==================== apb_noc_initiator
Figure 1. Met1 routing (apb_noc_initiator).
The bar under the picture is 20 um long. Supply wires on this layer in grey.
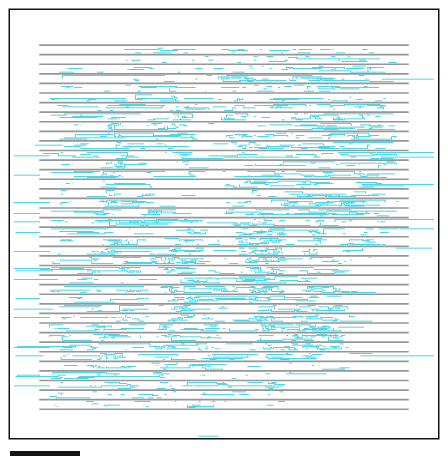

$ cat src/rtl/apb_noc_initiator.sv
// ----------------------------------------------------------------------------
// apb_noc_initiator
//
// Bridges a local APB master onto a NoC router port. An APB access is turned
// into a 6-flit request packet (head, body0..body3, tail), the block then waits
// for the matching 6-flit response packet and completes the APB transfer with
// a single-cycle pready pulse. One transfer is outstanding at a time.
//
// Parameters
//   NODE_ID         this node's NoC id (request src, response dest match)
//   TIMEOUT_CYCLES  WAIT_RESP cycles before completing with pslverr=1
//
// Ports
//   clk, resetn        clock, asynchronous active-low reset
//   psel, penable      APB select / access phase from the local master
//   pwrite             1 = write, 0 = read
//   paddr, pwdata      APB address / write data
//   pready             one-cycle completion pulse
//   prdata, pslverr    read data / error, valid only while pready=1
//   o_flit, valid_out  request flit toward the NoC and its valid
//   noc_ready          NoC accepts o_flit this cycle
//   i_flit, enable     response flit from the NoC and its valid (no backpressure)
// ----------------------------------------------------------------------------
module apb_noc_initiator #(
    parameter logic [3:0] NODE_ID        = 4'h0,
    parameter int         TIMEOUT_CYCLES = 255
) (
    input  logic        clk,
    input  logic        resetn,
    input  logic        psel,
    input  logic        penable,
    input  logic        pwrite,
    input  logic [31:0] paddr,
    input  logic [31:0] pwdata,
    output logic        pready,
    output logic [31:0] prdata,
    output logic        pslverr,
    output logic [15:0] o_flit,
    output logic        valid_out,
    input  logic        noc_ready,
    input  logic [15:0] i_flit,
    input  logic        enable
);

    localparam logic [2:0] IDLE      = 3'd0;
    localparam logic [2:0] SEND      = 3'd1;
    localparam logic [2:0] WAIT_RESP = 3'd2;
    localparam logic [2:0] RECV      = 3'd3;
    localparam logic [2:0] DONE      = 3'd4;

    localparam int              TCNT_W      = $clog2(TIMEOUT_CYCLES + 1);
    localparam logic [TCNT_W:0] TIMEOUT_LIM = TIMEOUT_CYCLES[TCNT_W:0];

    logic [2:0]        state;
    logic [2:0]        flit_cnt;
    logic [2:0]        rx_cnt;
    logic [TCNT_W-1:0] tcnt;
    logic              err;

    logic [31:0]       addr;
    logic [31:0]       wdata;
    logic              write;
    logic [31:0]       rdata;

    logic [15:0]       flit;
    logic              head_ok;
    logic [TCNT_W:0]   tcnt_inc;
    logic              timeout_hit;

    // Response head: addressed to us and typed as a response.
    assign head_ok     = enable && (i_flit[15:12] == NODE_ID) && (i_flit[7:6] == 2'b10);
    // Extra bit on the increment keeps the >= compare free of wrap-around;
    // the transition fires on the cycle whose increment reaches the limit,
    // so WAIT_RESP lasts exactly TIMEOUT_CYCLES cycles.
    assign tcnt_inc    = {1'b0, tcnt} + {{TCNT_W{1'b0}}, 1'b1};
    assign timeout_hit = (tcnt_inc >= TIMEOUT_LIM);

    // Request flit selected by flit_cnt; a read sends zero write data.
    always_comb begin
        flit = 16'h0000;
        case (flit_cnt)
            3'd0:    flit = {addr[31:28], NODE_ID, (write ? 2'b01 : 2'b00), 6'b000000};
            3'd1:    flit = addr[31:16];
            3'd2:    flit = addr[15:0];
            3'd3:    flit = write ? wdata[31:16] : 16'h0000;
            3'd4:    flit = write ? wdata[15:0]  : 16'h0000;
            default: flit = 16'h0000;
        endcase
    end

    // Outputs decode straight from the registered state, so an asynchronous
    // reset clears them immediately.
    assign valid_out = (state == SEND);
    assign o_flit    = valid_out ? flit : 16'h0000;
    assign pready    = (state == DONE);
    assign prdata    = pready ? rdata : 32'h0;
    assign pslverr   = pready ? err : 1'b0;

    // ---- control: FSM, counters, error flag ----
    always_ff @(posedge clk or negedge resetn) begin
        if (!resetn) begin
            state    <= IDLE;
            flit_cnt <= 3'd0;
            rx_cnt   <= 3'd0;
            tcnt     <= '0;
            err      <= 1'b0;
        end else begin
            case (state)
                IDLE: begin
                    if (psel && penable) begin
                        flit_cnt <= 3'd0;
                        state    <= SEND;
                    end
                end
                SEND: begin
                    if (noc_ready) begin
                        if (flit_cnt == 3'd5) begin
                            flit_cnt <= 3'd0;
                            tcnt     <= '0;
                            state    <= WAIT_RESP;
                        end else begin
                            flit_cnt <= flit_cnt + 3'd1;
                        end
                    end
                end
                WAIT_RESP: begin
                    tcnt <= tcnt_inc[TCNT_W-1:0];
                    if (head_ok) begin
                        rx_cnt <= 3'd1;
                        state  <= RECV;
                    end else if (timeout_hit) begin
                        err   <= 1'b1;
                        state <= DONE;
                    end
                end
                RECV: begin
                    if (enable) begin
                        rx_cnt <= rx_cnt + 3'd1;
                        if (rx_cnt == 3'd5) begin
                            err   <= i_flit[0];
                            state <= DONE;
                        end
                    end
                end
                DONE: begin
                    rx_cnt <= 3'd0;
                    state  <= IDLE;
                end
                default: state <= IDLE;
            endcase
        end
    end

    // ---- datapath: request latch and response capture ----
    always_ff @(posedge clk) begin
        if (state == IDLE && psel && penable) begin
            addr  <= paddr;
            wdata <= pwdata;
            write <= pwrite;
        end
        if (state == WAIT_RESP && !head_ok && timeout_hit) begin
            rdata <= 32'h0;
        end
        if (state == RECV && enable) begin
            if (rx_cnt == 3'd1) rdata[31:16] <= i_flit;
            if (rx_cnt == 3'd2) rdata[15:0]  <= i_flit;
        end
    end

endmodule

$ cat config.mk
export PLATFORM = sky130hd
export DESIGN_NAME = apb_noc_initiator
export DESIGN_NICKNAME = d
export VERILOG_FILES = /design/src/rtl/apb_noc_initiator.sv
export SDC_FILE = /design/constraint.sdc
export NUM_CORES = 1
export LEC_CHECK = 0
export CAP_MARGIN = 30
export CORE_MARGIN = 8
export CORE_UTILIZATION = 45
export CTS_BUF_LIST = sky130_fd_sc_hd__clkbuf_4
export CTS_CLUSTER_SIZE = 28
export DETAILED_ROUTE_END_ITERATION = 10
export GPL_TIMING_DRIVEN = 0
export HOLD_SLACK_MARGIN = 0.05
export PLACE_DENSITY = 0.76
export SYNTH_ARGS = -nofsm -noshare
export SYNTH_HDL_FRONTEND = slang
export SYNTH_SLANG_ARGS = --single-unit
$ cat constraint.sdc
create_clock -name clk -period 4.5 [get_ports clk]
set_input_delay 0.9 -clock clk [delete_from_list [all_inputs] [get_ports clk]]
set_output_delay 0.9 -clock clk [all_outputs]
set_load 0.05 [all_outputs]
==================== prog_updown_counter
### src/rtl/prog_updown_counter.sv
// Programmable-modulus up/down counter with input prescaler, synchronous load/clear,
// and wrap reporting as a combinational flag, a one-cycle pulse, a sticky flag and a saturating count.
module prog_updown_counter #(
    parameter int WIDTH      = 8,
    parameter int PRESCALE_W = 4,
    parameter int WRAPS_W    = 8
) (
    input  logic                  clk,
    input  logic                  rst_n,
    input  logic                  enable,
    input  logic                  up_dn,
    input  logic                  clr,
    input  logic                  load,
    input  logic [WIDTH-1:0]      load_val,
    input  logic [WIDTH-1:0]      modulus,
    input  logic [PRESCALE_W-1:0] prescale,
    input  logic                  sticky_clr,
    output logic [WIDTH-1:0]      count,
    output logic                  tc,
    output logic                  wrap_pulse,
    output logic                  wrap_sticky,
    output logic [WRAPS_W-1:0]    wrap_cnt
);

    logic [WIDTH-1:0]      count_q, count_d;
    logic [PRESCALE_W-1:0] pre_q, pre_d;
    logic                  wrap_pulse_q, wrap_pulse_d;
    logic                  wrap_sticky_q, wrap_sticky_d;
    logic [WRAPS_W-1:0]    wrap_cnt_q, wrap_cnt_d;

    logic tick;
    logic at_wrap;

    // >= so that lowering prescale below the running phase ticks at once
    assign tick    = enable && (pre_q >= prescale);
    // Up wrap uses >= so a loaded value above modulus folds back to 0
    assign at_wrap = up_dn ? (count_q >= modulus) : (count_q == '0);
    assign tc      = tick && !clr && !load && at_wrap;

    always_comb begin
        count_d       = count_q;
        pre_d         = pre_q;
        wrap_pulse_d  = tc;
        wrap_sticky_d = tc | (wrap_sticky_q & ~sticky_clr);
        wrap_cnt_d    = wrap_cnt_q;

        if (clr) begin
            count_d = '0;
            pre_d   = '0;
        end else if (load) begin
            count_d = load_val;
            pre_d   = '0;
        end else begin
            if (enable)
                pre_d = tick ? '0 : pre_q + 1'b1;
            if (tick) begin
                if (up_dn)
                    count_d = at_wrap ? '0 : count_q + 1'b1;
                else
                    count_d = at_wrap ? modulus : count_q - 1'b1;
            end
        end

        // A wrap on the same edge as sticky_clr leaves exactly one wrap recorded
        if (sticky_clr)
            wrap_cnt_d = {{(WRAPS_W-1){1'b0}}, tc};
        else if (tc && !(&wrap_cnt_q))
            wrap_cnt_d = wrap_cnt_q + 1'b1;
    end

    always_ff @(posedge clk) begin
        if (!rst_n) begin
            count_q       <= '0;
            pre_q         <= '0;
            wrap_pulse_q  <= 1'b0;
            wrap_sticky_q <= 1'b0;
            wrap_cnt_q    <= '0;
        end else begin
            count_q       <= count_d;
            pre_q         <= pre_d;
            wrap_pulse_q  <= wrap_pulse_d;
            wrap_sticky_q <= wrap_sticky_d;
            wrap_cnt_q    <= wrap_cnt_d;
        end
    end

    assign count       = count_q;
    assign wrap_pulse  = wrap_pulse_q;
    assign wrap_sticky = wrap_sticky_q;
    assign wrap_cnt    = wrap_cnt_q;

endmodule
### config.mk
export PLATFORM = sky130hd
export DESIGN_NAME = prog_updown_counter
export DESIGN_NICKNAME = d
export VERILOG_FILES = /design/src/rtl/prog_updown_counter.sv
export SDC_FILE = /design/constraint.sdc
export NUM_CORES = 1
export LEC_CHECK = 0
export ABC_AREA = 0
export CAP_MARGIN = 0
export CORE_MARGIN = 2
export CORE_UTILIZATION = 60
export CTS_BUF_LIST = sky130_fd_sc_hd__clkbuf_2 sky130_fd_sc_hd__clkbuf_4 sky130_fd_sc_hd__clkbuf_8
export DETAILED_ROUTE_END_ITERATION = 16
export DONT_BUFFER_PORTS = 1
export GPL_TIMING_DRIVEN = 0
export HOLD_SLACK_MARGIN = 0.05
export PLACE_DENSITY = 0.81
export SLEW_MARGIN = 10
export SYNTH_ARGS = -nofsm -noshare
export SYNTH_HDL_FRONTEND = slang
export SYNTH_SLANG_ARGS = --single-unit
export TNS_END_PERCENT = 20
### constraint.sdc
create_clock -name clk -period 2.9 [get_ports clk]
set_input_delay 0.435 -clock clk [delete_from_list [all_inputs] [get_ports clk]]
set_output_delay 0.435 -clock clk [all_outputs]
set_load 0.01 [all_outputs]
==================== int_ctrl_flat
==> config.mk <==
export PLATFORM = sky130hd
export DESIGN_NAME = int_ctrl_flat
export DESIGN_NICKNAME = d
export VERILOG_FILES = /design/src/rtl/int_ctrl_if.sv /design/src/rtl/int_ctrl.sv /design/src/flat_wrapper.sv
export SDC_FILE = /design/constraint.sdc
export NUM_CORES = 1
export LEC_CHECK = 0
export CAP_MARGIN = 20
export CORE_MARGIN = 5
export CORE_UTILIZATION = 49
export CTS_BUF_LIST = sky130_fd_sc_hd__clkbuf_2
export CTS_CLUSTER_SIZE = 10
export DETAILED_ROUTE_END_ITERATION = 12
export GPL_TIMING_DRIVEN = 0
export PLACE_DENSITY = 0.87
export SLEW_MARGIN = 5
export SYNTH_ARGS = -nofsm -noshare
export SYNTH_HDL_FRONTEND = slang
export SYNTH_SLANG_ARGS = --single-unit
==> constraint.sdc <==
create_clock -name clk -period 3.9 [get_ports clk]
set_input_delay 0.39 -clock clk [delete_from_list [all_inputs] [get_ports clk]]
set_output_delay 0.39 -clock clk [all_outputs]
set_load 0.02 [all_outputs]
==> src/rtl/int_ctrl_if.sv <==
// Interrupt controller bus: request/blocking inputs, pipeline control outputs.
// master drives int_req/stall/is_branch/rti_done/pc_in; slave is int_ctrl.
interface int_ctrl_if;
    logic        int_req;
    logic        stall;
    logic        is_branch;
    logic        rti_done;
    logic [31:0] pc_in;
    logic [1:0]  pc_select;
    logic        flush;
    logic        push_pc;
    logic [31:0] saved_pc;
    logic        int_active;
    logic        int_pending;
    logic [7:0]  int_count;

    modport master (
        output int_req, stall, is_branch, rti_done, pc_in,
        input  pc_select, flush, push_pc, saved_pc,
        input  int_active, int_pending, int_count
    );

    modport slave (
        input  int_req, stall, is_branch, rti_done, pc_in,
        output pc_select, flush, push_pc, saved_pc,
        output int_active, int_pending, int_count
    );
endinterface

==> src/rtl/int_ctrl.sv <==
// Interrupt entry sequencer: edge-detect, wait, flush, push PC, vector, service.
// Ports: clk, rst (async active-low), bus (int_ctrl_if.slave).
module int_ctrl #(
    parameter int DRAIN_CYCLES = 3
) (
    input  logic       clk,
    input  logic       rst,
    int_ctrl_if.slave  bus
);
    typedef enum logic [2:0] {
        ST_IDLE,
        ST_WAIT,
        ST_FLUSH,
        ST_PUSH,
        ST_VECTOR,
        ST_SERVICE
    } state_e;

    localparam logic [2:0] CNT_INIT = 3'(DRAIN_CYCLES - 1);

    state_e      state_q, state_d;
    logic        int_req_q, int_req_d;
    logic        armed_q, armed_d;
    logic        pending_q, pending_d;
    logic [2:0]  cnt_q, cnt_d;
    logic [31:0] saved_pc_q, saved_pc_d;
    logic [7:0]  count_q, count_d;
    logic        req_edge;
    logic        accept;

    always_ff @(posedge clk or negedge rst) begin
        if (!rst) begin
            state_q    <= ST_IDLE;
            int_req_q  <= 1'b0;
            armed_q    <= 1'b0;
            pending_q  <= 1'b0;
            cnt_q      <= 3'd0;
            saved_pc_q <= 32'h0;
            count_q    <= 8'h0;
        end else begin
            state_q    <= state_d;
            int_req_q  <= int_req_d;
            armed_q    <= armed_d;
            pending_q  <= pending_d;
            cnt_q      <= cnt_d;
            saved_pc_q <= saved_pc_d;
            count_q    <= count_d;
        end
    end

    always_comb begin
        int_req_d  = bus.int_req;
        // A line held high across reset release is not a new request:
        // edges are only honoured once the line has been seen low.
        armed_d    = armed_q | ~bus.int_req;
        req_edge   = bus.int_req & ~int_req_q & armed_q;
        accept     = (state_q == ST_WAIT) & ~bus.stall & ~bus.is_branch;
        // Set beats clear when a new edge lands on the accept cycle.
        pending_d  = req_edge | (pending_q & ~accept);
        state_d    = state_q;
        cnt_d      = cnt_q;
        saved_pc_d = saved_pc_q;
        count_d    = count_q;
        unique case (state_q)
            ST_IDLE: begin
                if (pending_q) state_d = ST_WAIT;
            end
            ST_WAIT: begin
                if (accept) begin
                    state_d    = ST_FLUSH;
                    saved_pc_d = bus.pc_in;
                    cnt_d      = CNT_INIT;
                end
            end
            ST_FLUSH: begin
                if (cnt_q == 3'd0) state_d = ST_PUSH;
                else               cnt_d   = cnt_q - 3'd1;
            end
            ST_PUSH: begin
                state_d = ST_VECTOR;
            end
            ST_VECTOR: begin
                state_d = ST_SERVICE;
                if (count_q != 8'hFF) count_d = count_q + 8'd1;
            end
            ST_SERVICE: begin
                if (bus.rti_done) state_d = ST_IDLE;
            end
            default: begin
                state_d = ST_IDLE;
            end
        endcase
    end

    assign bus.flush       = (state_q == ST_FLUSH);
    assign bus.push_pc     = (state_q == ST_PUSH);
    assign bus.pc_select   = (state_q == ST_VECTOR) ? 2'b10 : 2'b00;
    assign bus.int_active  = (state_q == ST_SERVICE);
    assign bus.int_pending = pending_q;
    assign bus.saved_pc    = saved_pc_q;
    assign bus.int_count   = count_q;
endmodule

==> src/flat_wrapper.sv <==
// flat-port wrapper written by rule: the top's interface ports become plain ports
module int_ctrl_flat 
#(
    parameter int DRAIN_CYCLES = 3
)
  (clk, rst, bus_int_req, bus_stall, bus_is_branch, bus_rti_done, bus_pc_in, bus_pc_select, bus_flush, bus_push_pc, bus_saved_pc, bus_int_active, bus_int_pending, bus_int_count);
  int_ctrl_if bus_i ();
  input  logic clk;
  input  logic rst;
  input wire logic [$bits(bus_i.int_req)-1:0] bus_int_req;
  input wire logic [$bits(bus_i.stall)-1:0] bus_stall;
  input wire logic [$bits(bus_i.is_branch)-1:0] bus_is_branch;
  input wire logic [$bits(bus_i.rti_done)-1:0] bus_rti_done;
  input wire logic [$bits(bus_i.pc_in)-1:0] bus_pc_in;
  output wire logic [$bits(bus_i.pc_select)-1:0] bus_pc_select;
  output wire logic [$bits(bus_i.flush)-1:0] bus_flush;
  output wire logic [$bits(bus_i.push_pc)-1:0] bus_push_pc;
  output wire logic [$bits(bus_i.saved_pc)-1:0] bus_saved_pc;
  output wire logic [$bits(bus_i.int_active)-1:0] bus_int_active;
  output wire logic [$bits(bus_i.int_pending)-1:0] bus_int_pending;
  output wire logic [$bits(bus_i.int_count)-1:0] bus_int_count;
  assign bus_i.int_req = bus_int_req;
  assign bus_i.stall = bus_stall;
  assign bus_i.is_branch = bus_is_branch;
  assign bus_i.rti_done = bus_rti_done;
  assign bus_i.pc_in = bus_pc_in;
  assign bus_pc_select = bus_i.pc_select;
  assign bus_flush = bus_i.flush;
  assign bus_push_pc = bus_i.push_pc;
  assign bus_saved_pc = bus_i.saved_pc;
  assign bus_int_active = bus_i.int_active;
  assign bus_int_pending = bus_i.int_pending;
  assign bus_int_count = bus_i.int_count;
  int_ctrl #(.DRAIN_CYCLES(DRAIN_CYCLES)) u_core (.clk(clk), .rst(rst), .bus(bus_i));
endmodule
==================== i2c_eeprom_rd_arbiter_flat
[config.mk]
export PLATFORM = sky130hd
export DESIGN_NAME = i2c_eeprom_rd_arbiter_flat
export DESIGN_NICKNAME = d
export VERILOG_FILES = /design/src/rtl/i2c_eeprom_rd_arbiter_if.sv /design/src/rtl/i2c_eeprom_rd_arbiter.sv /design/src/flat_wrapper.sv
export SDC_FILE = /design/constraint.sdc
export NUM_CORES = 1
export LEC_CHECK = 0
export CAP_MARGIN = 20
export CORE_ASPECT_RATIO = 0.5
export CORE_MARGIN = 10
export CORE_UTILIZATION = 35
export DETAILED_ROUTE_END_ITERATION = 12
export GPL_TIMING_DRIVEN = 0
export PLACE_DENSITY = 0.79
export SYNTH_ARGS = -nofsm -noshare
export SYNTH_HDL_FRONTEND = slang
export SYNTH_SLANG_ARGS = --single-unit
export TNS_END_PERCENT = 10
[constraint.sdc]
create_clock -name clk -period 1.7 [get_ports clk]
set_input_delay 0.255 -clock clk [delete_from_list [all_inputs] [get_ports clk]]
set_output_delay 0.255 -clock clk [all_outputs]
set_load 0.02 [all_outputs]
[src/rtl/i2c_eeprom_rd_arbiter_if.sv]
// Request/response and AXI read-channel signals of the EEPROM read arbiter.
// Handshake: a transfer happens on every clock edge where valid and ready are both high.
interface i2c_eeprom_rd_arbiter_if;
  logic [1:0]  req_valid;
  logic [1:0]  req_ready;
  logic [31:0] req_addr;
  logic [15:0] req_len;
  logic [1:0]  rsp_valid;
  logic [7:0]  rsp_data;
  logic        rsp_last;
  logic [1:0]  rsp_resp;
  logic [1:0]  MASTER_RD_ADDR_ID;
  logic [31:0] MASTER_RD_ADDR;
  logic [7:0]  MASTER_RD_ADDR_LEN;
  logic [1:0]  MASTER_RD_ADDR_BURST;
  logic        MASTER_RD_ADDR_VALID;
  logic        MASTER_RD_ADDR_READY;
  logic [31:0] MASTER_RD_DATA;
  logic [1:0]  MASTER_RD_DATA_RESP;
  logic        MASTER_RD_DATA_LAST;
  logic        MASTER_RD_DATA_VALID;
  logic        MASTER_RD_DATA_READY;

  modport master (
    input  req_valid, req_addr, req_len,
           MASTER_RD_ADDR_READY, MASTER_RD_DATA, MASTER_RD_DATA_RESP,
           MASTER_RD_DATA_LAST, MASTER_RD_DATA_VALID,
    output req_ready, rsp_valid, rsp_data, rsp_last, rsp_resp,
           MASTER_RD_ADDR_ID, MASTER_RD_ADDR, MASTER_RD_ADDR_LEN, MASTER_RD_ADDR_BURST,
           MASTER_RD_ADDR_VALID, MASTER_RD_DATA_READY
  );

  modport slave (
    output req_valid, req_addr, req_len,
           MASTER_RD_ADDR_READY, MASTER_RD_DATA, MASTER_RD_DATA_RESP,
           MASTER_RD_DATA_LAST, MASTER_RD_DATA_VALID,
    input  req_ready, rsp_valid, rsp_data, rsp_last, rsp_resp,
           MASTER_RD_ADDR_ID, MASTER_RD_ADDR, MASTER_RD_ADDR_LEN, MASTER_RD_ADDR_BURST,
           MASTER_RD_ADDR_VALID, MASTER_RD_DATA_READY
  );
endinterface

[src/rtl/i2c_eeprom_rd_arbiter.sv]
// Round-robin arbiter sharing one AXI INCR read path to the I2C EEPROM slave
// between two requesters, with a fixed idle gap after every burst.
module i2c_eeprom_rd_arbiter #(
  parameter logic [31:0] I2C_EEPROM_SLAVE_BASEADDR = 32'h3000_0000,
  parameter logic [6:0]  I2C_DEV_ADDR              = 7'b1010_011,
  parameter int          GAP_CYCLES                = 20480
) (
  input  logic                          clk,
  input  logic                          rst,
  i2c_eeprom_rd_arbiter_if.master       bus,
  output logic [1:0]                    dbg_state
);

  typedef enum logic [1:0] {IDLE = 2'd0, ADDR = 2'd1, DATA = 2'd2, GAP = 2'd3} state_t;

  // GAP_CYCLES of 0 and 1 both give a single gap cycle.
  localparam logic [15:0] GAP_LAST = (GAP_CYCLES == 0) ? 16'd0 : 16'(GAP_CYCLES - 1);

  state_t      state, state_nxt;
  logic        rr_ptr;
  logic [15:0] cnt;
  logic [15:0] addr_q;
  logic [7:0]  len_q;
  logic        gnt_q;
  logic        gnt;
  logic        accept;
  logic        beat;
  logic        unused_data_bits;

  always_comb begin
    state_nxt = state;
    gnt       = rr_ptr;
    accept    = 1'b0;
    case (state)
      IDLE: if (|bus.req_valid) begin
        gnt       = bus.req_valid[rr_ptr] ? rr_ptr : ~rr_ptr;
        accept    = 1'b1;
        state_nxt = ADDR;
      end
      ADDR: if (bus.MASTER_RD_ADDR_READY) state_nxt = DATA;
      DATA: if (bus.MASTER_RD_DATA_VALID && bus.MASTER_RD_DATA_LAST) state_nxt = GAP;
      GAP:  if (cnt == GAP_LAST) state_nxt = IDLE;
      default: state_nxt = IDLE;
    endcase
  end

  always_ff @(posedge clk) begin
    if (rst) begin
      state  <= IDLE;
      rr_ptr <= 1'b0;
      cnt    <= '0;
      addr_q <= '0;
      len_q  <= '0;
      gnt_q  <= 1'b0;
    end else begin
      state <= state_nxt;
      if (accept) begin
        gnt_q  <= gnt;
        rr_ptr <= ~gnt;
        addr_q <= gnt ? bus.req_addr[31:16] : bus.req_addr[15:0];
        len_q  <= gnt ? bus.req_len[15:8] : bus.req_len[7:0];
      end
      if (state == GAP) cnt <= (state_nxt == IDLE) ? 16'd0 : cnt + 16'd1;
    end
  end

  assign bus.req_ready = accept ? (gnt ? 2'b10 : 2'b01) : 2'b00;

  // Response fields are zeroed between beats so idle cycles show all-zero outputs.
  assign beat          = (state == DATA) && bus.MASTER_RD_DATA_VALID;
  assign bus.rsp_valid = beat ? (gnt_q ? 2'b10 : 2'b01) : 2'b00;
  assign bus.rsp_data  = beat ? bus.MASTER_RD_DATA[7:0] : 8'd0;
  assign bus.rsp_last  = beat & bus.MASTER_RD_DATA_LAST;
  assign bus.rsp_resp  = beat ? bus.MASTER_RD_DATA_RESP : 2'b00;

  assign bus.MASTER_RD_ADDR_ID    = 2'b00;
  assign bus.MASTER_RD_ADDR       = {I2C_EEPROM_SLAVE_BASEADDR[31:24], I2C_DEV_ADDR, 1'b1, addr_q};
  assign bus.MASTER_RD_ADDR_LEN   = len_q;
  assign bus.MASTER_RD_ADDR_BURST = 2'b01;
  assign bus.MASTER_RD_ADDR_VALID = (state == ADDR);
  assign bus.MASTER_RD_DATA_READY = (state == DATA);

  assign dbg_state        = state;
  assign unused_data_bits = ^bus.MASTER_RD_DATA[31:8];

endmodule
[src/flat_wrapper.sv]
// flat-port wrapper written by rule: the top's interface ports become plain ports
module i2c_eeprom_rd_arbiter_flat 
#(
  parameter logic [31:0] I2C_EEPROM_SLAVE_BASEADDR = 32'h3000_0000,
  parameter logic [6:0]  I2C_DEV_ADDR              = 7'b1010_011,
  parameter int          GAP_CYCLES                = 20480
)
  (clk, rst, dbg_state, bus_req_valid, bus_req_addr, bus_req_len, bus_MASTER_RD_ADDR_READY, bus_MASTER_RD_DATA, bus_MASTER_RD_DATA_RESP, bus_MASTER_RD_DATA_LAST, bus_MASTER_RD_DATA_VALID, bus_req_ready, bus_rsp_valid, bus_rsp_data, bus_rsp_last, bus_rsp_resp, bus_MASTER_RD_ADDR_ID, bus_MASTER_RD_ADDR, bus_MASTER_RD_ADDR_LEN, bus_MASTER_RD_ADDR_BURST, bus_MASTER_RD_ADDR_VALID, bus_MASTER_RD_DATA_READY);
  i2c_eeprom_rd_arbiter_if bus_i ();
  input  logic clk;
  input  logic rst;
  output logic [1:0] dbg_state;
  input wire logic [$bits(bus_i.req_valid)-1:0] bus_req_valid;
  input wire logic [$bits(bus_i.req_addr)-1:0] bus_req_addr;
  input wire logic [$bits(bus_i.req_len)-1:0] bus_req_len;
  input wire logic [$bits(bus_i.MASTER_RD_ADDR_READY)-1:0] bus_MASTER_RD_ADDR_READY;
  input wire logic [$bits(bus_i.MASTER_RD_DATA)-1:0] bus_MASTER_RD_DATA;
  input wire logic [$bits(bus_i.MASTER_RD_DATA_RESP)-1:0] bus_MASTER_RD_DATA_RESP;
  input wire logic [$bits(bus_i.MASTER_RD_DATA_LAST)-1:0] bus_MASTER_RD_DATA_LAST;
  input wire logic [$bits(bus_i.MASTER_RD_DATA_VALID)-1:0] bus_MASTER_RD_DATA_VALID;
  output wire logic [$bits(bus_i.req_ready)-1:0] bus_req_ready;
  output wire logic [$bits(bus_i.rsp_valid)-1:0] bus_rsp_valid;
  output wire logic [$bits(bus_i.rsp_data)-1:0] bus_rsp_data;
  output wire logic [$bits(bus_i.rsp_last)-1:0] bus_rsp_last;
  output wire logic [$bits(bus_i.rsp_resp)-1:0] bus_rsp_resp;
  output wire logic [$bits(bus_i.MASTER_RD_ADDR_ID)-1:0] bus_MASTER_RD_ADDR_ID;
  output wire logic [$bits(bus_i.MASTER_RD_ADDR)-1:0] bus_MASTER_RD_ADDR;
  output wire logic [$bits(bus_i.MASTER_RD_ADDR_LEN)-1:0] bus_MASTER_RD_ADDR_LEN;
  output wire logic [$bits(bus_i.MASTER_RD_ADDR_BURST)-1:0] bus_MASTER_RD_ADDR_BURST;
  output wire logic [$bits(bus_i.MASTER_RD_ADDR_VALID)-1:0] bus_MASTER_RD_ADDR_VALID;
  output wire logic [$bits(bus_i.MASTER_RD_DATA_READY)-1:0] bus_MASTER_RD_DATA_READY;
  assign bus_i.req_valid = bus_req_valid;
  assign bus_i.req_addr = bus_req_addr;
  assign bus_i.req_len = bus_req_len;
  assign bus_i.MASTER_RD_ADDR_READY = bus_MASTER_RD_ADDR_READY;
  assign bus_i.MASTER_RD_DATA = bus_MASTER_RD_DATA;
  assign bus_i.MASTER_RD_DATA_RESP = bus_MASTER_RD_DATA_RESP;
  assign bus_i.MASTER_RD_DATA_LAST = bus_MASTER_RD_DATA_LAST;
  assign bus_i.MASTER_RD_DATA_VALID = bus_MASTER_RD_DATA_VALID;
  assign bus_req_ready = bus_i.req_ready;
  assign bus_rsp_valid = bus_i.rsp_valid;
  assign bus_rsp_data = bus_i.rsp_data;
  assign bus_rsp_last = bus_i.rsp_last;
  assign bus_rsp_resp = bus_i.rsp_resp;
  assign bus_MASTER_RD_ADDR_ID = bus_i.MASTER_RD_ADDR_ID;
  assign bus_MASTER_RD_ADDR = bus_i.MASTER_RD_ADDR;
  assign bus_MASTER_RD_ADDR_LEN = bus_i.MASTER_RD_ADDR_LEN;
  assign bus_MASTER_RD_ADDR_BURST = bus_i.MASTER_RD_ADDR_BURST;
  assign bus_MASTER_RD_ADDR_VALID = bus_i.MASTER_RD_ADDR_VALID;
  assign bus_MASTER_RD_DATA_READY = bus_i.MASTER_RD_DATA_READY;
  i2c_eeprom_rd_arbiter #(.I2C_EEPROM_SLAVE_BASEADDR(I2C_EEPROM_SLAVE_BASEADDR), .I2C_DEV_ADDR(I2C_DEV_ADDR), .GAP_CYCLES(GAP_CYCLES)) u_core (.clk(clk), .rst(rst), .bus(bus_i), .dbg_state(dbg_state));
endmodule

==> gallery <==
Routing congestion.
(a)
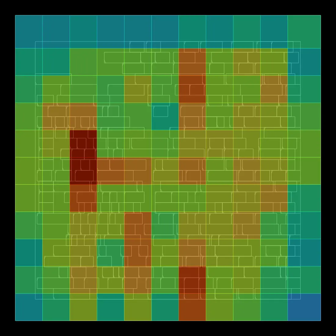
(b)
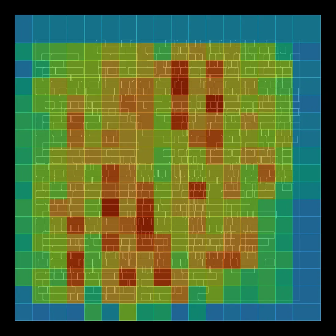
(c)
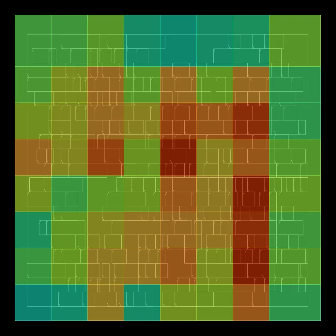
(d)
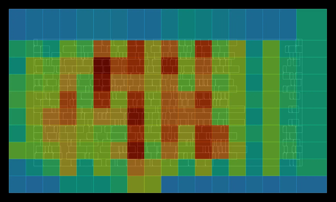
(c) is prog_updown_counter.
(d) is i2c_eeprom_rd_arbiter_flat.
(b) is apb_noc_initiator.
(a) is int_ctrl_flat.
- highest track usage: (c)
- lowest track usage: (d)

Figure 2. Routed metal per tile (int_ctrl_flat).
15 x 15 tiles, from dark blue (low) to red (high), scaled to the fullest tile. Values are wire area over tile area, all layers added.
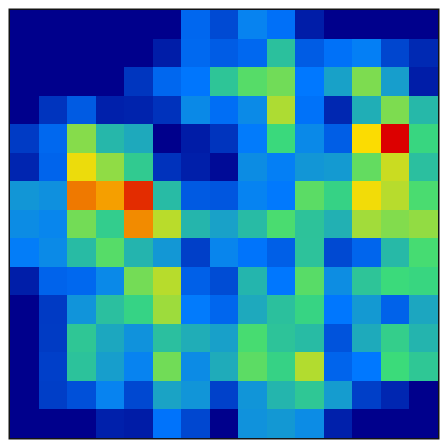
The fullest tile reaches 0.44. The emptiest ninth of the die: upper left. 16% of the tiles are over half the peak.
detail-routed net length per standard cell: 17.0 um
global-route total usage across every layer: 0.178

==> flow_metrics.tcl, int_ctrl_flat <==
# flow metrics
set metrics [dict create \
    insertion_delay_ns 0.42 \
    timing.critical_path.to "bus_flush" \
    initial_utilization 0.507 \
    layout_setup_ws_ns 1.18 \
    clock_power_share 0.086 \
    die.size.y_um 77.4 \
    place_hpwl_um 3870 \
    cts-resized-gates 0 \
    crit_required_ns 3.51 \
    post_route_cells_drive_above_1_share 0.238 \
    pre_cts_slack_ns 1.66 \
    number_of_top_level_pins 84 \
    worstPathArrival_ns 2.33 \
    cts_hold_buffers 1 \
    syn_area_per_cell_sq_um 15.0 \
    netsw_mw 0.866 \
    crit_buf_inv 4 \
    top_area_cell "sky130_fd_sc_hd__dfrtp_1" \
    aoi_share 0.0529 \
    synth.comb.largest_family "multiplexers" \
    critical-path-slowest-cell "sky130_fd_sc_hd__clkdlybuf4s50_1" \
    leak_pwr_nw 1.38 \
    setup_tns_ns 0 \
    run_status "finished clean" \
    largest_register_ffs 32 \
    overflow 0 \
    p_clk_mw 0.203 \
    netlist_top_cells_area "sky130_fd_sc_hd__dfrtp_1 55%, sky130_fd_sc_hd__mux2_4 20%, sky130_fd_sc_hd__buf_12 2.7%" \
    met3_wirelength_um 284 \
    timing.critical_path.to_type "output pin" \
    cts_max_path_buffers 2 \
    ys_cells 148 \
]
int_ctrl_flat: final cells by class:
type	instances	area (sq um)
Multi-Input combinational cell	90	907
Sequential cell	49	1230
Buffer	6	78.8
Inverter	3	11.3
Tap cell	52	65.1
Clock buffer	6	30.0
Timing Repair Buffer	84	846
Clock inverter	2	15.0
Fill cell	302	1200
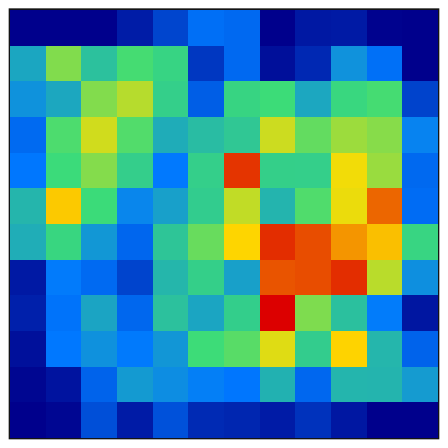
Figure 3: prog_updown_counter, routed metal per tile.
12 x 12 tiles, from dark blue (low) to red (high), scaled to the fullest tile. Values are wire area over tile area, all layers added.
The emptiest ninth of the die: lower left. The mean over all tiles is 0.21. 8.3% of the tiles are nearly empty.
detail-routed net length per standard cell: 15.6 um
global-route total usage across every layer: 0.261
number of vias in the routed layout: 1765
overall routed net length: 4270 um

==> flow_metrics.tcl, prog_updown_counter <==
# flow metrics
set metrics [dict create \
    power.group.top "registers" \
    numCtsBuffers 3 \
    total_number_of_cells_along_the_worst_setup_path 8 \
    yosys.area.top_type_share 0.251 \
    rr_worst_depth 9 \
    timing.critical_path.to_type "output pin" \
    initial_utilization 0.636 \
    cts_hold_buffers 0 \
    post-route-drc-count 0 \
    crit_required_ns 2.47 \
    worstPathArrival_ns 2.39 \
    synth_async_sr_flop_share 0 \
    clock_power_share 0.335 \
    die_width_um 58.1 \
    crit_buf_inv 3 \
    cap_violations 0 \
    top_area_cell "sky130_fd_sc_hd__dfxtp_1" \
    final.signal_inverter_count 17 \
    skew_ns 0.00943 \
    worst_slew_margin_rel 0.439 \
    grt_util_met3 0.0513 \
    p_per_area_nw_per_um2 357 \
    met2_length_um 2070 \
    p_seq_mw 0.317 \
    run_status "finished clean" \
    busiest_layer "met2" \
    warning_count 28 \
    synth_cells 231 \
    mappedNetlistArea_sq_um 1750 \
    dominant_logic_cell_type_in_the_layout "sky130_fd_sc_hd__nor2_1" \
    grt_use_met1 0.331 \
    smallest_hold_slack_ns 0.221 \
    place_hpwl_um 3180 \
    worst_hold_path_type "in -> reg" \
    clockBufferCount 3 \
    aoi_share 0.249 \
    sequential_cell_area_sq_um 448 \
    pwr-share-seq 0.456 \
    post-synth-top-count-cell "sky130_fd_sc_hd__nor2_1" \
    placement.io_buffers 0 \
    reg2reg_from "count[0]$_SDFFE_PP0P_" \
    instances_no_fill 274 \
    n_tap_cell 31 \
    postSynth.topFlopCell "sky130_fd_sc_hd__dfxtp_1" \
    insertion_delay_ns 0.31 \
    mux_share 0.00571 \
    placement_rows 19 \
    post-route-min-period_ns 2.82 \
    largestClassByArea "logic gates" \
    cts_max_path_buffers 2 \
    timing.critical_path.fanout_max 8 \
    chip_area_sq_um 3370 \
    overflow 0 \
    clk_pin_slew_worst_paths_ns 0.13 \
    layout.cell_area.non_filler_sq_um 1940 \
    sequence_of_cells_on_the_critical_path "inv_4, ha_4, or4b_4, nor4_4, nor2_2, a2111o_1, inv_2, buf_6" \
    syn_nets 274 \
    yosys_register_bits 22 \
]
## prog_updown_counter: worst min path at each step
stage	endpoint	slack [ns]
after floorplan	pre_q[3]$_SDFFE_PP0P_	0.48
after global placement	pre_q[3]$_SDFFE_PP0P_	0.50
after detailed placement	wrap_sticky$_SDFF_PN0_	0.53
after CTS	wrap_cnt[0]$_SDFFE_PN0P_	0.21
after global routing	wrap_cnt[0]$_SDFFE_PN0P_	0.20
final	wrap_cnt[0]$_SDFFE_PN0P_	0.22
Figure 4. Metal 3 (apb_noc_initiator).
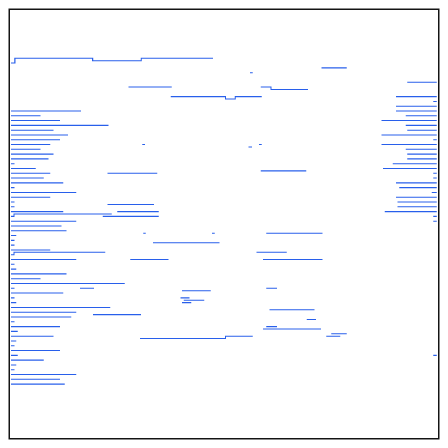
The longest straight run is 32.0 um. 108 nets have wire on it. The wires run mostly horizontal. The layer carries 1220 um of wire. The layer holds 9.6% of the routed length.
number of vias in the routed layout: 3878
overall routed net length: 12800 um
met3 usage in global routing: 0.0852

Notes on Figure 1 above:
604 nets have wire on it. The wires run mostly horizontal. The layer carries 5180 um of wire. The layer holds 41% of the routed length.
met1 Usage GRT: 0.192

==> flow_metrics.tcl, apb_noc_initiator <==
# flow metrics
set metrics [dict create \
    layout_setup_ws_ns 0.308 \
    worst-slew-pin-transition_ns 0.821 \
    synth.top_cells.by_count "69 x sky130_fd_sc_hd__nor2_1, 65 x sky130_fd_sc_hd__edfxtp_1, 37 x sky130_fd_sc_hd__and2_1" \
    total_number_of_cells_along_the_worst_setup_path 8 \
    synth.comb.largest_family "simple AND/OR/NAND/NOR gates" \
    syn_nets 522 \
    initial_utilization 0.462 \
    leak_pwr_nw 2.58 \
    highest-signal-layer "met4" \
    grt.total_usage 0.177 \
    seq_area_frac_synth 0.608 \
    cap_violations 0 \
    cp_slowest_stage_delay_ns 0.55 \
    yosys_warnings 0 \
    placed_cells_incl_taps 706 \
    timing.critical_path.fanout_max 10 \
    run_status "finished clean" \
    met3_wirelength_um 1220 \
    pwr-share-seq 0.468 \
    sequence_of_cells_on_the_critical_path "clkbuf_1, and2_1, ha_1, clkbuf_1, o21ai_1, buf_2, nor2_1, dlygate4sd2_1" \
    aoi_share 0.116 \
    routed_metal_1_wire_length_um 5180 \
    busiest_layer "met2" \
    timing.fmax_mhz 239 \
    first_global_vias 4101 \
    clock_sink_count 115 \
    finalSetupViolations 0 \
    final-max-slew-violation-count 0 \
    simple_gate_area_frac 0.163 \
    vdd_ir_drop_max_uv 297 \
    gr-usage-met2 0.292 \
    clk_pin_slew_worst_paths_ns 0.10 \
    design.core.area_sq_um 10800 \
    netlist_top_cells_area "sky130_fd_sc_hd__edfxtp_1 39%, sky130_fd_sc_hd__dfxtp_1 13%, sky130_fd_sc_hd__dfrtp_1 9.0%" \
    detail_route.wl_per_cell_um 17.3 \
    number_of_top_level_pins 138 \
    comb_power_share 0.291 \
    tritoncts_clock_tree "done" \
    insertion_delay_ns 0.50 \
    post-route-min-period_ns 4.19 \
    endpoint_worst_hold "rdata[17]$_DFF_P_" \
    numCtsBuffers 17 \
    grt_max_degree 47 \
    post_route_cells_drive_above_1_share 0.0836 \
    mux_share 0.0640 \
    cpMostUsedCell "sky130_fd_sc_hd__clkbuf_1" \
    timing.critical_path.to "o_flit[6]" \
    r2r_setup_slack_ns 2.33 \
    gp_routability_congestion 0.818 \
    ys_chip_area_sq_um 5010 \
    timing.final.crit_share 0.932 \
    overflow 0 \
    cts_hold_buffers 0 \
    ys_sh_xor 0.00175 \
]
[apb_noc_initiator: area by class of cell]
class / count / area (sq um)
Timing Repair Buffer: 137 / 1370
Inverter: 6 / 22.5
Clock buffer: 20 / 150
Buffer: 27 / 141
Sequential cell: 115 / 3040
Multi-Input combinational cell: 281 / 1810
Tap cell: 140 / 175
Fill cell: 849 / 4010
Clock inverter: 12 / 115
Figure 5. Signal wires on met4 (i2c_eeprom_rd_arbiter_flat).
Supply wires on this layer in grey.
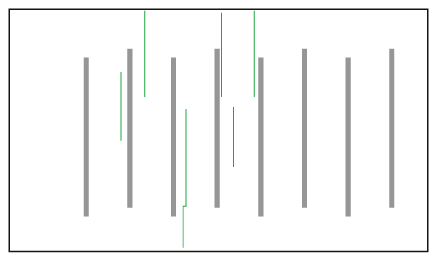
5 nets have wire on it. The layer carries 162 um of wire. The wires run mostly vertical. The layer holds 2.1% of the routed length.
overall routed net length: 7680 um
number of vias in the routed layout: 2238

Figure 6. Metal 3 (i2c_eeprom_rd_arbiter_flat).
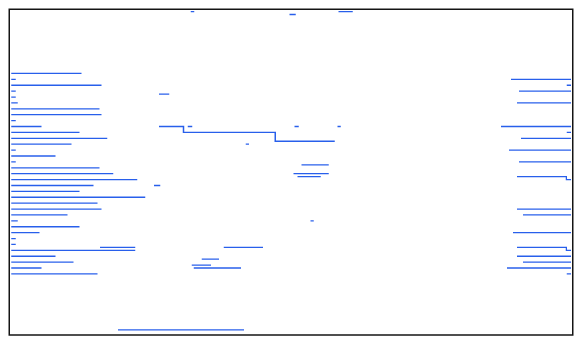
The layer holds 10% of the routed length. The layer carries 769 um of wire.
met3 usage in global routing: 0.0673

==> flow_metrics.tcl, i2c_eeprom_rd_arbiter_flat <==
# flow metrics
set metrics [dict create \
    mux_share 0.00476 \
    run_status "finished clean" \
    share_of_the_final_layout_cell_area_in_multi_input_gates 0.292 \
    n_all_buffers 152 \
    criticalPathCategory "reg -> out" \
    lay_top_cells "89 x sky130_fd_sc_hd__clkdlybuf4s50_1, 43 x sky130_fd_sc_hd__nor2_1, 42 x sky130_fd_sc_hd__dfxtp_1, 34 x sky130_fd_sc_hd__buf_4, 24 x sky130_fd_sc_hd__a222oi_1" \
    timing.critical_path.fanout_max 8 \
    post_route_cells_drive_above_1_share 0.203 \
    yosys_warnings 0 \
    fillers 444 \
    reg2reg_from "u_core.dbg_state[1]$_SDFF_PP0_" \
    holdCritStartpoint "u_core.bus.MASTER_RD_ADDR_LEN[2]$_SDFFE_PP0P_" \
    cap_violations 0 \
    busiest_layer "met2" \
    gr-usage-met2 0.269 \
    endpoint_worst_hold "u_core.bus.MASTER_RD_ADDR_LEN[2]$_SDFFE_PP0P_" \
]
i2c_eeprom_rd_arbiter_flat: state kept, by name (all words and copies together), names as in the netlist:
signal	count
u_core.bus.MASTER_RD_ADDR_LEN	8
u_core.rr_ptr	1
u_core.gnt_q	1
u_core.cnt	16
u_core.addr_q	16
u_core.dbg_state	2
i2c_eeprom_rd_arbiter_flat: tightest hold or removal path, cell delays in order (launching register included):
cell and delay (ns):
sky130_fd_sc_hd__dfxtp_1 0.32, sky130_fd_sc_hd__a222oi_1 0.06, sky130_fd_sc_hd__nor2_1 0.08

==================== hex_display_scan
Figure 7. Metal 3 (hex_display_scan).
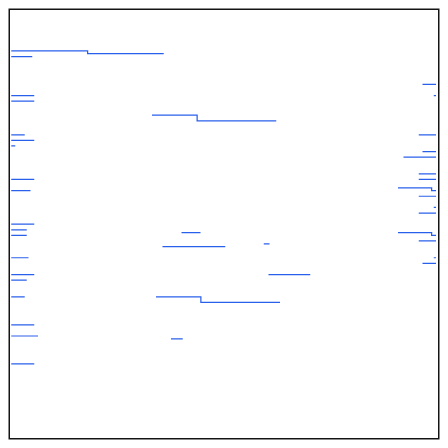

**config.mk**
```make
export PLATFORM = sky130hd
export DESIGN_NAME = hex_display_scan
export DESIGN_NICKNAME = d
export VERILOG_FILES = /design/src/rtl/hex_display_scan.sv
export SDC_FILE = /design/constraint.sdc
export NUM_CORES = 1
export LEC_CHECK = 0
export CORE_MARGIN = 3
export CORE_UTILIZATION = 48
export DETAILED_ROUTE_END_ITERATION = 8
export PLACE_DENSITY_LB_ADDON = 0.12
export REMOVE_ABC_BUFFERS = 1
export SYNTH_ARGS = -nofsm -noshare
export SYNTH_HDL_FRONTEND = slang
export SYNTH_SLANG_ARGS = --single-unit
export TNS_END_PERCENT = 10
```
**constraint.sdc**
```tcl
create_clock -name clock -period 6.9 [get_ports clock]
set_input_delay 1.38 -clock clock [delete_from_list [all_inputs] [get_ports clock]]
set_output_delay 1.38 -clock clock [all_outputs]
set_load 0.01 [all_outputs]
```
**src/rtl/hex_display_scan.sv**
```systemverilog
// Time-multiplexed hex display driver: scans DIGITS nibbles of a shadowed word onto one 7-seg bus.
// Latency: outputs are registered, one cycle behind the slot counter / digit index state.
// Backpressure: none; load is always accepted, and a new word becomes visible only at a frame boundary.
module hex_display_scan #(
  parameter int DIGITS   = 8,
  parameter int SCAN_DIV = 50000,
  parameter int GUARD    = 64
) (
  input  logic                  clock,
  input  logic                  reset,
  input  logic [4*DIGITS-1:0]   word,
  input  logic                  load,
  input  logic                  blank_lz,
  output logic [6:0]            seg,
  output logic [DIGITS-1:0]     an,
  output logic                  frame_start
);

  localparam int CW = (SCAN_DIV > 1) ? $clog2(SCAN_DIV) : 1;
  localparam int IW = (DIGITS > 1) ? $clog2(DIGITS) : 1;

  localparam logic [CW-1:0] DIV_MAX = CW'(SCAN_DIV - 1);
  localparam logic [CW-1:0] GUARD_C = CW'(GUARD);
  localparam logic [IW-1:0] IDX_MAX = IW'(DIGITS - 1);

  logic [CW-1:0]         div_cnt_q, div_cnt_d;
  logic [IW-1:0]         idx_q, idx_d;
  logic [4*DIGITS-1:0]   pending_q, pending_d;
  logic [4*DIGITS-1:0]   shadow_q, shadow_d;
  logic [6:0]            seg_q, seg_d;
  logic [DIGITS-1:0]     an_q, an_d;
  logic                  fs_q, fs_d;

  logic                  slot_wrap;
  logic                  frame_wrap;
  logic [IW-1:0]         lead;
  logic [3:0]            nibble;
  logic                  dark;

  // Active-low gfedcba glyph for one hex nibble.
  function automatic logic [6:0] hex7(input logic [3:0] n);
    case (n)
      4'h0: hex7 = 7'b1000000;
      4'h1: hex7 = 7'b1111001;
      4'h2: hex7 = 7'b0100100;
      4'h3: hex7 = 7'b0110000;
      4'h4: hex7 = 7'b0011001;
      4'h5: hex7 = 7'b0010010;
      4'h6: hex7 = 7'b0000010;
      4'h7: hex7 = 7'b1111000;
      4'h8: hex7 = 7'b0000000;
      4'h9: hex7 = 7'b0011000;
      4'hA: hex7 = 7'b0001000;
      4'hB: hex7 = 7'b0000011;
      4'hC: hex7 = 7'b1000110;
      4'hD: hex7 = 7'b0100001;
      4'hE: hex7 = 7'b0000110;
      4'hF: hex7 = 7'b0001110;
    endcase
  endfunction

  // Highest nonzero nibble of the displayed word; digits above it are leading zeros.
  always_comb begin
    lead = '0;
    for (int i = 0; i < DIGITS; i++) begin
      if (shadow_q[4*i +: 4] != 4'd0) lead = IW'(i);
    end
  end

  // Next-state: slot prescaler, digit index, load capture and frame-boundary shadow update.
  always_comb begin
    slot_wrap  = (div_cnt_q == DIV_MAX);
    frame_wrap = slot_wrap && (idx_q == IDX_MAX);
    div_cnt_d  = slot_wrap ? '0 : div_cnt_q + 1'b1;
    idx_d      = idx_q;
    if (slot_wrap) idx_d = frame_wrap ? '0 : idx_q + 1'b1;
    pending_d  = load ? word : pending_q;
    // The shadow takes the pending value from before this edge, so a load
    // coinciding with the frame wrap waits one more frame.
    shadow_d   = frame_wrap ? pending_q : shadow_q;
    nibble     = shadow_q[{idx_q, 2'b00} +: 4];
    dark       = (div_cnt_q < GUARD_C) || (blank_lz && (idx_q > lead));
    an_d       = dark ? '1 : ~(DIGITS'(1) << idx_q);
    seg_d      = dark ? 7'b1111111 : hex7(nibble);
    fs_d       = frame_wrap;
  end

  // State and registered outputs; reset forces the display dark without a clock.
  always_ff @(posedge clock or posedge reset) begin
    if (reset) begin
      div_cnt_q <= '0;
      idx_q     <= '0;
      pending_q <= '0;
      shadow_q  <= '0;
      seg_q     <= 7'b1111111;
      an_q      <= '1;
      fs_q      <= 1'b0;
    end else begin
      div_cnt_q <= div_cnt_d;
      idx_q     <= idx_d;
      pending_q <= pending_d;
      shadow_q  <= shadow_d;
      seg_q     <= seg_d;
      an_q      <= an_d;
      fs_q      <= fs_d;
    end
  end

  assign seg         = seg_q;
  assign an          = an_q;
  assign frame_start = fs_q;

endmodule

```
==================== control_sequencer
--- src/rtl/control_sequencer.sv ---
// Multi-cycle FETCH/DECODE/EXEC/MEM/WB sequencer producing the raw datapath enable
// vector and condition field; optional retired-instruction counter under INSTR_COUNT_EN.
module control_sequencer #(
  parameter int unsigned INSTR_W  = 24,
  parameter int unsigned WAIT_MAX = 15
) (
  input  logic               clock,
  input  logic               reset,
  input  logic [INSTR_W-1:0] instr_in,
  input  logic               mem_ready,
  input  logic               stall,
  output logic [3:0]         condition,
  output logic [15:0]        en_intermediate,
  output logic [2:0]         stage,
  output logic               halted,
  output logic               mem_error
`ifdef INSTR_COUNT_EN
  ,
  output logic [31:0]        instr_count
`endif
);

  typedef enum logic [2:0] {
    S_FETCH  = 3'd0,
    S_DECODE = 3'd1,
    S_EXEC   = 3'd2,
    S_MEM    = 3'd3,
    S_WB     = 3'd4,
    S_HALT   = 3'd5
  } state_t;

  localparam logic [15:0] IR_LOAD    = 16'h0001;
  localparam logic [15:0] PC_LOAD    = 16'h0002;
  localparam logic [15:0] PC_INC     = 16'h0004;
  localparam logic [15:0] RF_WRITE   = 16'h0008;
  localparam logic [15:0] RA_LOAD    = 16'h0010;
  localparam logic [15:0] RB_LOAD    = 16'h0020;
  localparam logic [15:0] RZ_LOAD    = 16'h0040;
  localparam logic [15:0] RY_LOAD    = 16'h0080;
  localparam logic [15:0] MEM_READ   = 16'h0100;
  localparam logic [15:0] MEM_WRITE  = 16'h0200;
  localparam logic [15:0] FLAGS_LOAD = 16'h0400;
  localparam logic [15:0] MAR_LOAD   = 16'h0800;

  localparam logic [3:0] OP_NOP    = 4'd0;
  localparam logic [3:0] OP_ALU    = 4'd1;
  localparam logic [3:0] OP_LOAD   = 4'd2;
  localparam logic [3:0] OP_STORE  = 4'd3;
  localparam logic [3:0] OP_BRANCH = 4'd4;
  localparam logic [3:0] OP_HALT   = 4'd15;

  localparam int unsigned CNT_W = (WAIT_MAX < 2) ? 1 : $clog2(WAIT_MAX + 1);

  state_t           state, next_state;
  logic [8:0]       ir;            // cond, opcode and S bit only
  logic [CNT_W-1:0] wait_cnt;
  logic [15:0]      en_raw;
  logic             mem_wait;
  logic             timeout;
  logic             stall_eff;
  logic             unused_operands;

  wire [3:0] ir_cond   = ir[8:5];
  wire [3:0] ir_opcode = ir[4:1];
  wire       ir_s      = ir[0];

  assign unused_operands = ^instr_in[INSTR_W-10:0];
  assign stall_eff       = stall && (state != S_HALT);

  always_comb begin
    next_state = state;
    en_raw     = '0;
    mem_wait   = 1'b0;
    timeout    = 1'b0;
    case (state)
      S_FETCH: begin
        en_raw = MAR_LOAD | MEM_READ;
        if (mem_ready) begin
          en_raw     = en_raw | IR_LOAD | PC_INC;
          next_state = S_DECODE;
        end else begin
          mem_wait = 1'b1;
        end
      end
      S_DECODE: begin
        en_raw = RA_LOAD | RB_LOAD;
        case (ir_opcode)
          OP_ALU, OP_LOAD, OP_STORE, OP_BRANCH: next_state = S_EXEC;
          OP_HALT:                              next_state = S_HALT;
          default:                              next_state = S_FETCH;
        endcase
      end
      S_EXEC: begin
        case (ir_opcode)
          OP_ALU: begin
            en_raw     = ir_s ? (RZ_LOAD | FLAGS_LOAD) : RZ_LOAD;
            next_state = S_WB;
          end
          OP_LOAD, OP_STORE: begin
            en_raw     = RZ_LOAD | MAR_LOAD;
            next_state = S_MEM;
          end
          OP_BRANCH: begin
            en_raw     = PC_LOAD;
            next_state = S_FETCH;
          end
          default: next_state = S_FETCH;
        endcase
      end
      S_MEM: begin
        if (ir_opcode == OP_LOAD)
          en_raw = mem_ready ? (MEM_READ | RY_LOAD) : MEM_READ;
        else
          en_raw = MEM_WRITE;
        if (mem_ready)
          next_state = (ir_opcode == OP_LOAD) ? S_WB : S_FETCH;
        else
          mem_wait = 1'b1;
      end
      S_WB: begin
        en_raw     = (ir_opcode == OP_ALU) ? (RF_WRITE | RY_LOAD) : RF_WRITE;
        next_state = S_FETCH;
      end
      S_HALT:  next_state = S_HALT;
      default: next_state = S_FETCH;
    endcase
    // Timeout fires on the wait cycle that would bring the counter up to WAIT_MAX.
    if (mem_wait && (WAIT_MAX != 0) && ((32'(wait_cnt) + 32'd1) == WAIT_MAX)) begin
      next_state = S_HALT;
      timeout    = 1'b1;
    end
    if (stall_eff) begin
      next_state = state;
      en_raw     = '0;
      timeout    = 1'b0;
    end
  end

  always_ff @(posedge clock or posedge reset) begin
    if (reset) begin
      state     <= S_FETCH;
      ir        <= '0;
      wait_cnt  <= '0;
      mem_error <= 1'b0;
    end else begin
      state <= next_state;
      if (!stall_eff && (state == S_FETCH) && mem_ready)
        ir <= instr_in[INSTR_W-1 -: 9];
      if (!stall_eff) begin
        if (mem_wait && (next_state == state))
          wait_cnt <= wait_cnt + CNT_W'(1);
        else
          wait_cnt <= '0;
      end
      if (timeout)
        mem_error <= 1'b1;
    end
  end

`ifdef INSTR_COUNT_EN
  always_ff @(posedge clock or posedge reset) begin
    if (reset)
      instr_count <= '0;
    else if ((state != S_FETCH) && (state != S_HALT) && (next_state == S_FETCH))
      instr_count <= instr_count + 32'd1;
  end
`endif

  assign stage           = state;
  assign halted          = !reset && (state == S_HALT);
  assign en_intermediate = reset ? '0 : en_raw;
  assign condition       = (reset || state == S_FETCH || state == S_DECODE || state == S_HALT)
                           ? 4'h0 : ir_cond;

endmodule

--- config.mk ---
export PLATFORM = sky130hd
export DESIGN_NAME = control_sequencer
export DESIGN_NICKNAME = d
export VERILOG_FILES = /design/src/rtl/control_sequencer.sv
export SDC_FILE = /design/constraint.sdc
export NUM_CORES = 1
export LEC_CHECK = 0
export CORE_MARGIN = 2
export CORE_UTILIZATION = 27
export CTS_CLUSTER_DIAMETER = 150
export CTS_CLUSTER_SIZE = 20
export DETAILED_ROUTE_END_ITERATION = 8
export GPL_TIMING_DRIVEN = 0
export HOLD_SLACK_MARGIN = 0.02
export SYNTH_ARGS = -nofsm -noshare
export SYNTH_HDL_FRONTEND = slang
export SYNTH_SLANG_ARGS = --single-unit
--- constraint.sdc ---
create_clock -name clock -period 2.45 [get_ports clock]
set_clock_uncertainty 0.15 [all_clocks]
set_input_delay 0.245 -clock clock [delete_from_list [all_inputs] [get_ports clock]]
set_output_delay 0.245 -clock clock [all_outputs]
set_load 0.03 [all_outputs]
==================== serial_rx
$ cat config.mk
export PLATFORM = sky130hd
export DESIGN_NAME = serial_rx
export DESIGN_NICKNAME = d
export VERILOG_FILES = /design/src/rtl/serial_rx_pkg.sv /design/src/rtl/serial_rx_sync.sv /design/src/rtl/serial_rx.sv
export SDC_FILE = /design/constraint.sdc
export NUM_CORES = 1
export LEC_CHECK = 0
export ABC_CLOCK_PERIOD_IN_PS = 1500
export CORE_MARGIN = 2
export CORE_UTILIZATION = 50
export CTS_CLUSTER_DIAMETER = 40
export DETAILED_ROUTE_END_ITERATION = 16
export GPL_TIMING_DRIVEN = 0
export PLACE_DENSITY_LB_ADDON = 0.15
export SYNTH_ARGS = -nofsm -noshare
export SYNTH_HDL_FRONTEND = slang
export SYNTH_SLANG_ARGS = --single-unit
$ cat constraint.sdc
create_clock -name clk -period 1.5 [get_ports clk]
set_input_delay 0.375 -clock clk [delete_from_list [all_inputs] [get_ports clk]]
set_output_delay 0.375 -clock clk [all_outputs]
set_load 0.05 [all_outputs]
$ cat src/rtl/serial_rx_pkg.sv
// Shared types and helpers for the serial frame receiver.
package serial_rx_pkg;

    typedef enum logic [2:0] {
        IDLE   = 3'd0,
        START  = 3'd1,
        DATA   = 3'd2,
        PARITY = 3'd3,
        STOP   = 3'd4
    } state_t;

    // Bits needed to hold values 0..value-1.
    function automatic int unsigned clog2(input int unsigned value);
        int unsigned result;
        int unsigned v;
        result = 0;
        v = (value > 0) ? value - 1 : 0;
        while (v > 0) begin
            result = result + 1;
            v = v >> 1;
        end
        return result;
    endfunction

endpackage

$ cat src/rtl/serial_rx_sync.sv
// Two-stage synchronizer for an asynchronous input; resets to the idle-high level.
module serial_rx_sync (
    input  logic clk,
    input  logic reset,
    input  logic d,
    output logic q
);

    logic meta;

    always_ff @(posedge clk or posedge reset) begin
        if (reset) begin
            meta <= 1'b1;
            q    <= 1'b1;
        end else begin
            meta <= d;
            q    <= meta;
        end
    end

endmodule

$ cat src/rtl/serial_rx.sv
// Serial frame receiver: start, N LSB-first data bits, even parity, stop.
// Completed words are held in a valid/ready output register with error flags.
module serial_rx
    import serial_rx_pkg::*;
#(
    parameter int unsigned N            = 8,
    parameter int unsigned CLKS_PER_BIT = 16
) (
    input  logic         clk,
    input  logic         reset,
    input  logic         rx,
    input  logic         ready,
    output logic [N-1:0] q,
    output logic         valid,
    output logic         parity_err,
    output logic         frame_err,
    output logic         overrun,
    output logic         busy
);

    localparam int unsigned CW = clog2(CLKS_PER_BIT);
    localparam int unsigned BW = clog2(N + 1);
    localparam logic [CW-1:0] HALF_LAST = CW'(CLKS_PER_BIT / 2 - 1);
    localparam logic [CW-1:0] FULL_LAST = CW'(CLKS_PER_BIT - 1);
    localparam logic [BW-1:0] BIT_LAST  = BW'(N - 1);

    logic          rx_s;
    logic          rx_prev;
    logic          fall_c;
    logic          sample_c;

    state_t        state, state_next;
    logic [CW-1:0] clk_cnt, clk_cnt_next;
    logic [BW-1:0] bit_cnt, bit_cnt_next;
    logic [N-1:0]  shreg, shreg_next;
    logic          perr_pend, perr_pend_next;
    logic [N-1:0]  q_next;
    logic          valid_next;
    logic          parity_err_next;
    logic          frame_err_next;
    logic          overrun_next;
    logic          busy_next;

    serial_rx_sync u_sync (
        .clk   (clk),
        .reset (reset),
        .d     (rx),
        .q     (rx_s)
    );

    assign fall_c   = rx_prev & ~rx_s;
    // START samples at mid-bit; later states sample once per full bit period.
    assign sample_c = (state == START) ? (clk_cnt == HALF_LAST) : (clk_cnt == FULL_LAST);

    always_comb begin
        state_next      = state;
        clk_cnt_next    = '0;
        bit_cnt_next    = bit_cnt;
        shreg_next      = shreg;
        perr_pend_next  = perr_pend;
        q_next          = q;
        valid_next      = valid & ~ready;
        parity_err_next = parity_err;
        frame_err_next  = frame_err;
        overrun_next    = overrun;

        case (state)
            IDLE: begin
                if (fall_c) begin
                    state_next   = START;
                    bit_cnt_next = '0;
                end
            end
            START: begin
                if (sample_c) begin
                    state_next = rx_s ? IDLE : DATA;
                end else begin
                    clk_cnt_next = clk_cnt + CW'(1);
                end
            end
            DATA: begin
                if (sample_c) begin
                    shreg_next = (shreg >> 1) | (N'(rx_s) << (N - 1));
                    if (bit_cnt == BIT_LAST) begin
                        bit_cnt_next = '0;
                        state_next   = PARITY;
                    end else begin
                        bit_cnt_next = bit_cnt + BW'(1);
                    end
                end else begin
                    clk_cnt_next = clk_cnt + CW'(1);
                end
            end
            PARITY: begin
                if (sample_c) begin
                    perr_pend_next = (^shreg) ^ rx_s;
                    state_next     = STOP;
                end else begin
                    clk_cnt_next = clk_cnt + CW'(1);
                end
            end
            STOP: begin
                if (sample_c) begin
                    // Commit overrides any same-cycle accept of the previous word.
                    q_next          = shreg;
                    parity_err_next = perr_pend;
                    frame_err_next  = ~rx_s;
                    valid_next      = 1'b1;
                    if (valid && !ready) begin
                        overrun_next = 1'b1;
                    end
                    state_next = IDLE;
                end else begin
                    clk_cnt_next = clk_cnt + CW'(1);
                end
            end
            default: begin
                state_next = IDLE;
            end
        endcase

        busy_next = (state_next != IDLE);
    end

    always_ff @(posedge clk or posedge reset) begin
        if (reset) begin
            rx_prev    <= 1'b1;
            state      <= IDLE;
            clk_cnt    <= '0;
            bit_cnt    <= '0;
            shreg      <= '0;
            perr_pend  <= 1'b0;
            q          <= '0;
            valid      <= 1'b0;
            parity_err <= 1'b0;
            frame_err  <= 1'b0;
            overrun    <= 1'b0;
            busy       <= 1'b0;
        end else begin
            rx_prev    <= rx_s;
            state      <= state_next;
            clk_cnt    <= clk_cnt_next;
            bit_cnt    <= bit_cnt_next;
            shreg      <= shreg_next;
            perr_pend  <= perr_pend_next;
            q          <= q_next;
            valid      <= valid_next;
            parity_err <= parity_err_next;
            frame_err  <= frame_err_next;
            overrun    <= overrun_next;
            busy       <= busy_next;
        end
    end

endmodule


==> layout pictures side by side <==
Routed metal per tile.
panel A
21 x 21 tiles, from dark blue (low) to red (high), scaled to the fullest tile. Values are wire area over tile area, all layers added.
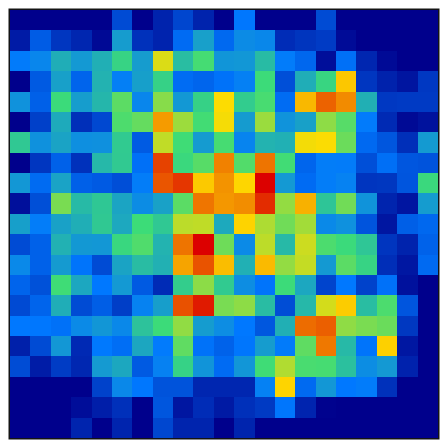
panel B
12 x 12 tiles, from dark blue (low) to red (high), scaled to the fullest tile. Values are wire area over tile area, all layers added.
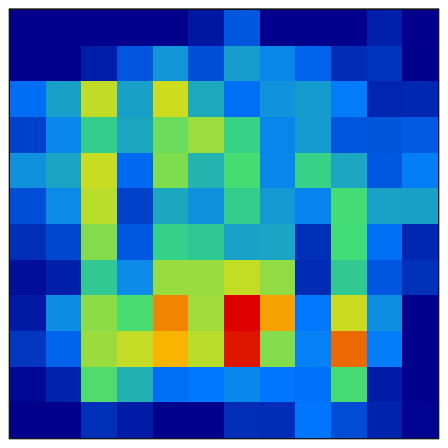
panel C
15 x 15 tiles, from dark blue (low) to red (high), scaled to the fullest tile. Values are wire area over tile area, all layers added.
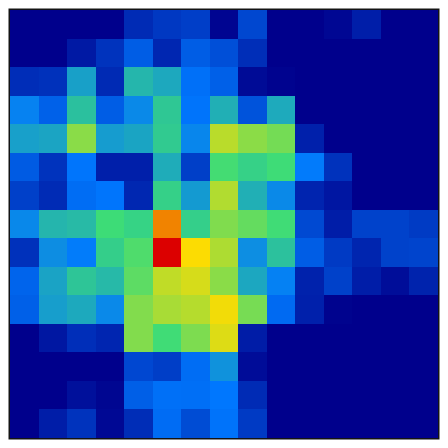
- panel A = hex_display_scan
- panel C = control_sequencer
- panel B = serial_rx

Key to panel C:
The densest ninth of the die: centre. 34% of the tiles are nearly empty. The fullest tile reaches 0.45. 13% of the tiles are over half the peak. The mean over all tiles is 0.086.

Figure 8. Metal 2 (hex_display_scan).
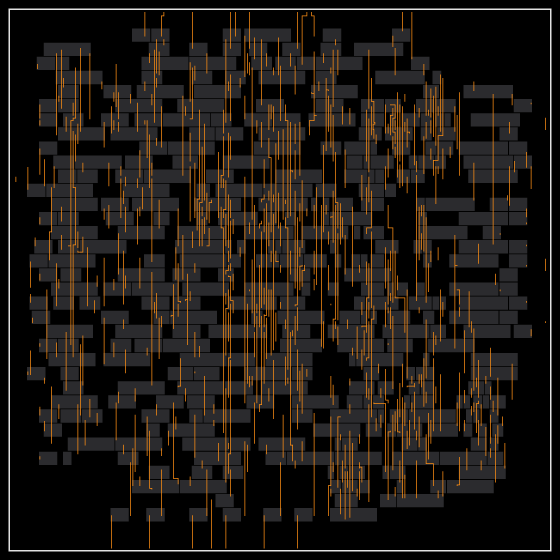
The longest straight run is 43.5 um. The layer holds 47% of the routed length. The wires run mostly vertical. The layer carries 3640 um of wire.
overall routed net length: 7680 um
number of vias in the routed layout: 2665
M2 GR Usage: 0.231

About Figure 7:
The longest straight run is 19.1 um. 36 nets have wire on it. The layer carries 272 um of wire. The wires run mostly horizontal.
met3 usage in global routing: 0.0379

==> flow_metrics.tcl, hex_display_scan <==
# flow metrics
set metrics [dict create \
    fillers 799 \
    die.size.y_um 104 \
    instances_no_fill 511 \
    run_status "finished clean" \
    p_seq_mw 0.609 \
    first_global_vias 2592 \
    netlist_top_cells_area "sky130_fd_sc_hd__dfrtp_1 45%, sky130_fd_sc_hd__mux2_4 9.7%, sky130_fd_sc_hd__mux2_2 8.8%" \
    clock_tree.root_cell "sky130_fd_sc_hd__clkbuf_8" \
    vdd_ir_drop_max_uv 120 \
    cpMostUsedCell "sky130_fd_sc_hd__o21ai_0" \
    critical_path.startpoint_type "flip-flop" \
    largestClassByArea "flip-flops and latches" \
    detail_route.wl_per_cell_um 15.0 \
    seq_area_frac 0.463 \
    gp_routability_congestion 0.781 \
    ys_sh_xor 0.0265 \
    finish.utilization 0.581 \
    placement.io_buffers 51 \
    aoi_share 0.0284 \
    dpl_cell_area_sq_um 5210 \
    worst_slew_margin_rel 0.268 \
    design.core.area_sq_um 9280 \
    crit_family "AND-OR/OR-AND gates" \
    yosys_register_bits 99 \
    overflow 0 \
    setup_tns_ns 0 \
    warning_count 33 \
    powerComb_mw 0.0554 \
    detailedRoute.firstIterationViolations 50 \
    leak_pwr_nw 2.50 \
    yosys.area.top_type_share 0.455 \
    sequence_of_cells_on_the_critical_path "nor4_1, o41ai_1, a21boi_0, o21ai_0, nand2_1, ha_1, nor2b_1, o21ai_0, nand2b_1, a31oi_1, o311ai_0" \
    placed_cells_incl_taps 495 \
    cap_violations 0 \
    rr_worst_depth 11 \
    worst_hold_path_type "reg -> reg" \
    switching_portion_of_total_power 0.238 \
    layout.cell_area.non_filler_sq_um 5390 \
    power_report.internal_total_mw 0.771 \
    insertion_delay_ns 0.36 \
    layout-area-overhead-vs-synth_pct 16.7 \
    postSynth.topFlopCell "sky130_fd_sc_hd__dfrtp_1" \
    synth.top_cells.by_count "84 x sky130_fd_sc_hd__dfrtp_1, 36 x sky130_fd_sc_hd__mux2_2, 30 x sky130_fd_sc_hd__mux2_4" \
    post_route_cells_drive_above_1_share 0.277 \
    mappedNetlistArea_sq_um 4620 \
]
## hex_display_scan: sequential cells by signal, indices dropped and copies added (netlist names)
signal / flops
pending_q: 32
shadow_q: 32
div_cnt_q: 16
an: 8
seg: 7
idx_q: 3
frame_start: 1
## hex_display_scan: layer usage
metal  track usage  wire length (um)  vias to the layer above
li1              -                 -                     1282
met1         0.208              3640                     1333
met2         0.231              3640                       42
met3        0.0379               271                        8
met4        0.0465               116                        0
met5             0                 0                        -
Figure 9. Routing congestion (control_sequencer).
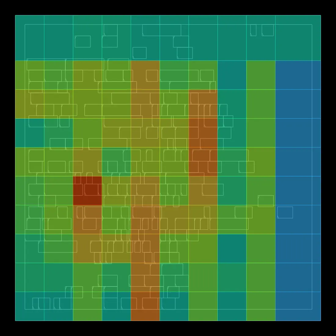
most heavily used metal layer in global routing: met2
global-route total usage across every layer: 0.115

Figure 10. Metal 3 (control_sequencer).
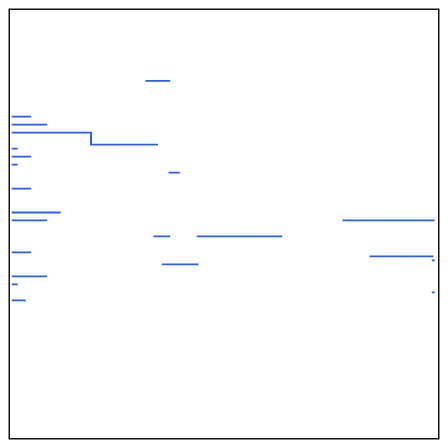
The wires run mostly horizontal. The longest straight run is 15.4 um.
overall routed net length: 2940 um
number of vias in the routed layout: 1097
met3 usage in global routing: 0.0207

==> flow_metrics.tcl, control_sequencer <==
# flow metrics
set metrics [dict create \
    run_status "finished clean" \
    tritoncts_clock_tree "done" \
    yosys_warnings 0 \
    mi_logic_area_sq_um 752 \
    finalSetupViolations 0 \
    synth.comb.largest_family "simple AND/OR/NAND/NOR gates" \
    n_all_buffers 48 \
    met2_length_um 1410 \
    gp_routability_congestion 0.861 \
    power.group.top "combinational logic" \
    ys_sh_xor 0.0137 \
    holdCritStartpoint "mem_error$_DFFE_PP0P_" \
    crit_required_ns 2.06 \
    crit_family "simple AND/OR/NAND/NOR gates" \
    edff_count_synth 0 \
    ys_cells 136 \
    seq_cells 17 \
    chip_area_sq_um 5320 \
    number_of_top_level_pins 53 \
    grt_first_pass_wirelength_um 4840 \
    final-clk-cell-share 0.0264 \
    total_number_of_cells_along_the_worst_setup_path 5 \
]
==> control_sequencer: state kept, by name, summed over array words and instances, names as in the netlist <==
name       cells
wait_cnt       4
ir             9
mem_error      1
stage          3
==> control_sequencer: layer usage <==
metal | GRT usage | vias to the layer above
met4 | 0.0309 | 0
met3 | 0.0207 | 3
li1 | - | 560
met5 | 0 | -
met2 | 0.192 | 25
met1 | 0.154 | 509
==> control_sequencer: cell families after synthesis <==
group,Yosys count
buffers and inverters,17
muxes,11
and+or+nand+nor,62
DFF,17
adders and majority gates,2
xor gates and xnor gates,2
AOI/OAI and AO/OA,24
other,1
Figure 11. Metal 3 (serial_rx).
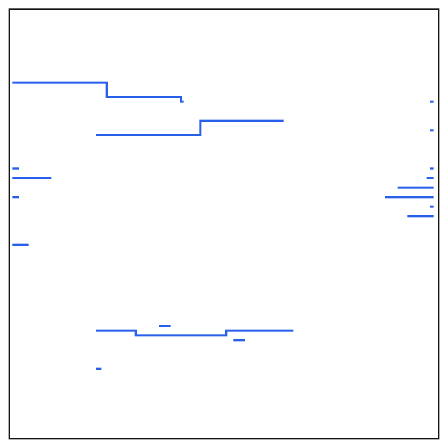
The longest straight run is 14.7 um. The layer carries 113 um of wire.
met3 usage in global routing: 0.0693
number of vias in the routed layout: 1077
overall routed net length: 2910 um

Figure 12. Metal 2 (serial_rx).
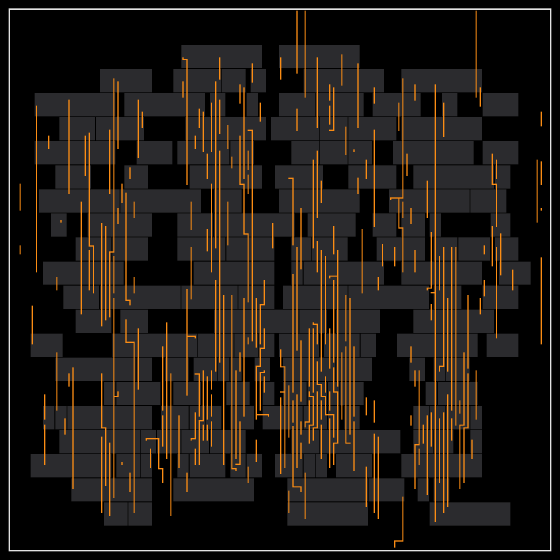
The layer holds 50% of the routed length. 153 nets have wire on it.
M2 GR Usage: 0.275

==> flow_metrics.tcl, serial_rx <==
# flow metrics
set metrics [dict create \
    fillers 252 \
    crit_required_ns 1.73 \
    mappedNetlistArea_sq_um 1630 \
    finalSetupViolations 1 \
    dominant_logic_cell_type_in_the_layout "sky130_fd_sc_hd__dfrtp_1" \
    layout_setup_ws_ns -0.0585 \
    post-synth-top-count-cell "sky130_fd_sc_hd__dfrtp_1" \
    yosys_register_bits 36 \
    pre_cts_slack_ns -0.488 \
    mi_logic_area_sq_um 764 \
    timing.fmax_mhz 642 \
    post_route_cells_drive_above_1_share 0.428 \
    grt_max_degree 37 \
    pwr-share-seq 0.444 \
    violations "negative setup slack" \
    postSynth.topFlopCell "sky130_fd_sc_hd__dfrtp_1" \
    final-clk-cell-share 0.0307 \
    post-route-drc-count 0 \
    timing.final.crit_share 1.04 \
    first_global_vias 1061 \
    run_status "complete, but fails checks" \
    finish.utilization 0.688 \
    ys_cells 133 \
    worstSetupStartpoint "shreg[3]$_DFFE_PP0P_" \
    n_tap_cell 44 \
    critical-path-slowest-cell "sky130_fd_sc_hd__dfrtp_1" \
    share_of_the_final_layout_cell_area_in_multi_input_gates 0.361 \
    clock_power_share 0.219 \
    detailedRoute.firstIterationViolations 39 \
    syn_nets 139 \
    instances_no_fill 210 \
    edff_count_synth 0 \
    leak_pwr_nw 1.00 \
    htree_levels 2 \
    placed_cells_incl_taps 193 \
    layout.cell_area.non_filler_sq_um 2120 \
    placement.io_buffers 16 \
    min_delay_path_depth 0 \
    cts_hold_buffers 0 \
    syn_area_per_cell_sq_um 12.2 \
    worst-slew-pin-transition_ns 0.752 \
]
==> serial_rx: cells by family (layout without fill, tap and decap cells) <==
logic type / after synthesis / count (layout) / share of synthesized area
AND-OR/OR-AND: 17 / 17 / 0.0693
XOR/XNOR: 11 / 11 / 0.0677
adder cells (fa/ha/maj): 2 / 2 / 0.0154
buffers and inverters: 13 / 46 / 0.0400
flip-flops: 36 / 36 / 0.557
multiplexers: 18 / 18 / 0.139
AND/OR/NAND/NOR: 36 / 36 / 0.112
==> serial_rx: per-layer routing <==
metal  vias up  share of wire
met4         0          0.011
met2        22           0.50
met1       535           0.45
met5         -              0
li1        517              -
met3         3          0.039

==================== uart_rx_core
Figure 13. Signal wires on met4 (uart_rx_core).
Supply wires on this layer in grey.
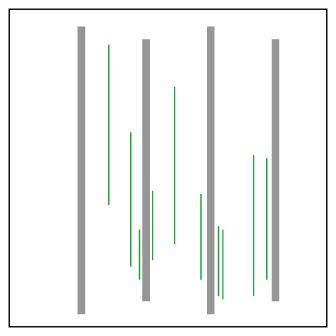

--- config.mk ---
export PLATFORM = sky130hd
export DESIGN_NAME = uart_rx_core
export DESIGN_NICKNAME = d
export VERILOG_FILES = /design/src/rtl/uart_rx_core.sv
export SDC_FILE = /design/constraint.sdc
export NUM_CORES = 1
export LEC_CHECK = 0
export CORE_UTILIZATION = 49
export DETAILED_ROUTE_END_ITERATION = 16
export MAX_ROUTING_LAYER = met4
export PLACE_DENSITY = 0.8
export SLEW_MARGIN = 20
export SYNTH_ARGS = -nofsm -noshare
export SYNTH_HDL_FRONTEND = slang
export SYNTH_SLANG_ARGS = --single-unit
--- constraint.sdc ---
create_clock -name PCLK -period 1.6 [get_ports PCLK]
set_input_delay 0.16 -clock PCLK [delete_from_list [all_inputs] [get_ports PCLK]]
set_output_delay 0.16 -clock PCLK [all_outputs]
set_load 0.03 [all_outputs]
--- src/rtl/uart_rx_core.sv ---
// UART receiver: 16x-oversampled 5-8 bit frames with optional parity, framing/break
// detection and a single-entry valid/ready holding register.
module uart_rx_core #(
    parameter int SYNC_STAGES = 2,
    parameter int OVS         = 16
) (
    input  logic       PCLK,
    input  logic       PRESETn,
    input  logic       baud_tick,
    input  logic       RXD,
    input  logic       rx_enable,
    input  logic [1:0] cfg_wls,
    input  logic       cfg_pen,
    input  logic       cfg_eps,
    output logic [7:0] rx_data,
    output logic       rx_pe,
    output logic       rx_fe,
    output logic       rx_bi,
    output logic       rx_valid,
    input  logic       rx_ready,
    output logic       rx_overrun,
    output logic       rx_busy,
    output logic [2:0] dbg_state
);

    localparam int TW = (OVS > 2) ? $clog2(OVS) : 1;
    localparam logic [TW-1:0] TICK_MID  = TW'(OVS / 2 - 1);
    localparam logic [TW-1:0] TICK_LAST = TW'(OVS - 1);

    typedef enum logic [2:0] {
        IDLE     = 3'd0,
        START    = 3'd1,
        DATA     = 3'd2,
        PARITY   = 3'd3,
        STOP     = 3'd4,
        BRK_WAIT = 3'd5
    } state_t;

    logic [SYNC_STAGES-1:0] sync_q;
    logic                   rxd_s;
    state_t                 state, state_d;
    logic [TW-1:0]          tick_cnt, tick_d;
    logic [2:0]             bit_cnt, bit_d;
    logic [7:0]             shift_q, shift_d;
    logic                   par_q, par_d;    // running XOR of data bits
    logic                   zero_q, zero_d;  // every sampled bit so far was 0
    logic                   pe_q, pe_d;
    logic [1:0]             wls_q, wls_d;
    logic                   pen_q, pen_d;
    logic                   eps_q, eps_d;
    logic                   frame_done, fe_new, bi_new;

    assign rxd_s     = sync_q[SYNC_STAGES-1];
    assign rx_busy   = (state != IDLE);
    assign dbg_state = state;

    always_comb begin
        state_d    = state;
        tick_d     = tick_cnt;
        bit_d      = bit_cnt;
        shift_d    = shift_q;
        par_d      = par_q;
        zero_d     = zero_q;
        pe_d       = pe_q;
        wls_d      = wls_q;
        pen_d      = pen_q;
        eps_d      = eps_q;
        frame_done = 1'b0;
        fe_new     = 1'b0;
        bi_new     = 1'b0;
        if (!rx_enable) begin
            state_d = IDLE;
            tick_d  = '0;
            bit_d   = '0;
        end else if (baud_tick) begin
            case (state)
                IDLE: if (!rxd_s) begin
                    state_d = START;
                    tick_d  = '0;
                    shift_d = '0;
                    par_d   = 1'b0;
                    zero_d  = 1'b1;
                    pe_d    = 1'b0;
                    wls_d   = cfg_wls;
                    pen_d   = cfg_pen;
                    eps_d   = cfg_eps;
                end
                START: if (tick_cnt == TICK_MID) begin
                    tick_d  = '0;
                    bit_d   = '0;
                    state_d = rxd_s ? IDLE : DATA;
                end else begin
                    tick_d = tick_cnt + 1'b1;
                end
                DATA: if (tick_cnt == TICK_LAST) begin
                    tick_d           = '0;
                    shift_d[bit_cnt] = rxd_s;
                    par_d            = par_q ^ rxd_s;
                    zero_d           = zero_q & ~rxd_s;
                    // last data bit index is word length - 1 = 4 + wls
                    if (bit_cnt == {1'b1, wls_q}) begin
                        bit_d   = '0;
                        state_d = pen_q ? PARITY : STOP;
                    end else begin
                        bit_d = bit_cnt + 3'd1;
                    end
                end else begin
                    tick_d = tick_cnt + 1'b1;
                end
                PARITY: if (tick_cnt == TICK_LAST) begin
                    tick_d  = '0;
                    // error when total XOR differs from 0 (even) / 1 (odd)
                    pe_d    = ((par_q ^ rxd_s) == eps_q);
                    zero_d  = zero_q & ~rxd_s;
                    state_d = STOP;
                end else begin
                    tick_d = tick_cnt + 1'b1;
                end
                STOP: if (tick_cnt == TICK_LAST) begin
                    tick_d     = '0;
                    frame_done = 1'b1;
                    fe_new     = ~rxd_s;
                    bi_new     = zero_q & ~rxd_s;
                    state_d    = rxd_s ? IDLE : BRK_WAIT;
                end else begin
                    tick_d = tick_cnt + 1'b1;
                end
                BRK_WAIT: if (rxd_s) state_d = IDLE;
                default: state_d = IDLE;
            endcase
        end
    end

    always_ff @(posedge PCLK or negedge PRESETn) begin
        if (!PRESETn) begin
            sync_q     <= '1;
            state      <= IDLE;
            tick_cnt   <= '0;
            bit_cnt    <= '0;
            shift_q    <= '0;
            par_q      <= 1'b0;
            zero_q     <= 1'b0;
            pe_q       <= 1'b0;
            wls_q      <= '0;
            pen_q      <= 1'b0;
            eps_q      <= 1'b0;
            rx_data    <= '0;
            rx_pe      <= 1'b0;
            rx_fe      <= 1'b0;
            rx_bi      <= 1'b0;
            rx_valid   <= 1'b0;
            rx_overrun <= 1'b0;
        end else begin
            sync_q   <= {sync_q[SYNC_STAGES-2:0], RXD};
            state    <= state_d;
            tick_cnt <= tick_d;
            bit_cnt  <= bit_d;
            shift_q  <= shift_d;
            par_q    <= par_d;
            zero_q   <= zero_d;
            pe_q     <= pe_d;
            wls_q    <= wls_d;
            pen_q    <= pen_d;
            eps_q    <= eps_d;
            // handshake: valid/ready transfer on any cycle with both high;
            // a completing frame may refill the register in the same cycle
            rx_overrun <= frame_done & rx_valid & ~rx_ready;
            if (frame_done && (!rx_valid || rx_ready)) begin
                rx_data  <= shift_d;
                rx_pe    <= pe_q;
                rx_fe    <= fe_new;
                rx_bi    <= bi_new;
                rx_valid <= 1'b1;
            end else if (rx_valid && rx_ready) begin
                rx_valid <= 1'b0;
            end
        end
    end

endmodule
==================== apb_requester_flat
## src/rtl/apb_requester_if.sv

```systemverilog
`default_nettype none
// ============================================================================
// Module   : apb_requester_if
// Purpose  : Bundles the client command/response channel and the APB4 bus
//            seen by apb_requester.
//   master : the requester's view. It receives client commands and
//            completer responses, and drives cmd_ready, rsp_* and the APB
//            request signals.
//   slave  : the environment's view (client plus completer).
// Signals  : cmd_valid/ready/write/addr/wdata/strb/prot,
//            rsp_valid/rdata/err/timeout,
//            PSEL PENABLE PWRITE PADDR PWDATA PSTRB PPROT,
//            PREADY PSLVERR PRDATA
// Revision : 1.0 - initial release
// ============================================================================
interface apb_requester_if #(
  parameter int ADDR_WIDTH = 16,
  parameter int DATA_WIDTH = 32
) ();
  localparam int c_STRB_W = DATA_WIDTH / 8;

  // client command / response channel
  logic                  cmd_valid;
  logic                  cmd_ready;
  logic                  cmd_write;
  logic [ADDR_WIDTH-1:0] cmd_addr;
  logic [DATA_WIDTH-1:0] cmd_wdata;
  logic [c_STRB_W-1:0]   cmd_strb;
  logic [2:0]            cmd_prot;
  logic                  rsp_valid;
  logic [DATA_WIDTH-1:0] rsp_rdata;
  logic                  rsp_err;
  logic                  rsp_timeout;

  // APB4 bus
  logic                  PSEL;
  logic                  PENABLE;
  logic                  PWRITE;
  logic [ADDR_WIDTH-1:0] PADDR;
  logic [DATA_WIDTH-1:0] PWDATA;
  logic [c_STRB_W-1:0]   PSTRB;
  logic [2:0]            PPROT;
  logic                  PREADY;
  logic                  PSLVERR;
  logic [DATA_WIDTH-1:0] PRDATA;

  modport master (
    input  cmd_valid, cmd_write, cmd_addr, cmd_wdata, cmd_strb, cmd_prot,
    input  PREADY, PSLVERR, PRDATA,
    output cmd_ready, rsp_valid, rsp_rdata, rsp_err, rsp_timeout,
    output PSEL, PENABLE, PWRITE, PADDR, PWDATA, PSTRB, PPROT
  );

  modport slave (
    output cmd_valid, cmd_write, cmd_addr, cmd_wdata, cmd_strb, cmd_prot,
    output PREADY, PSLVERR, PRDATA,
    input  cmd_ready, rsp_valid, rsp_rdata, rsp_err, rsp_timeout,
    input  PSEL, PENABLE, PWRITE, PADDR, PWDATA, PSTRB, PPROT
  );
endinterface
`default_nettype wire

```

## src/rtl/apb_requester.sv

```systemverilog
`default_nettype none
// ============================================================================
// Module   : apb_requester
// Purpose  : APB4 requester. Converts single-word client commands into
//            APB SETUP/ACCESS transfers and returns exactly one response per
//            command. Misaligned addresses are rejected locally, without a
//            bus cycle. ACCESS wait states are bounded by a timeout.
// Ports    : PCLK   - clock, rising edge
//            PRESET - synchronous active-high reset
//            bus    - apb_requester_if.master (command, response, APB)
// Revision : 1.0 - initial release
// ============================================================================
module apb_requester #(
  parameter int ADDR_WIDTH     = 16,
  parameter int DATA_WIDTH     = 32,
  parameter int TIMEOUT_CYCLES = 16
) (
  input wire              PCLK,
  input wire              PRESET,
  apb_requester_if.master bus
);
  localparam int c_STRB_W = DATA_WIDTH / 8;
  localparam int c_CNT_W  = (TIMEOUT_CYCLES > 1) ? $clog2(TIMEOUT_CYCLES + 1) : 1;
  localparam logic [c_CNT_W-1:0] c_TO_LIMIT = c_CNT_W'(TIMEOUT_CYCLES);
  localparam logic [c_CNT_W-1:0] c_CNT_ONE  = c_CNT_W'(1);
  localparam bit c_TO_EN = (TIMEOUT_CYCLES != 0);

  typedef enum logic [1:0] {
    S_IDLE   = 2'd0,
    S_SETUP  = 2'd1,
    S_ACCESS = 2'd2
  } state_t;

  state_t                r_state;
  logic                  r_psel;
  logic                  r_penable;
  logic                  r_pwrite;
  logic [ADDR_WIDTH-1:0] r_paddr;
  logic [DATA_WIDTH-1:0] r_pwdata;
  logic [c_STRB_W-1:0]   r_pstrb;
  logic [2:0]            r_pprot;
  logic [c_CNT_W-1:0]    r_wait;
  logic                  r_rsp_valid;
  logic [DATA_WIDTH-1:0] r_rsp_rdata;
  logic                  r_rsp_err;
  logic                  r_rsp_timeout;

  logic w_cmd_ready;
  logic w_aligned;
  logic w_timeout;

  assign w_cmd_ready = (r_state == S_IDLE);
  assign w_aligned   = (bus.cmd_addr[1:0] == 2'b00);
  // r_wait equals the number of PREADY-low ACCESS cycles already seen, so
  // the abort happens in the ACCESS cycle that would exceed the limit.
  assign w_timeout   = c_TO_EN && (r_wait == c_TO_LIMIT);

  always_ff @(posedge PCLK) begin
    if (PRESET) begin
      r_state       <= S_IDLE;
      r_psel        <= 1'b0;
      r_penable     <= 1'b0;
      r_pwrite      <= 1'b0;
      r_paddr       <= '0;
      r_pwdata      <= '0;
      r_pstrb       <= '0;
      r_pprot       <= '0;
      r_wait        <= '0;
      r_rsp_valid   <= 1'b0;
      r_rsp_rdata   <= '0;
      r_rsp_err     <= 1'b0;
      r_rsp_timeout <= 1'b0;
    end else begin
      // response is a single-cycle pulse; the rsp_* payload holds
      r_rsp_valid <= 1'b0;
      case (r_state)
        S_IDLE: begin
          if (bus.cmd_valid) begin
            if (w_aligned) begin
              r_paddr  <= bus.cmd_addr;
              r_pwrite <= bus.cmd_write;
              r_pprot  <= bus.cmd_prot;
              // reads must drive zero strobes on APB4
              r_pwdata <= bus.cmd_write ? bus.cmd_wdata : '0;
              r_pstrb  <= bus.cmd_write ? bus.cmd_strb  : '0;
              r_psel   <= 1'b1;
              r_state  <= S_SETUP;
            end else begin
              r_rsp_valid   <= 1'b1;
              r_rsp_err     <= 1'b1;
              r_rsp_timeout <= 1'b0;
              r_rsp_rdata   <= '0;
            end
          end
        end
        S_SETUP: begin
          r_penable <= 1'b1;
          r_wait    <= '0;
          r_state   <= S_ACCESS;
        end
        S_ACCESS: begin
          // PREADY wins over a coincident timeout
          if (bus.PREADY) begin
            r_psel        <= 1'b0;
            r_penable     <= 1'b0;
            r_state       <= S_IDLE;
            r_rsp_valid   <= 1'b1;
            r_rsp_err     <= bus.PSLVERR;
            r_rsp_timeout <= 1'b0;
            r_rsp_rdata   <= (!r_pwrite && !bus.PSLVERR) ? bus.PRDATA : '0;
          end else if (w_timeout) begin
            r_psel        <= 1'b0;
            r_penable     <= 1'b0;
            r_state       <= S_IDLE;
            r_rsp_valid   <= 1'b1;
            r_rsp_err     <= 1'b1;
            r_rsp_timeout <= 1'b1;
            r_rsp_rdata   <= '0;
          end else begin
            r_wait <= r_wait + c_CNT_ONE;
          end
        end
        default: r_state <= S_IDLE;
      endcase
    end
  end

  assign bus.cmd_ready   = w_cmd_ready;
  assign bus.PSEL        = r_psel;
  assign bus.PENABLE     = r_penable;
  assign bus.PWRITE      = r_pwrite;
  assign bus.PADDR       = r_paddr;
  assign bus.PWDATA      = r_pwdata;
  assign bus.PSTRB       = r_pstrb;
  assign bus.PPROT       = r_pprot;
  assign bus.rsp_valid   = r_rsp_valid;
  assign bus.rsp_rdata   = r_rsp_rdata;
  assign bus.rsp_err     = r_rsp_err;
  assign bus.rsp_timeout = r_rsp_timeout;
endmodule
`default_nettype wire

```

## src/flat_wrapper.sv

```systemverilog
// flat-port wrapper written by rule: the top's interface ports become plain ports
module apb_requester_flat 
#(
  parameter int ADDR_WIDTH     = 16,
  parameter int DATA_WIDTH     = 32,
  parameter int TIMEOUT_CYCLES = 16
)
  (PCLK, PRESET, bus_cmd_valid, bus_cmd_write, bus_cmd_addr, bus_cmd_wdata, bus_cmd_strb, bus_cmd_prot, bus_PREADY, bus_PSLVERR, bus_PRDATA, bus_cmd_ready, bus_rsp_valid, bus_rsp_rdata, bus_rsp_err, bus_rsp_timeout, bus_PSEL, bus_PENABLE, bus_PWRITE, bus_PADDR, bus_PWDATA, bus_PSTRB, bus_PPROT);
  apb_requester_if #(.ADDR_WIDTH(ADDR_WIDTH), .DATA_WIDTH(DATA_WIDTH)) bus_i ();
  input wire PCLK;
  input wire PRESET;
  input wire logic [$bits(bus_i.cmd_valid)-1:0] bus_cmd_valid;
  input wire logic [$bits(bus_i.cmd_write)-1:0] bus_cmd_write;
  input wire logic [$bits(bus_i.cmd_addr)-1:0] bus_cmd_addr;
  input wire logic [$bits(bus_i.cmd_wdata)-1:0] bus_cmd_wdata;
  input wire logic [$bits(bus_i.cmd_strb)-1:0] bus_cmd_strb;
  input wire logic [$bits(bus_i.cmd_prot)-1:0] bus_cmd_prot;
  input wire logic [$bits(bus_i.PREADY)-1:0] bus_PREADY;
  input wire logic [$bits(bus_i.PSLVERR)-1:0] bus_PSLVERR;
  input wire logic [$bits(bus_i.PRDATA)-1:0] bus_PRDATA;
  output wire logic [$bits(bus_i.cmd_ready)-1:0] bus_cmd_ready;
  output wire logic [$bits(bus_i.rsp_valid)-1:0] bus_rsp_valid;
  output wire logic [$bits(bus_i.rsp_rdata)-1:0] bus_rsp_rdata;
  output wire logic [$bits(bus_i.rsp_err)-1:0] bus_rsp_err;
  output wire logic [$bits(bus_i.rsp_timeout)-1:0] bus_rsp_timeout;
  output wire logic [$bits(bus_i.PSEL)-1:0] bus_PSEL;
  output wire logic [$bits(bus_i.PENABLE)-1:0] bus_PENABLE;
  output wire logic [$bits(bus_i.PWRITE)-1:0] bus_PWRITE;
  output wire logic [$bits(bus_i.PADDR)-1:0] bus_PADDR;
  output wire logic [$bits(bus_i.PWDATA)-1:0] bus_PWDATA;
  output wire logic [$bits(bus_i.PSTRB)-1:0] bus_PSTRB;
  output wire logic [$bits(bus_i.PPROT)-1:0] bus_PPROT;
  assign bus_i.cmd_valid = bus_cmd_valid;
  assign bus_i.cmd_write = bus_cmd_write;
  assign bus_i.cmd_addr = bus_cmd_addr;
  assign bus_i.cmd_wdata = bus_cmd_wdata;
  assign bus_i.cmd_strb = bus_cmd_strb;
  assign bus_i.cmd_prot = bus_cmd_prot;
  assign bus_i.PREADY = bus_PREADY;
  assign bus_i.PSLVERR = bus_PSLVERR;
  assign bus_i.PRDATA = bus_PRDATA;
  assign bus_cmd_ready = bus_i.cmd_ready;
  assign bus_rsp_valid = bus_i.rsp_valid;
  assign bus_rsp_rdata = bus_i.rsp_rdata;
  assign bus_rsp_err = bus_i.rsp_err;
  assign bus_rsp_timeout = bus_i.rsp_timeout;
  assign bus_PSEL = bus_i.PSEL;
  assign bus_PENABLE = bus_i.PENABLE;
  assign bus_PWRITE = bus_i.PWRITE;
  assign bus_PADDR = bus_i.PADDR;
  assign bus_PWDATA = bus_i.PWDATA;
  assign bus_PSTRB = bus_i.PSTRB;
  assign bus_PPROT = bus_i.PPROT;
  apb_requester #(.ADDR_WIDTH(ADDR_WIDTH), .DATA_WIDTH(DATA_WIDTH), .TIMEOUT_CYCLES(TIMEOUT_CYCLES)) u_core (.PCLK(PCLK), .PRESET(PRESET), .bus(bus_i));
endmodule
```

## config.mk

```make
export PLATFORM = sky130hd
export DESIGN_NAME = apb_requester_flat
export DESIGN_NICKNAME = d
export VERILOG_FILES = /design/src/rtl/apb_requester_if.sv /design/src/rtl/apb_requester.sv /design/src/flat_wrapper.sv
export SDC_FILE = /design/constraint.sdc
export NUM_CORES = 1
export LEC_CHECK = 0
export CAP_MARGIN = 10
export CORE_MARGIN = 3
export CORE_UTILIZATION = 37
export DETAILED_ROUTE_END_ITERATION = 6
export HOLD_SLACK_MARGIN = 0.03
export PLACE_DENSITY = 0.76
export SLEW_MARGIN = 10
export SYNTH_ARGS = -nofsm -noshare
export SYNTH_HDL_FRONTEND = slang
export SYNTH_SLANG_ARGS = --single-unit
```

## constraint.sdc

```tcl
create_clock -name PCLK -period 1.8 [get_ports PCLK]
set_clock_uncertainty 0.1 [all_clocks]
set_input_delay 0.36 -clock PCLK [delete_from_list [all_inputs] [get_ports PCLK]]
set_output_delay 0.36 -clock PCLK [all_outputs]
set_load 0.02 [all_outputs]
```

==================== serial_frame_transmitter
## src/rtl/serial_pkg.sv

```systemverilog
// Shared definitions for the serial link: FSM state encoding and line levels.
// The transmitter uses them now; a matching receiver can reuse them later.
package serial_pkg;

  localparam logic [2:0] ST_IDLE   = 3'd0;
  localparam logic [2:0] ST_START  = 3'd1;
  localparam logic [2:0] ST_DATA   = 3'd2;
  localparam logic [2:0] ST_PARITY = 3'd3;
  localparam logic [2:0] ST_STOP   = 3'd4;

  localparam logic LINE_IDLE  = 1'b1;
  localparam logic LINE_START = 1'b0;

endpackage

```

## src/rtl/bit_period_counter.sv

```systemverilog
// Counts clk cycles inside one bit period; tick marks the last cycle of the bit.
// With CLKS_PER_BIT=1 the count never moves and tick is permanently high.
module bit_period_counter #(
  parameter int CLKS_PER_BIT = 4
) (
  input  logic clk,
  input  logic rst,
  input  logic clear,
  output logic tick
);

  localparam int CNT_W = (CLKS_PER_BIT > 1) ? $clog2(CLKS_PER_BIT) : 1;
  localparam logic [CNT_W-1:0] LAST = CNT_W'(CLKS_PER_BIT - 1);

  logic [CNT_W-1:0] cnt;

  assign tick = (cnt == LAST);

  always_ff @(posedge clk) begin
    if (rst || clear) begin
      cnt <= '0;
    end else if (tick) begin
      cnt <= '0;
    end else begin
      cnt <= cnt + 1'b1;
    end
  end

endmodule

```

## src/rtl/serial_frame_transmitter.sv

```systemverilog
// Parallel-to-serial frame transmitter: start(0), data LSB first,
// optional even parity, stop(1). One word per valid/ready handshake.
module serial_frame_transmitter
  import serial_pkg::*;
#(
  parameter int DATA_W       = 8,
  parameter int CLKS_PER_BIT = 4,
  parameter int PARITY_EN    = 1
) (
  input  logic              clk,
  input  logic              rst,
  input  logic [DATA_W-1:0] tx_data,
  input  logic              tx_valid,
  output logic              tx_ready,
  output logic              tx_serial,
  output logic              tx_busy,
  output logic              tx_done
);

  localparam int BIT_W = (DATA_W > 1) ? $clog2(DATA_W) : 1;
  localparam logic [BIT_W-1:0] LAST_BIT = BIT_W'(DATA_W - 1);

  logic [2:0]        state;
  logic [DATA_W-1:0] shift;
  logic [BIT_W-1:0]  bit_cnt;
  logic              parity_bit;
  logic              tick;

  function automatic logic even_parity(input logic [DATA_W-1:0] w);
    return ^w;
  endfunction

  // Bit timing restarts from zero on the accept edge because IDLE holds it clear.
  bit_period_counter #(
    .CLKS_PER_BIT(CLKS_PER_BIT)
  ) u_bit_period_counter (
    .clk  (clk),
    .rst  (rst),
    .clear(state == ST_IDLE),
    .tick (tick)
  );

  assign tx_ready = (state == ST_IDLE);
  assign tx_busy  = (state != ST_IDLE);
  assign tx_done  = (state == ST_STOP) && tick;

  always_ff @(posedge clk) begin
    if (rst) begin
      state      <= ST_IDLE;
      tx_serial  <= LINE_IDLE;
      shift      <= '0;
      parity_bit <= 1'b0;
      bit_cnt    <= '0;
    end else begin
      case (state)
        ST_IDLE: begin
          if (tx_valid) begin
            state      <= ST_START;
            tx_serial  <= LINE_START;
            shift      <= tx_data;
            parity_bit <= even_parity(tx_data);
            bit_cnt    <= '0;
          end
        end
        ST_START: begin
          if (tick) begin
            state     <= ST_DATA;
            tx_serial <= shift[0];
            shift     <= shift >> 1;
            bit_cnt   <= '0;
          end
        end
        ST_DATA: begin
          if (tick) begin
            if (bit_cnt == LAST_BIT) begin
              if (PARITY_EN != 0) begin
                state     <= ST_PARITY;
                tx_serial <= parity_bit;
              end else begin
                state     <= ST_STOP;
                tx_serial <= LINE_IDLE;
              end
            end else begin
              bit_cnt   <= bit_cnt + 1'b1;
              tx_serial <= shift[0];
              shift     <= shift >> 1;
            end
          end
        end
        ST_PARITY: begin
          if (tick) begin
            state     <= ST_STOP;
            tx_serial <= LINE_IDLE;
          end
        end
        ST_STOP: begin
          if (tick) begin
            state <= ST_IDLE;
          end
        end
        default: begin
          state     <= ST_IDLE;
          tx_serial <= LINE_IDLE;
        end
      endcase
    end
  end

endmodule

```

## config.mk

```make
export PLATFORM = sky130hd
export DESIGN_NAME = serial_frame_transmitter
export DESIGN_NICKNAME = d
export VERILOG_FILES = /design/src/rtl/serial_pkg.sv /design/src/rtl/bit_period_counter.sv /design/src/rtl/serial_frame_transmitter.sv
export SDC_FILE = /design/constraint.sdc
export NUM_CORES = 1
export LEC_CHECK = 0
export CORE_UTILIZATION = 50
export DETAILED_ROUTE_END_ITERATION = 12
export PLACE_DENSITY = 0.75
export SYNTH_ARGS = -nofsm -noshare
export SYNTH_HDL_FRONTEND = slang
export SYNTH_SLANG_ARGS = --single-unit
```

## constraint.sdc

```tcl
create_clock -name clk -period 4.35 [get_ports clk]
set_clock_uncertainty 0.2 [all_clocks]
set_input_delay 1.305 -clock clk [delete_from_list [all_inputs] [get_ports clk]]
set_output_delay 1.305 -clock clk [all_outputs]
set_load 0.1 [all_outputs]
```

==================== btn_event_ctrl_flat
<file path="src/rtl/btn_pkg.sv">
// Shared types and defaults for the pushbutton event front end.
package btn_pkg;

  typedef enum logic [2:0] {
    IDLE,
    DEB_P,
    HELD,
    RPT,
    DEB_R
  } chan_state_t;

  localparam int CNT_W_DEF = 25;

  function automatic int max3(input int a, input int b, input int c);
    int m;
    m = (a > b) ? a : b;
    return (m > c) ? m : c;
  endfunction

endpackage

</file>
<file path="src/rtl/btn_event_ctrl_if.sv">
// Shared event channel: valid/ready handshake plus the sticky overflow flag.
interface btn_event_ctrl_if #(
  parameter int ID_W = 2
);
  logic            evt_valid;
  logic [ID_W-1:0] evt_id;
  logic            evt_rpt;
  logic            evt_ready;
  logic            ovf;

  modport master (output evt_valid, evt_id, evt_rpt, ovf, input evt_ready);
  modport slave  (input evt_valid, evt_id, evt_rpt, ovf, output evt_ready);
endinterface

</file>
<file path="src/rtl/btn_chan.sv">
// One button channel: 2-flop synchronizer, debounce counter and press FSM.
// Auto-repeat (HELD -> RPT) is built only when AUTO_REPEAT_EN is defined.
//
//   state | meaning
//   IDLE  | released and stable
//   DEB_P | press seen, waiting for DEB_CYC stable pressed cycles
//   HELD  | press accepted, button still down
//   RPT   | auto-repeating every RPT_CYC cycles
//   DEB_R | release seen, waiting for DEB_CYC stable released cycles
module btn_chan
  import btn_pkg::*;
#(
  parameter int DEB_CYC  = 500000,
`ifdef AUTO_REPEAT_EN
  parameter int HOLD_CYC = 25000000,
  parameter int RPT_CYC  = 5000000,
`endif
  parameter int CNT_W    = CNT_W_DEF
) (
  input  logic clk,
  input  logic rst_n,
  input  logic btn_n,
  output logic raise,
  output logic raise_rpt
);

  localparam logic [CNT_W-1:0] DEB_LAST  = CNT_W'(DEB_CYC - 1);
`ifdef AUTO_REPEAT_EN
  localparam logic [CNT_W-1:0] HOLD_LAST = CNT_W'(HOLD_CYC - 1);
  localparam logic [CNT_W-1:0] RPT_LAST  = CNT_W'(RPT_CYC - 1);
`endif

  logic             sync_1;
  logic             pr;
  chan_state_t      state, state_nxt;
  logic [CNT_W-1:0] cnt, cnt_nxt;

  // Inverted on capture so reset ("released") clears both flops.
  always_ff @(posedge clk or negedge rst_n) begin
    if (!rst_n) begin
      sync_1 <= 1'b0;
      pr     <= 1'b0;
    end else begin
      sync_1 <= ~btn_n;
      pr     <= sync_1;
    end
  end

  always_ff @(posedge clk or negedge rst_n) begin
    if (!rst_n) begin
      state <= IDLE;
      cnt   <= '0;
    end else begin
      state <= state_nxt;
      cnt   <= cnt_nxt;
    end
  end

  always_comb begin
    state_nxt = state;
    cnt_nxt   = cnt + CNT_W'(1);
    raise     = 1'b0;
    raise_rpt = 1'b0;
    case (state)
      IDLE: begin
        cnt_nxt = '0;
        if (pr) state_nxt = DEB_P;
      end
      DEB_P: begin
        if (!pr) begin
          state_nxt = IDLE;
          cnt_nxt   = '0;
        end else if (cnt == DEB_LAST) begin
          state_nxt = HELD;
          cnt_nxt   = '0;
          raise     = 1'b1;
        end
      end
      HELD: begin
        if (!pr) begin
          state_nxt = DEB_R;
          cnt_nxt   = '0;
        end
`ifdef AUTO_REPEAT_EN
        else if (cnt == HOLD_LAST) begin
          state_nxt = RPT;
          cnt_nxt   = '0;
          raise     = 1'b1;
          raise_rpt = 1'b1;
        end
`else
        else begin
          cnt_nxt = '0;
        end
`endif
      end
`ifdef AUTO_REPEAT_EN
      RPT: begin
        if (!pr) begin
          state_nxt = DEB_R;
          cnt_nxt   = '0;
        end else if (cnt == RPT_LAST) begin
          cnt_nxt   = '0;
          raise     = 1'b1;
          raise_rpt = 1'b1;
        end
      end
`endif
      DEB_R: begin
        // A bounce back to pressed resumes HELD without a second press event.
        if (pr) begin
          state_nxt = HELD;
          cnt_nxt   = '0;
        end else if (cnt == DEB_LAST) begin
          state_nxt = IDLE;
          cnt_nxt   = '0;
        end
      end
      default: begin
        state_nxt = IDLE;
        cnt_nxt   = '0;
      end
    endcase
  end

endmodule

</file>
<file path="src/rtl/btn_event_ctrl.sv">
// Pushbutton front end: N_BTN debounced channels, per-channel pending flags,
// fixed-priority (lowest index) event arbiter. Optional macro: AUTO_REPEAT_EN.
module btn_event_ctrl
  import btn_pkg::*;
#(
  parameter int N_BTN    = 4,
  parameter int DEB_CYC  = 500000,
  parameter int HOLD_CYC = 25000000,
  parameter int RPT_CYC  = 5000000,
  parameter int CNT_W    = CNT_W_DEF
) (
  input  logic             clk,
  input  logic             rst_n,
  input  logic [N_BTN-1:0] btn_n,
  btn_event_ctrl_if.master evt
);

  localparam int ID_W = (N_BTN > 1) ? $clog2(N_BTN) : 1;

  if (CNT_W < $clog2(max3(DEB_CYC, HOLD_CYC, RPT_CYC))) begin : g_cnt_w_too_small
    $error("btn_event_ctrl: CNT_W cannot hold the configured cycle counts");
  end

  logic [N_BTN-1:0] raise, raise_rpt;
  logic [N_BTN-1:0] pend, pend_rpt;
  logic [N_BTN-1:0] grant, clr;
  logic [ID_W-1:0]  grant_id;
  logic             any_pend, hs, ovf_q;

  for (genvar i = 0; i < N_BTN; i++) begin : g_chan
    btn_chan #(
      .DEB_CYC  (DEB_CYC),
`ifdef AUTO_REPEAT_EN
      .HOLD_CYC (HOLD_CYC),
      .RPT_CYC  (RPT_CYC),
`endif
      .CNT_W    (CNT_W)
    ) u_chan (
      .clk       (clk),
      .rst_n     (rst_n),
      .btn_n     (btn_n[i]),
      .raise     (raise[i]),
      .raise_rpt (raise_rpt[i])
    );
  end

  // Isolate the lowest set pending bit.
  assign grant    = pend & (~pend + N_BTN'(1));
  assign any_pend = |pend;
  assign hs       = any_pend & evt.evt_ready;
  assign clr      = grant & {N_BTN{hs}};

  always_comb begin
    grant_id = '0;
    for (int i = N_BTN - 1; i >= 0; i--) begin
      if (pend[i]) grant_id = ID_W'(i);
    end
  end

  // A raise on the cycle its flag is being handshaken replaces the old event.
  always_ff @(posedge clk or negedge rst_n) begin
    if (!rst_n) begin
      pend     <= '0;
      pend_rpt <= '0;
      ovf_q    <= 1'b0;
    end else begin
      pend  <= (pend & ~clr) | raise;
      ovf_q <= ovf_q | (|(raise & pend & ~clr));
      for (int i = 0; i < N_BTN; i++) begin
        if (raise[i] && (!pend[i] || clr[i])) pend_rpt[i] <= raise_rpt[i];
      end
    end
  end

  assign evt.evt_valid = any_pend;
  assign evt.evt_id    = grant_id;
  assign evt.evt_rpt   = |(grant & pend_rpt);
  assign evt.ovf       = ovf_q;

endmodule

</file>
<file path="src/flat_wrapper.sv">
// flat-port wrapper written by rule: the top's interface ports become plain ports
module btn_event_ctrl_flat import btn_pkg::*;
#(
  parameter int N_BTN    = 4,
  parameter int DEB_CYC  = 500000,
  parameter int HOLD_CYC = 25000000,
  parameter int RPT_CYC  = 5000000,
  parameter int CNT_W    = CNT_W_DEF
)
  (clk, rst_n, btn_n, evt_evt_valid, evt_evt_id, evt_evt_rpt, evt_ovf, evt_evt_ready);
  btn_event_ctrl_if #(.ID_W((2))) evt_i ();
  input  logic clk;
  input  logic rst_n;
  input  logic [N_BTN-1:0] btn_n;
  output wire logic [$bits(evt_i.evt_valid)-1:0] evt_evt_valid;
  output wire logic [$bits(evt_i.evt_id)-1:0] evt_evt_id;
  output wire logic [$bits(evt_i.evt_rpt)-1:0] evt_evt_rpt;
  output wire logic [$bits(evt_i.ovf)-1:0] evt_ovf;
  input wire logic [$bits(evt_i.evt_ready)-1:0] evt_evt_ready;
  assign evt_evt_valid = evt_i.evt_valid;
  assign evt_evt_id = evt_i.evt_id;
  assign evt_evt_rpt = evt_i.evt_rpt;
  assign evt_ovf = evt_i.ovf;
  assign evt_i.evt_ready = evt_evt_ready;
  btn_event_ctrl #(.N_BTN(N_BTN), .DEB_CYC(DEB_CYC), .HOLD_CYC(HOLD_CYC), .RPT_CYC(RPT_CYC), .CNT_W(CNT_W)) u_core (.clk(clk), .rst_n(rst_n), .btn_n(btn_n), .evt(evt_i));
endmodule
</file>
<file path="config.mk">
export PLATFORM = sky130hd
export DESIGN_NAME = btn_event_ctrl_flat
export DESIGN_NICKNAME = d
export VERILOG_FILES = /design/src/rtl/btn_pkg.sv /design/src/rtl/btn_event_ctrl_if.sv /design/src/rtl/btn_chan.sv /design/src/rtl/btn_event_ctrl.sv /design/src/flat_wrapper.sv
export SDC_FILE = /design/constraint.sdc
export NUM_CORES = 1
export LEC_CHECK = 0
export CORE_AREA = 2 2 118 120
export CTS_CLUSTER_DIAMETER = 120
export DETAILED_ROUTE_END_ITERATION = 7
export DIE_AREA = 0 0 120 122
export PLACE_DENSITY_LB_ADDON = 0.05
export SLEW_MARGIN = 20
export SYNTH_ARGS = -nofsm -noshare
export SYNTH_HDL_FRONTEND = slang
export SYNTH_SLANG_ARGS = --single-unit
</file>
<file path="constraint.sdc">
create_clock -name clk -period 1.7 [get_ports clk]
set_input_delay 0.34 -clock clk [delete_from_list [all_inputs] [get_ports clk]]
set_output_delay 0.34 -clock clk [all_outputs]
set_load 0.05 [all_outputs]
</file>
Figure 14. Metal 3 (btn_event_ctrl_flat).
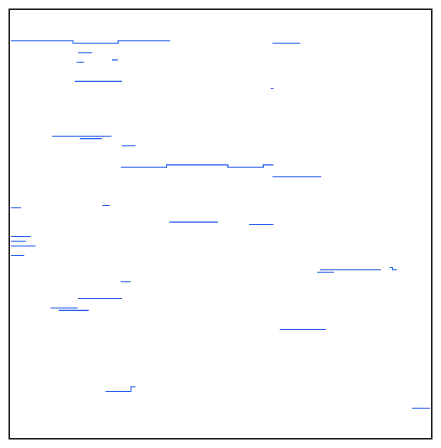
20 nets have wire on it. The layer holds 2.2% of the routed length. The wires run mostly horizontal. The layer carries 285 um of wire. The longest straight run is 17.5 um.
met3 usage in global routing: 0.0417
number of vias in the routed layout: 4817
overall routed net length: 13200 um

Figure 15. Routing congestion (btn_event_ctrl_flat).
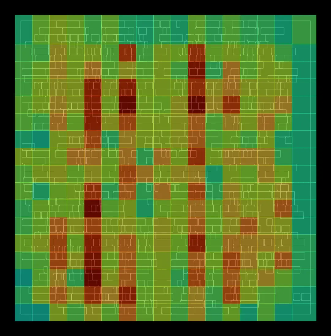
detail-routed net length per standard cell: 14.2 um
M2 GR Usage: 0.291
most heavily used metal layer in global routing: met2
final core utilization: 0.608

==> flow_metrics.tcl, btn_event_ctrl_flat <==
# flow metrics
set metrics [dict create \
    post-synth-top-count-cell "sky130_fd_sc_hd__nor2_1" \
    cap_violations 0 \
    criticalPathCategory "reg -> reg" \
    die_width_um 120 \
    synth.top_cells.by_count "131 x sky130_fd_sc_hd__nor2_1, 125 x sky130_fd_sc_hd__dfrtp_1, 48 x sky130_fd_sc_hd__xor2_1" \
    vdd_ir_drop_max_uv 640 \
    post_synth_num_cell_types 47 \
    placed_cells_incl_taps 874 \
    numCtsBuffers 17 \
    layout_setup_ws_ns -0.00318 \
    ys_cells 625 \
    htree_levels 4 \
    final_hold_vios 0 \
    finalSetupViolations 2 \
    syn_nets 636 \
    lay_top_cells "119 x sky130_fd_sc_hd__dfrtp_1, 109 x sky130_fd_sc_hd__nor2_1, 84 x sky130_fd_sc_hd__buf_4, 48 x sky130_fd_sc_hd__xor2_1, 42 x sky130_fd_sc_hd__xnor2_1" \
    synth_cells 625 \
    largest_register_ffs 100 \
    grt_setup_unrepaired "true" \
    simple_gate_area_frac 0.287 \
    placement_rows 43 \
    run_status "complete, but fails checks" \
    clock_power_share 0.526 \
    seq_area_frac_synth 0.516 \
    worstPathArrival_ns 2.00 \
    mappedNetlistArea_sq_um 6070 \
    post_synthesis_adder_cell_area_fraction 0.00825 \
    overflow 0 \
    clock_tree.root_cell "sky130_fd_sc_hd__clkbuf_16" \
    grt.total_usage 0.184 \
    terminus_of_the_critical_flop_to_flop_path "u_core.g_chan[2].u_chan.cnt[5]$_DFF_PN0_" \
    power_report.internal_total_mw 5.41 \
    tritoncts_clock_tree "done" \
    violations "negative setup slack" \
    rr_worst_depth 6 \
    design.core.area_sq_um 13500 \
]
-- btn_event_ctrl_flat: worst max-delay path: stages (launching register included) --
cell and delay (ns):
sky130_fd_sc_hd__dfrtp_1 0.42, sky130_fd_sc_hd__nor4b_1 0.34, sky130_fd_sc_hd__nand4_1 0.24, sky130_fd_sc_hd__nor2_2 0.19, sky130_fd_sc_hd__a211o_4 0.18, sky130_fd_sc_hd__clkbuf_16 0.17
sky130_fd_sc_hd__nor2_1 0.05
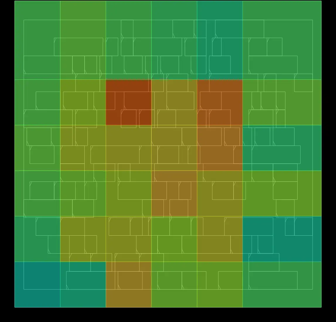
Figure 16: serial_frame_transmitter, routing congestion.
met3 usage in global routing: 0.0471
met1 Usage GRT: 0.221
most heavily used metal layer in global routing: met2
final core utilization: 0.629

==> flow_metrics.tcl, serial_frame_transmitter <==
# flow metrics
set metrics [dict create \
    pre_cts_slack_ns 1.05 \
    numCtsBuffers 3 \
    timing.critical_path.to "tx_serial" \
    clock_sink_count 18 \
    critical_path.startpoint_type "flip-flop" \
    terminus_of_the_critical_flop_to_flop_path "shift[6]$_SDFFE_PP0P_" \
    grt_setup_unrepaired "false" \
    crit_family "buffers and inverters" \
    grt.total_usage 0.201 \
    vias_per_cell 6.08 \
    sequence_of_cells_on_the_critical_path "clkdlybuf4s50_1" \
    placement_rows 15 \
    holdCritStartpoint "u_bit_period_counter.cnt[0]$_SDFF_PP0_" \
    leak_pwr_nw 0.403 \
    criticalPathCategory "reg -> out" \
    worst_slew_margin_rel 0.358 \
    cts_hold_buffers 0 \
    tritoncts_clock_tree "done" \
    gp_routability_congestion 0.719 \
    timing.fmax_mhz 306 \
    grt_antenna_before_repair 0 \
    timing.critical_path.to_type "output pin" \
    post-synth-top-count-cell "sky130_fd_sc_hd__dfxtp_1" \
    netlist_top_cells_area "sky130_fd_sc_hd__dfxtp_1 37%, sky130_fd_sc_hd__a311oi_1 8.9%, sky130_fd_sc_hd__mux2i_1 7.1%" \
    pwr-share-seq 0.524 \
    run_status "finished clean" \
    synth_cells 105 \
    reg2reg_from "u_bit_period_counter.cnt[0]$_SDFF_PP0_" \
    post-route-drc-count 0 \
    instances_no_fill 138 \
    top_area_cell "sky130_fd_sc_hd__dfxtp_1" \
    number_of_top_level_pins 15 \
    buffer_area_frac 0.118 \
    ys_cells 105 \
    cp_slowest_stage_delay_ns 1.13 \
    mi_logic_area_sq_um 564 \
    clock_tree.root_cell "sky130_fd_sc_hd__clkbuf_4" \
    clk_pin_slew_worst_paths_ns 0.10 \
    layout.cell_area.non_filler_sq_um 1120 \
    timing.final.crit_share 0.751 \
    timing.critical_path.fanout_max 2 \
    final-clk-cell-share 0.0201 \
    initial_utilization 0.553 \
    clockBufferCount 3 \
    setup_tns_ns 0 \
    post-route-min-period_ns 3.27 \
    placement.io_buffers 14 \
    power_report.internal_total_mw 0.243 \
    wirelength_um 1860 \
    switching_portion_of_total_power 0.305 \
    design.core.area_sq_um 1780 \
    largest_register_ffs 8 \
    seq_area_frac 0.321 \
    finalSetupViolations 0 \
    diodes 0 \
    post_route_cells_drive_above_1_share 0.0796 \
    clock_power_share 0.239 \
]
## serial_frame_transmitter: power groups by stage
stage	Sequential, mW	Clock, mW	Combinational (mW)
floorplan	0.190	0	0.0595
global placement	0.186	0	0.0813
detailed placement	0.187	0	0.0834
CTS	0.183	0.0874	0.0835
global route	0.184	0.0932	0.0897
finish	0.183	0.0833	0.0831
## serial_frame_transmitter: metal layers
| metal | up-vias | track usage |
|---|---|---|
| met3 | 2 | 0.0471 |
| li1 | 420 | - |
| met5 | - | 0 |
| met2 | 13 | 0.358 |
| met4 | 0 | 0.0882 |
| met1 | 404 | 0.221 |
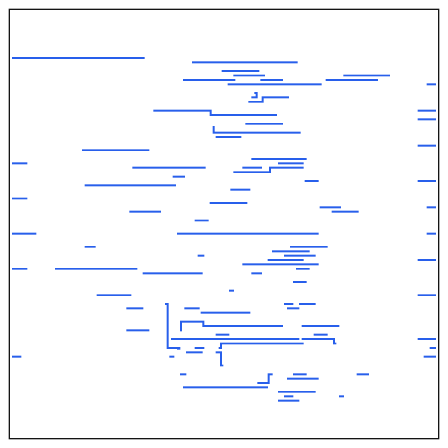
Figure 17: uart_rx_core, metal 3.
73 nets have wire on it. The wires run mostly horizontal. The longest straight run is 21.6 um. The layer holds 6.9% of the routed length.
number of vias in the routed layout: 2179
met3 usage in global routing: 0.0466
overall routed net length: 7010 um

Notes on Figure 13 above:
The wires run mostly vertical. The longest straight run is 33.3 um.

==> flow_metrics.tcl, uart_rx_core <==
# flow metrics
set metrics [dict create \
    critical-path-slowest-cell "sky130_fd_sc_hd__a2111oi_4" \
    violations "negative setup slack" \
    finish.utilization 0.854 \
    grt_first_pass_wirelength_um 8650 \
    timing.critical_path.fanout_max 6 \
    comb_power_share 0.171 \
    finalSetupViolations 32 \
    aoi_share 0.216 \
    syn_area_per_cell_sq_um 9.77 \
    endpoint_worst_hold "sync_q[0]$_DFF_PN1_" \
    final-max-slew-violation-count 0 \
    grt_antenna_before_repair 0 \
    min_delay_path_depth 1 \
    detail_route.wl_per_cell_um 20.2 \
    mi_logic_area_sq_um 1180 \
    power.total_mw 2.39 \
    powerComb_mw 0.407 \
    gp_routability_congestion 0.878 \
    fillers 184 \
    numCtsBuffers 5 \
    vias_per_cell 6.28 \
    worstPathArrival_ns 2.00 \
    post-route-min-period_ns 1.76 \
    worst_slew_margin_rel 0.660 \
    vdd_ir_drop_max_uv 558 \
    post_synthesis_adder_cell_area_fraction 0.0124 \
    detailedRoute.firstIterationViolations 214 \
    edff_count_synth 0 \
    reg2reg_from "dbg_state[0]$_DFFE_PN0P_" \
    timing.critical_path.to "bit_cnt[0]$_DFFE_PN0P_" \
    diodes 0 \
    busiest_layer "met2" \
    yosys.area.top_type_share 0.470 \
    mappedNetlistArea_sq_um 2020 \
    layout.cell_area.non_filler_sq_um 3250 \
    ys_chip_area_sq_um 2020 \
    insertion_delay_ns 0.30 \
    dpl_cell_area_sq_um 2630 \
    crit_required_ns 1.84 \
    total_number_of_cells_along_the_worst_setup_path 7 \
    clock_tree.root_cell "sky130_fd_sc_hd__clkbuf_8" \
    met2_length_um 3550 \
    worst-slew-pin-transition_ns 0.510 \
    instances_no_fill 347 \
    run_status "complete, but fails checks" \
    first_global_vias 1861 \
    placed_cells_incl_taps 314 \
    layout_setup_ws_ns -0.155 \
    worst_hold_path_type "in -> reg" \
    number_of_top_level_pins 27 \
    grt_use_met1 0.332 \
    die_width_um 66.2 \
]
-- uart_rx_core: state kept, by name, summed over array words and instances, names as in the netlist, 2 cells and up --
signal     flops
rx_data        8
bit_cnt        3
wls_q          2
sync_q         2
dbg_state      3
tick_cnt       4
shift_q        8
-- uart_rx_core: final cells by class --
| class | instances | area share |
|---|---|---|
| clock buffer | 6 | 0.0254 |
| clock inverter | 2 | 0.0120 |
| inverter | 10 | 0.0139 |
| multi-input combinational | 147 | 0.364 |
| sequential | 40 | 0.310 |
| tap | 48 | 0.0185 |
| timing repair buffer | 94 | 0.256 |
Figure 18. Metal 3 (apb_requester_flat).
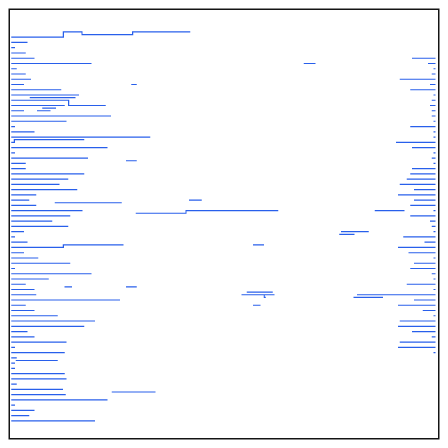
The layer holds 9.7% of the routed length. The layer carries 1200 um of wire. The longest straight run is 35.6 um.
met3 usage in global routing: 0.0759
overall routed net length: 12400 um
number of vias in the routed layout: 3992

==> flow_metrics.tcl, apb_requester_flat <==
# flow metrics
set metrics [dict create \
    cts_hold_buffers 0 \
    grt_use_met1 0.242 \
    syn_area_per_cell_sq_um 8.73 \
    gr-usage-met2 0.318 \
    vdd_ir_drop_max_uv 558 \
    detailedRoute.firstPassIterationCount 5 \
    clk_pin_slew_worst_paths_ns 0.10 \
    final_hold_vios 0 \
    fillers 884 \
    number_of_top_level_pins 187 \
    critical_path.startpoint_type "flip-flop" \
    post-synth-top-count-cell "sky130_fd_sc_hd__dfxtp_1" \
    post-cts-setup-buffer-count 0 \
    ant_nets 0 \
    overflow 0 \
    power.group.top "registers" \
    synth_async_sr_flop_share 0 \
    post_synth_num_cell_types 34 \
    simple_gate_area_frac 0.250 \
    pre_cts_slack_ns -0.201 \
    vias_per_cell 5.05 \
    endpoint_worst_hold "u_core.bus.PWDATA[1]$_SDFFE_PP0P_" \
    grt_first_pass_wirelength_um 20100 \
    chip_area_sq_um 12300 \
    numCtsBuffers 9 \
    first_global_vias 4001 \
    rr_worst_depth 5 \
    min_delay_path_depth 2 \
    seq_area_frac 0.307 \
    mappedNetlistArea_sq_um 4060 \
    final-clk-cell-share 0.0305 \
    met2_length_um 5790 \
    run_status "finished clean" \
    worstPathArrival_ns 1.30 \
    synth_cells 465 \
    crit_buf_inv 1 \
    dpl_cell_area_sq_um 6200 \
    detail_route.wl_per_cell_um 15.7 \
    timing.critical_path.to "bus_PWDATA[12]" \
]
[apb_requester_flat: sequential cells by signal, indices dropped and copies added (netlist names)]
name,count
u_core.bus.PSTRB,4
u_core.bus.rsp_timeout,1
u_core.bus.rsp_valid,1
u_core.bus.rsp_err,1
u_core.bus.PENABLE,1
u_core.bus.PPROT,3
u_core.bus.PWRITE,1
u_core.r_wait,5
u_core.bus.PSEL,1
u_core.r_state,2
u_core.bus.PWDATA,32
u_core.bus.PADDR,16
u_core.bus.rsp_rdata,32

==> gallery <==
Met1 routing.
image #1
The bar under the picture is 10 um long. Supply wires on this layer in grey.
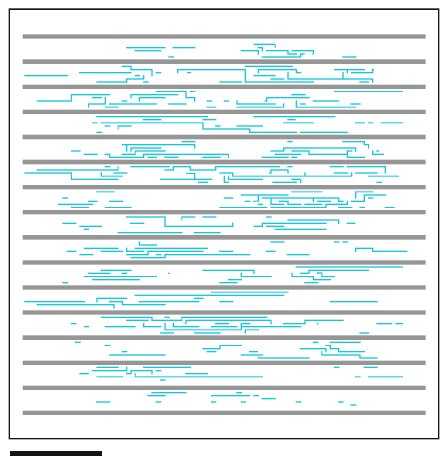
image #2
The bar under the picture is 20 um long. Supply wires on this layer in grey.
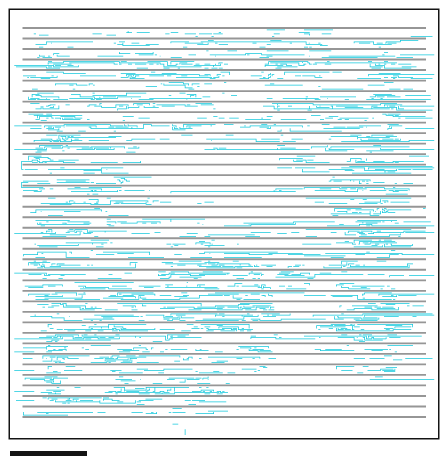
image #3
The bar under the picture is 20 um long. Supply wires on this layer in grey.
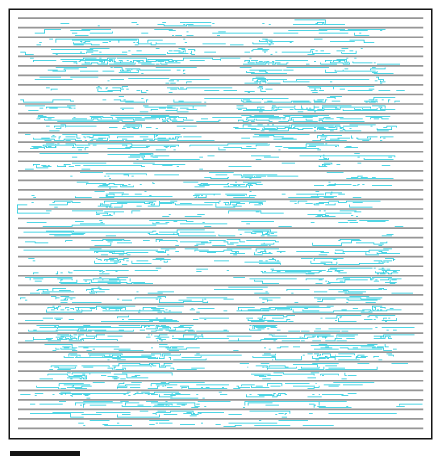
image #4
The bar under the picture is 20 um long. Supply wires on this layer in grey.
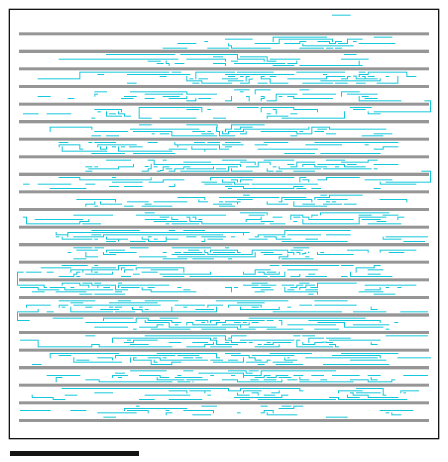
Of these, smallest die: image #1
| picture | from |
|---|---|
| image #3 | btn_event_ctrl_flat |
| image #2 | apb_requester_flat |
| image #1 | serial_frame_transmitter |
| image #4 | uart_rx_core |

Key to image #1:
The longest straight run is 16.1 um. The layer holds 47% of the routed length. The wires run mostly horizontal. 112 nets have wire on it. The layer carries 872 um of wire.



## Gallery

Metal 3.
shot_01.png
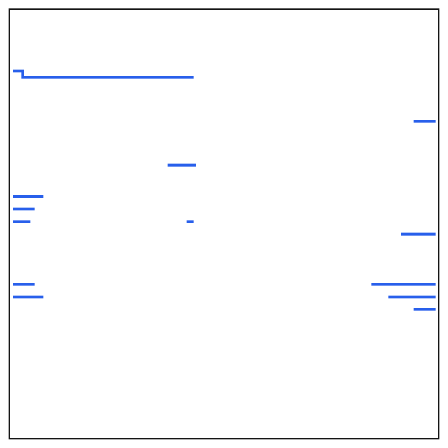
shot_02.png
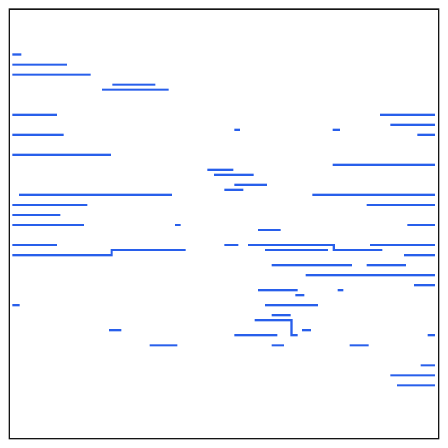
shot_03.png
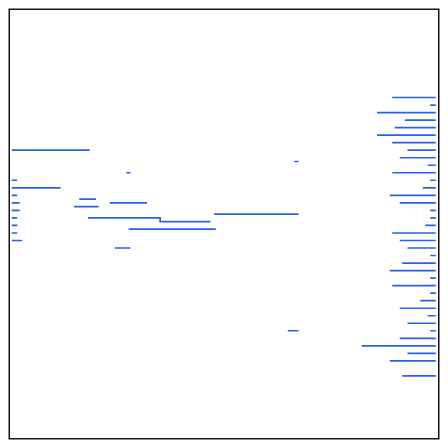
shot_01.png is serial_frame_transmitter.
shot_03.png is int_ctrl_flat.
shot_02.png is prog_updown_counter.

Key to shot_02.png:
The wires run mostly horizontal. The layer holds 7.9% of the routed length. 46 nets have wire on it. The longest straight run is 20.5 um. The layer carries 338 um of wire.


==> layout pictures side by side <==
Met1 routing.
Plate I
The bar under the picture is 20 um long. Supply wires on this layer in grey.
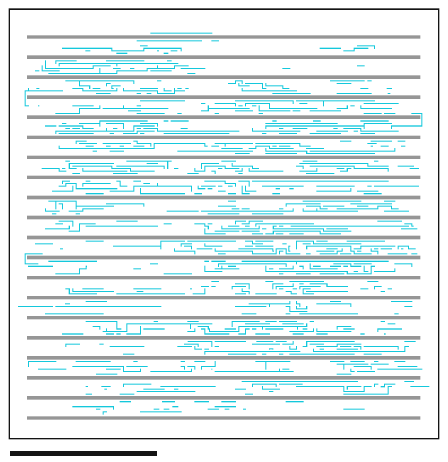
Plate II
The bar under the picture is 20 um long. Supply wires on this layer in grey.
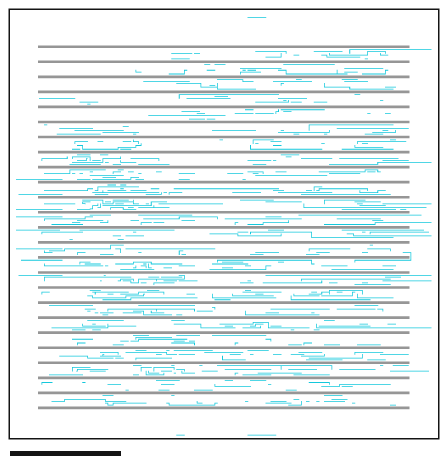
Plate III
The bar under the picture is 20 um long. Supply wires on this layer in grey.
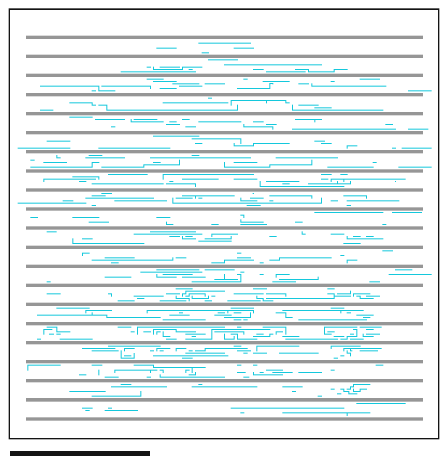
Plate IV
The bar under the picture is 20 um long. Supply wires on this layer in grey.
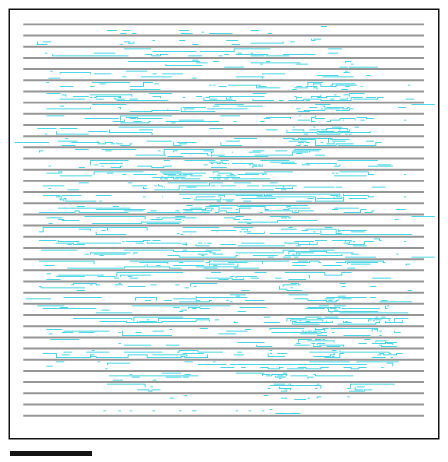
Plate V
The bar under the picture is 50 um long. Supply wires on this layer in grey.
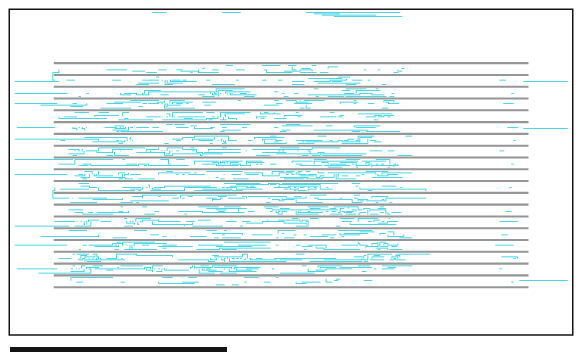
Plate VI
The bar under the picture is 20 um long. Supply wires on this layer in grey.
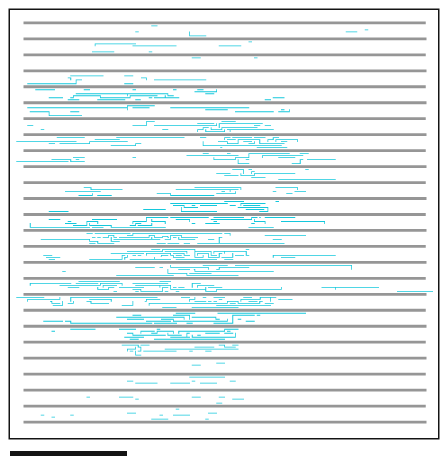
For i2c_eeprom_rd_arbiter_flat, see Plate V.
For int_ctrl_flat, see Plate II.
For serial_rx, see Plate III.
For prog_updown_counter, see Plate I.
For control_sequencer, see Plate VI.
For hex_display_scan, see Plate IV.

Power figures rest on the tool's default switching activity, not on a simulated workload.
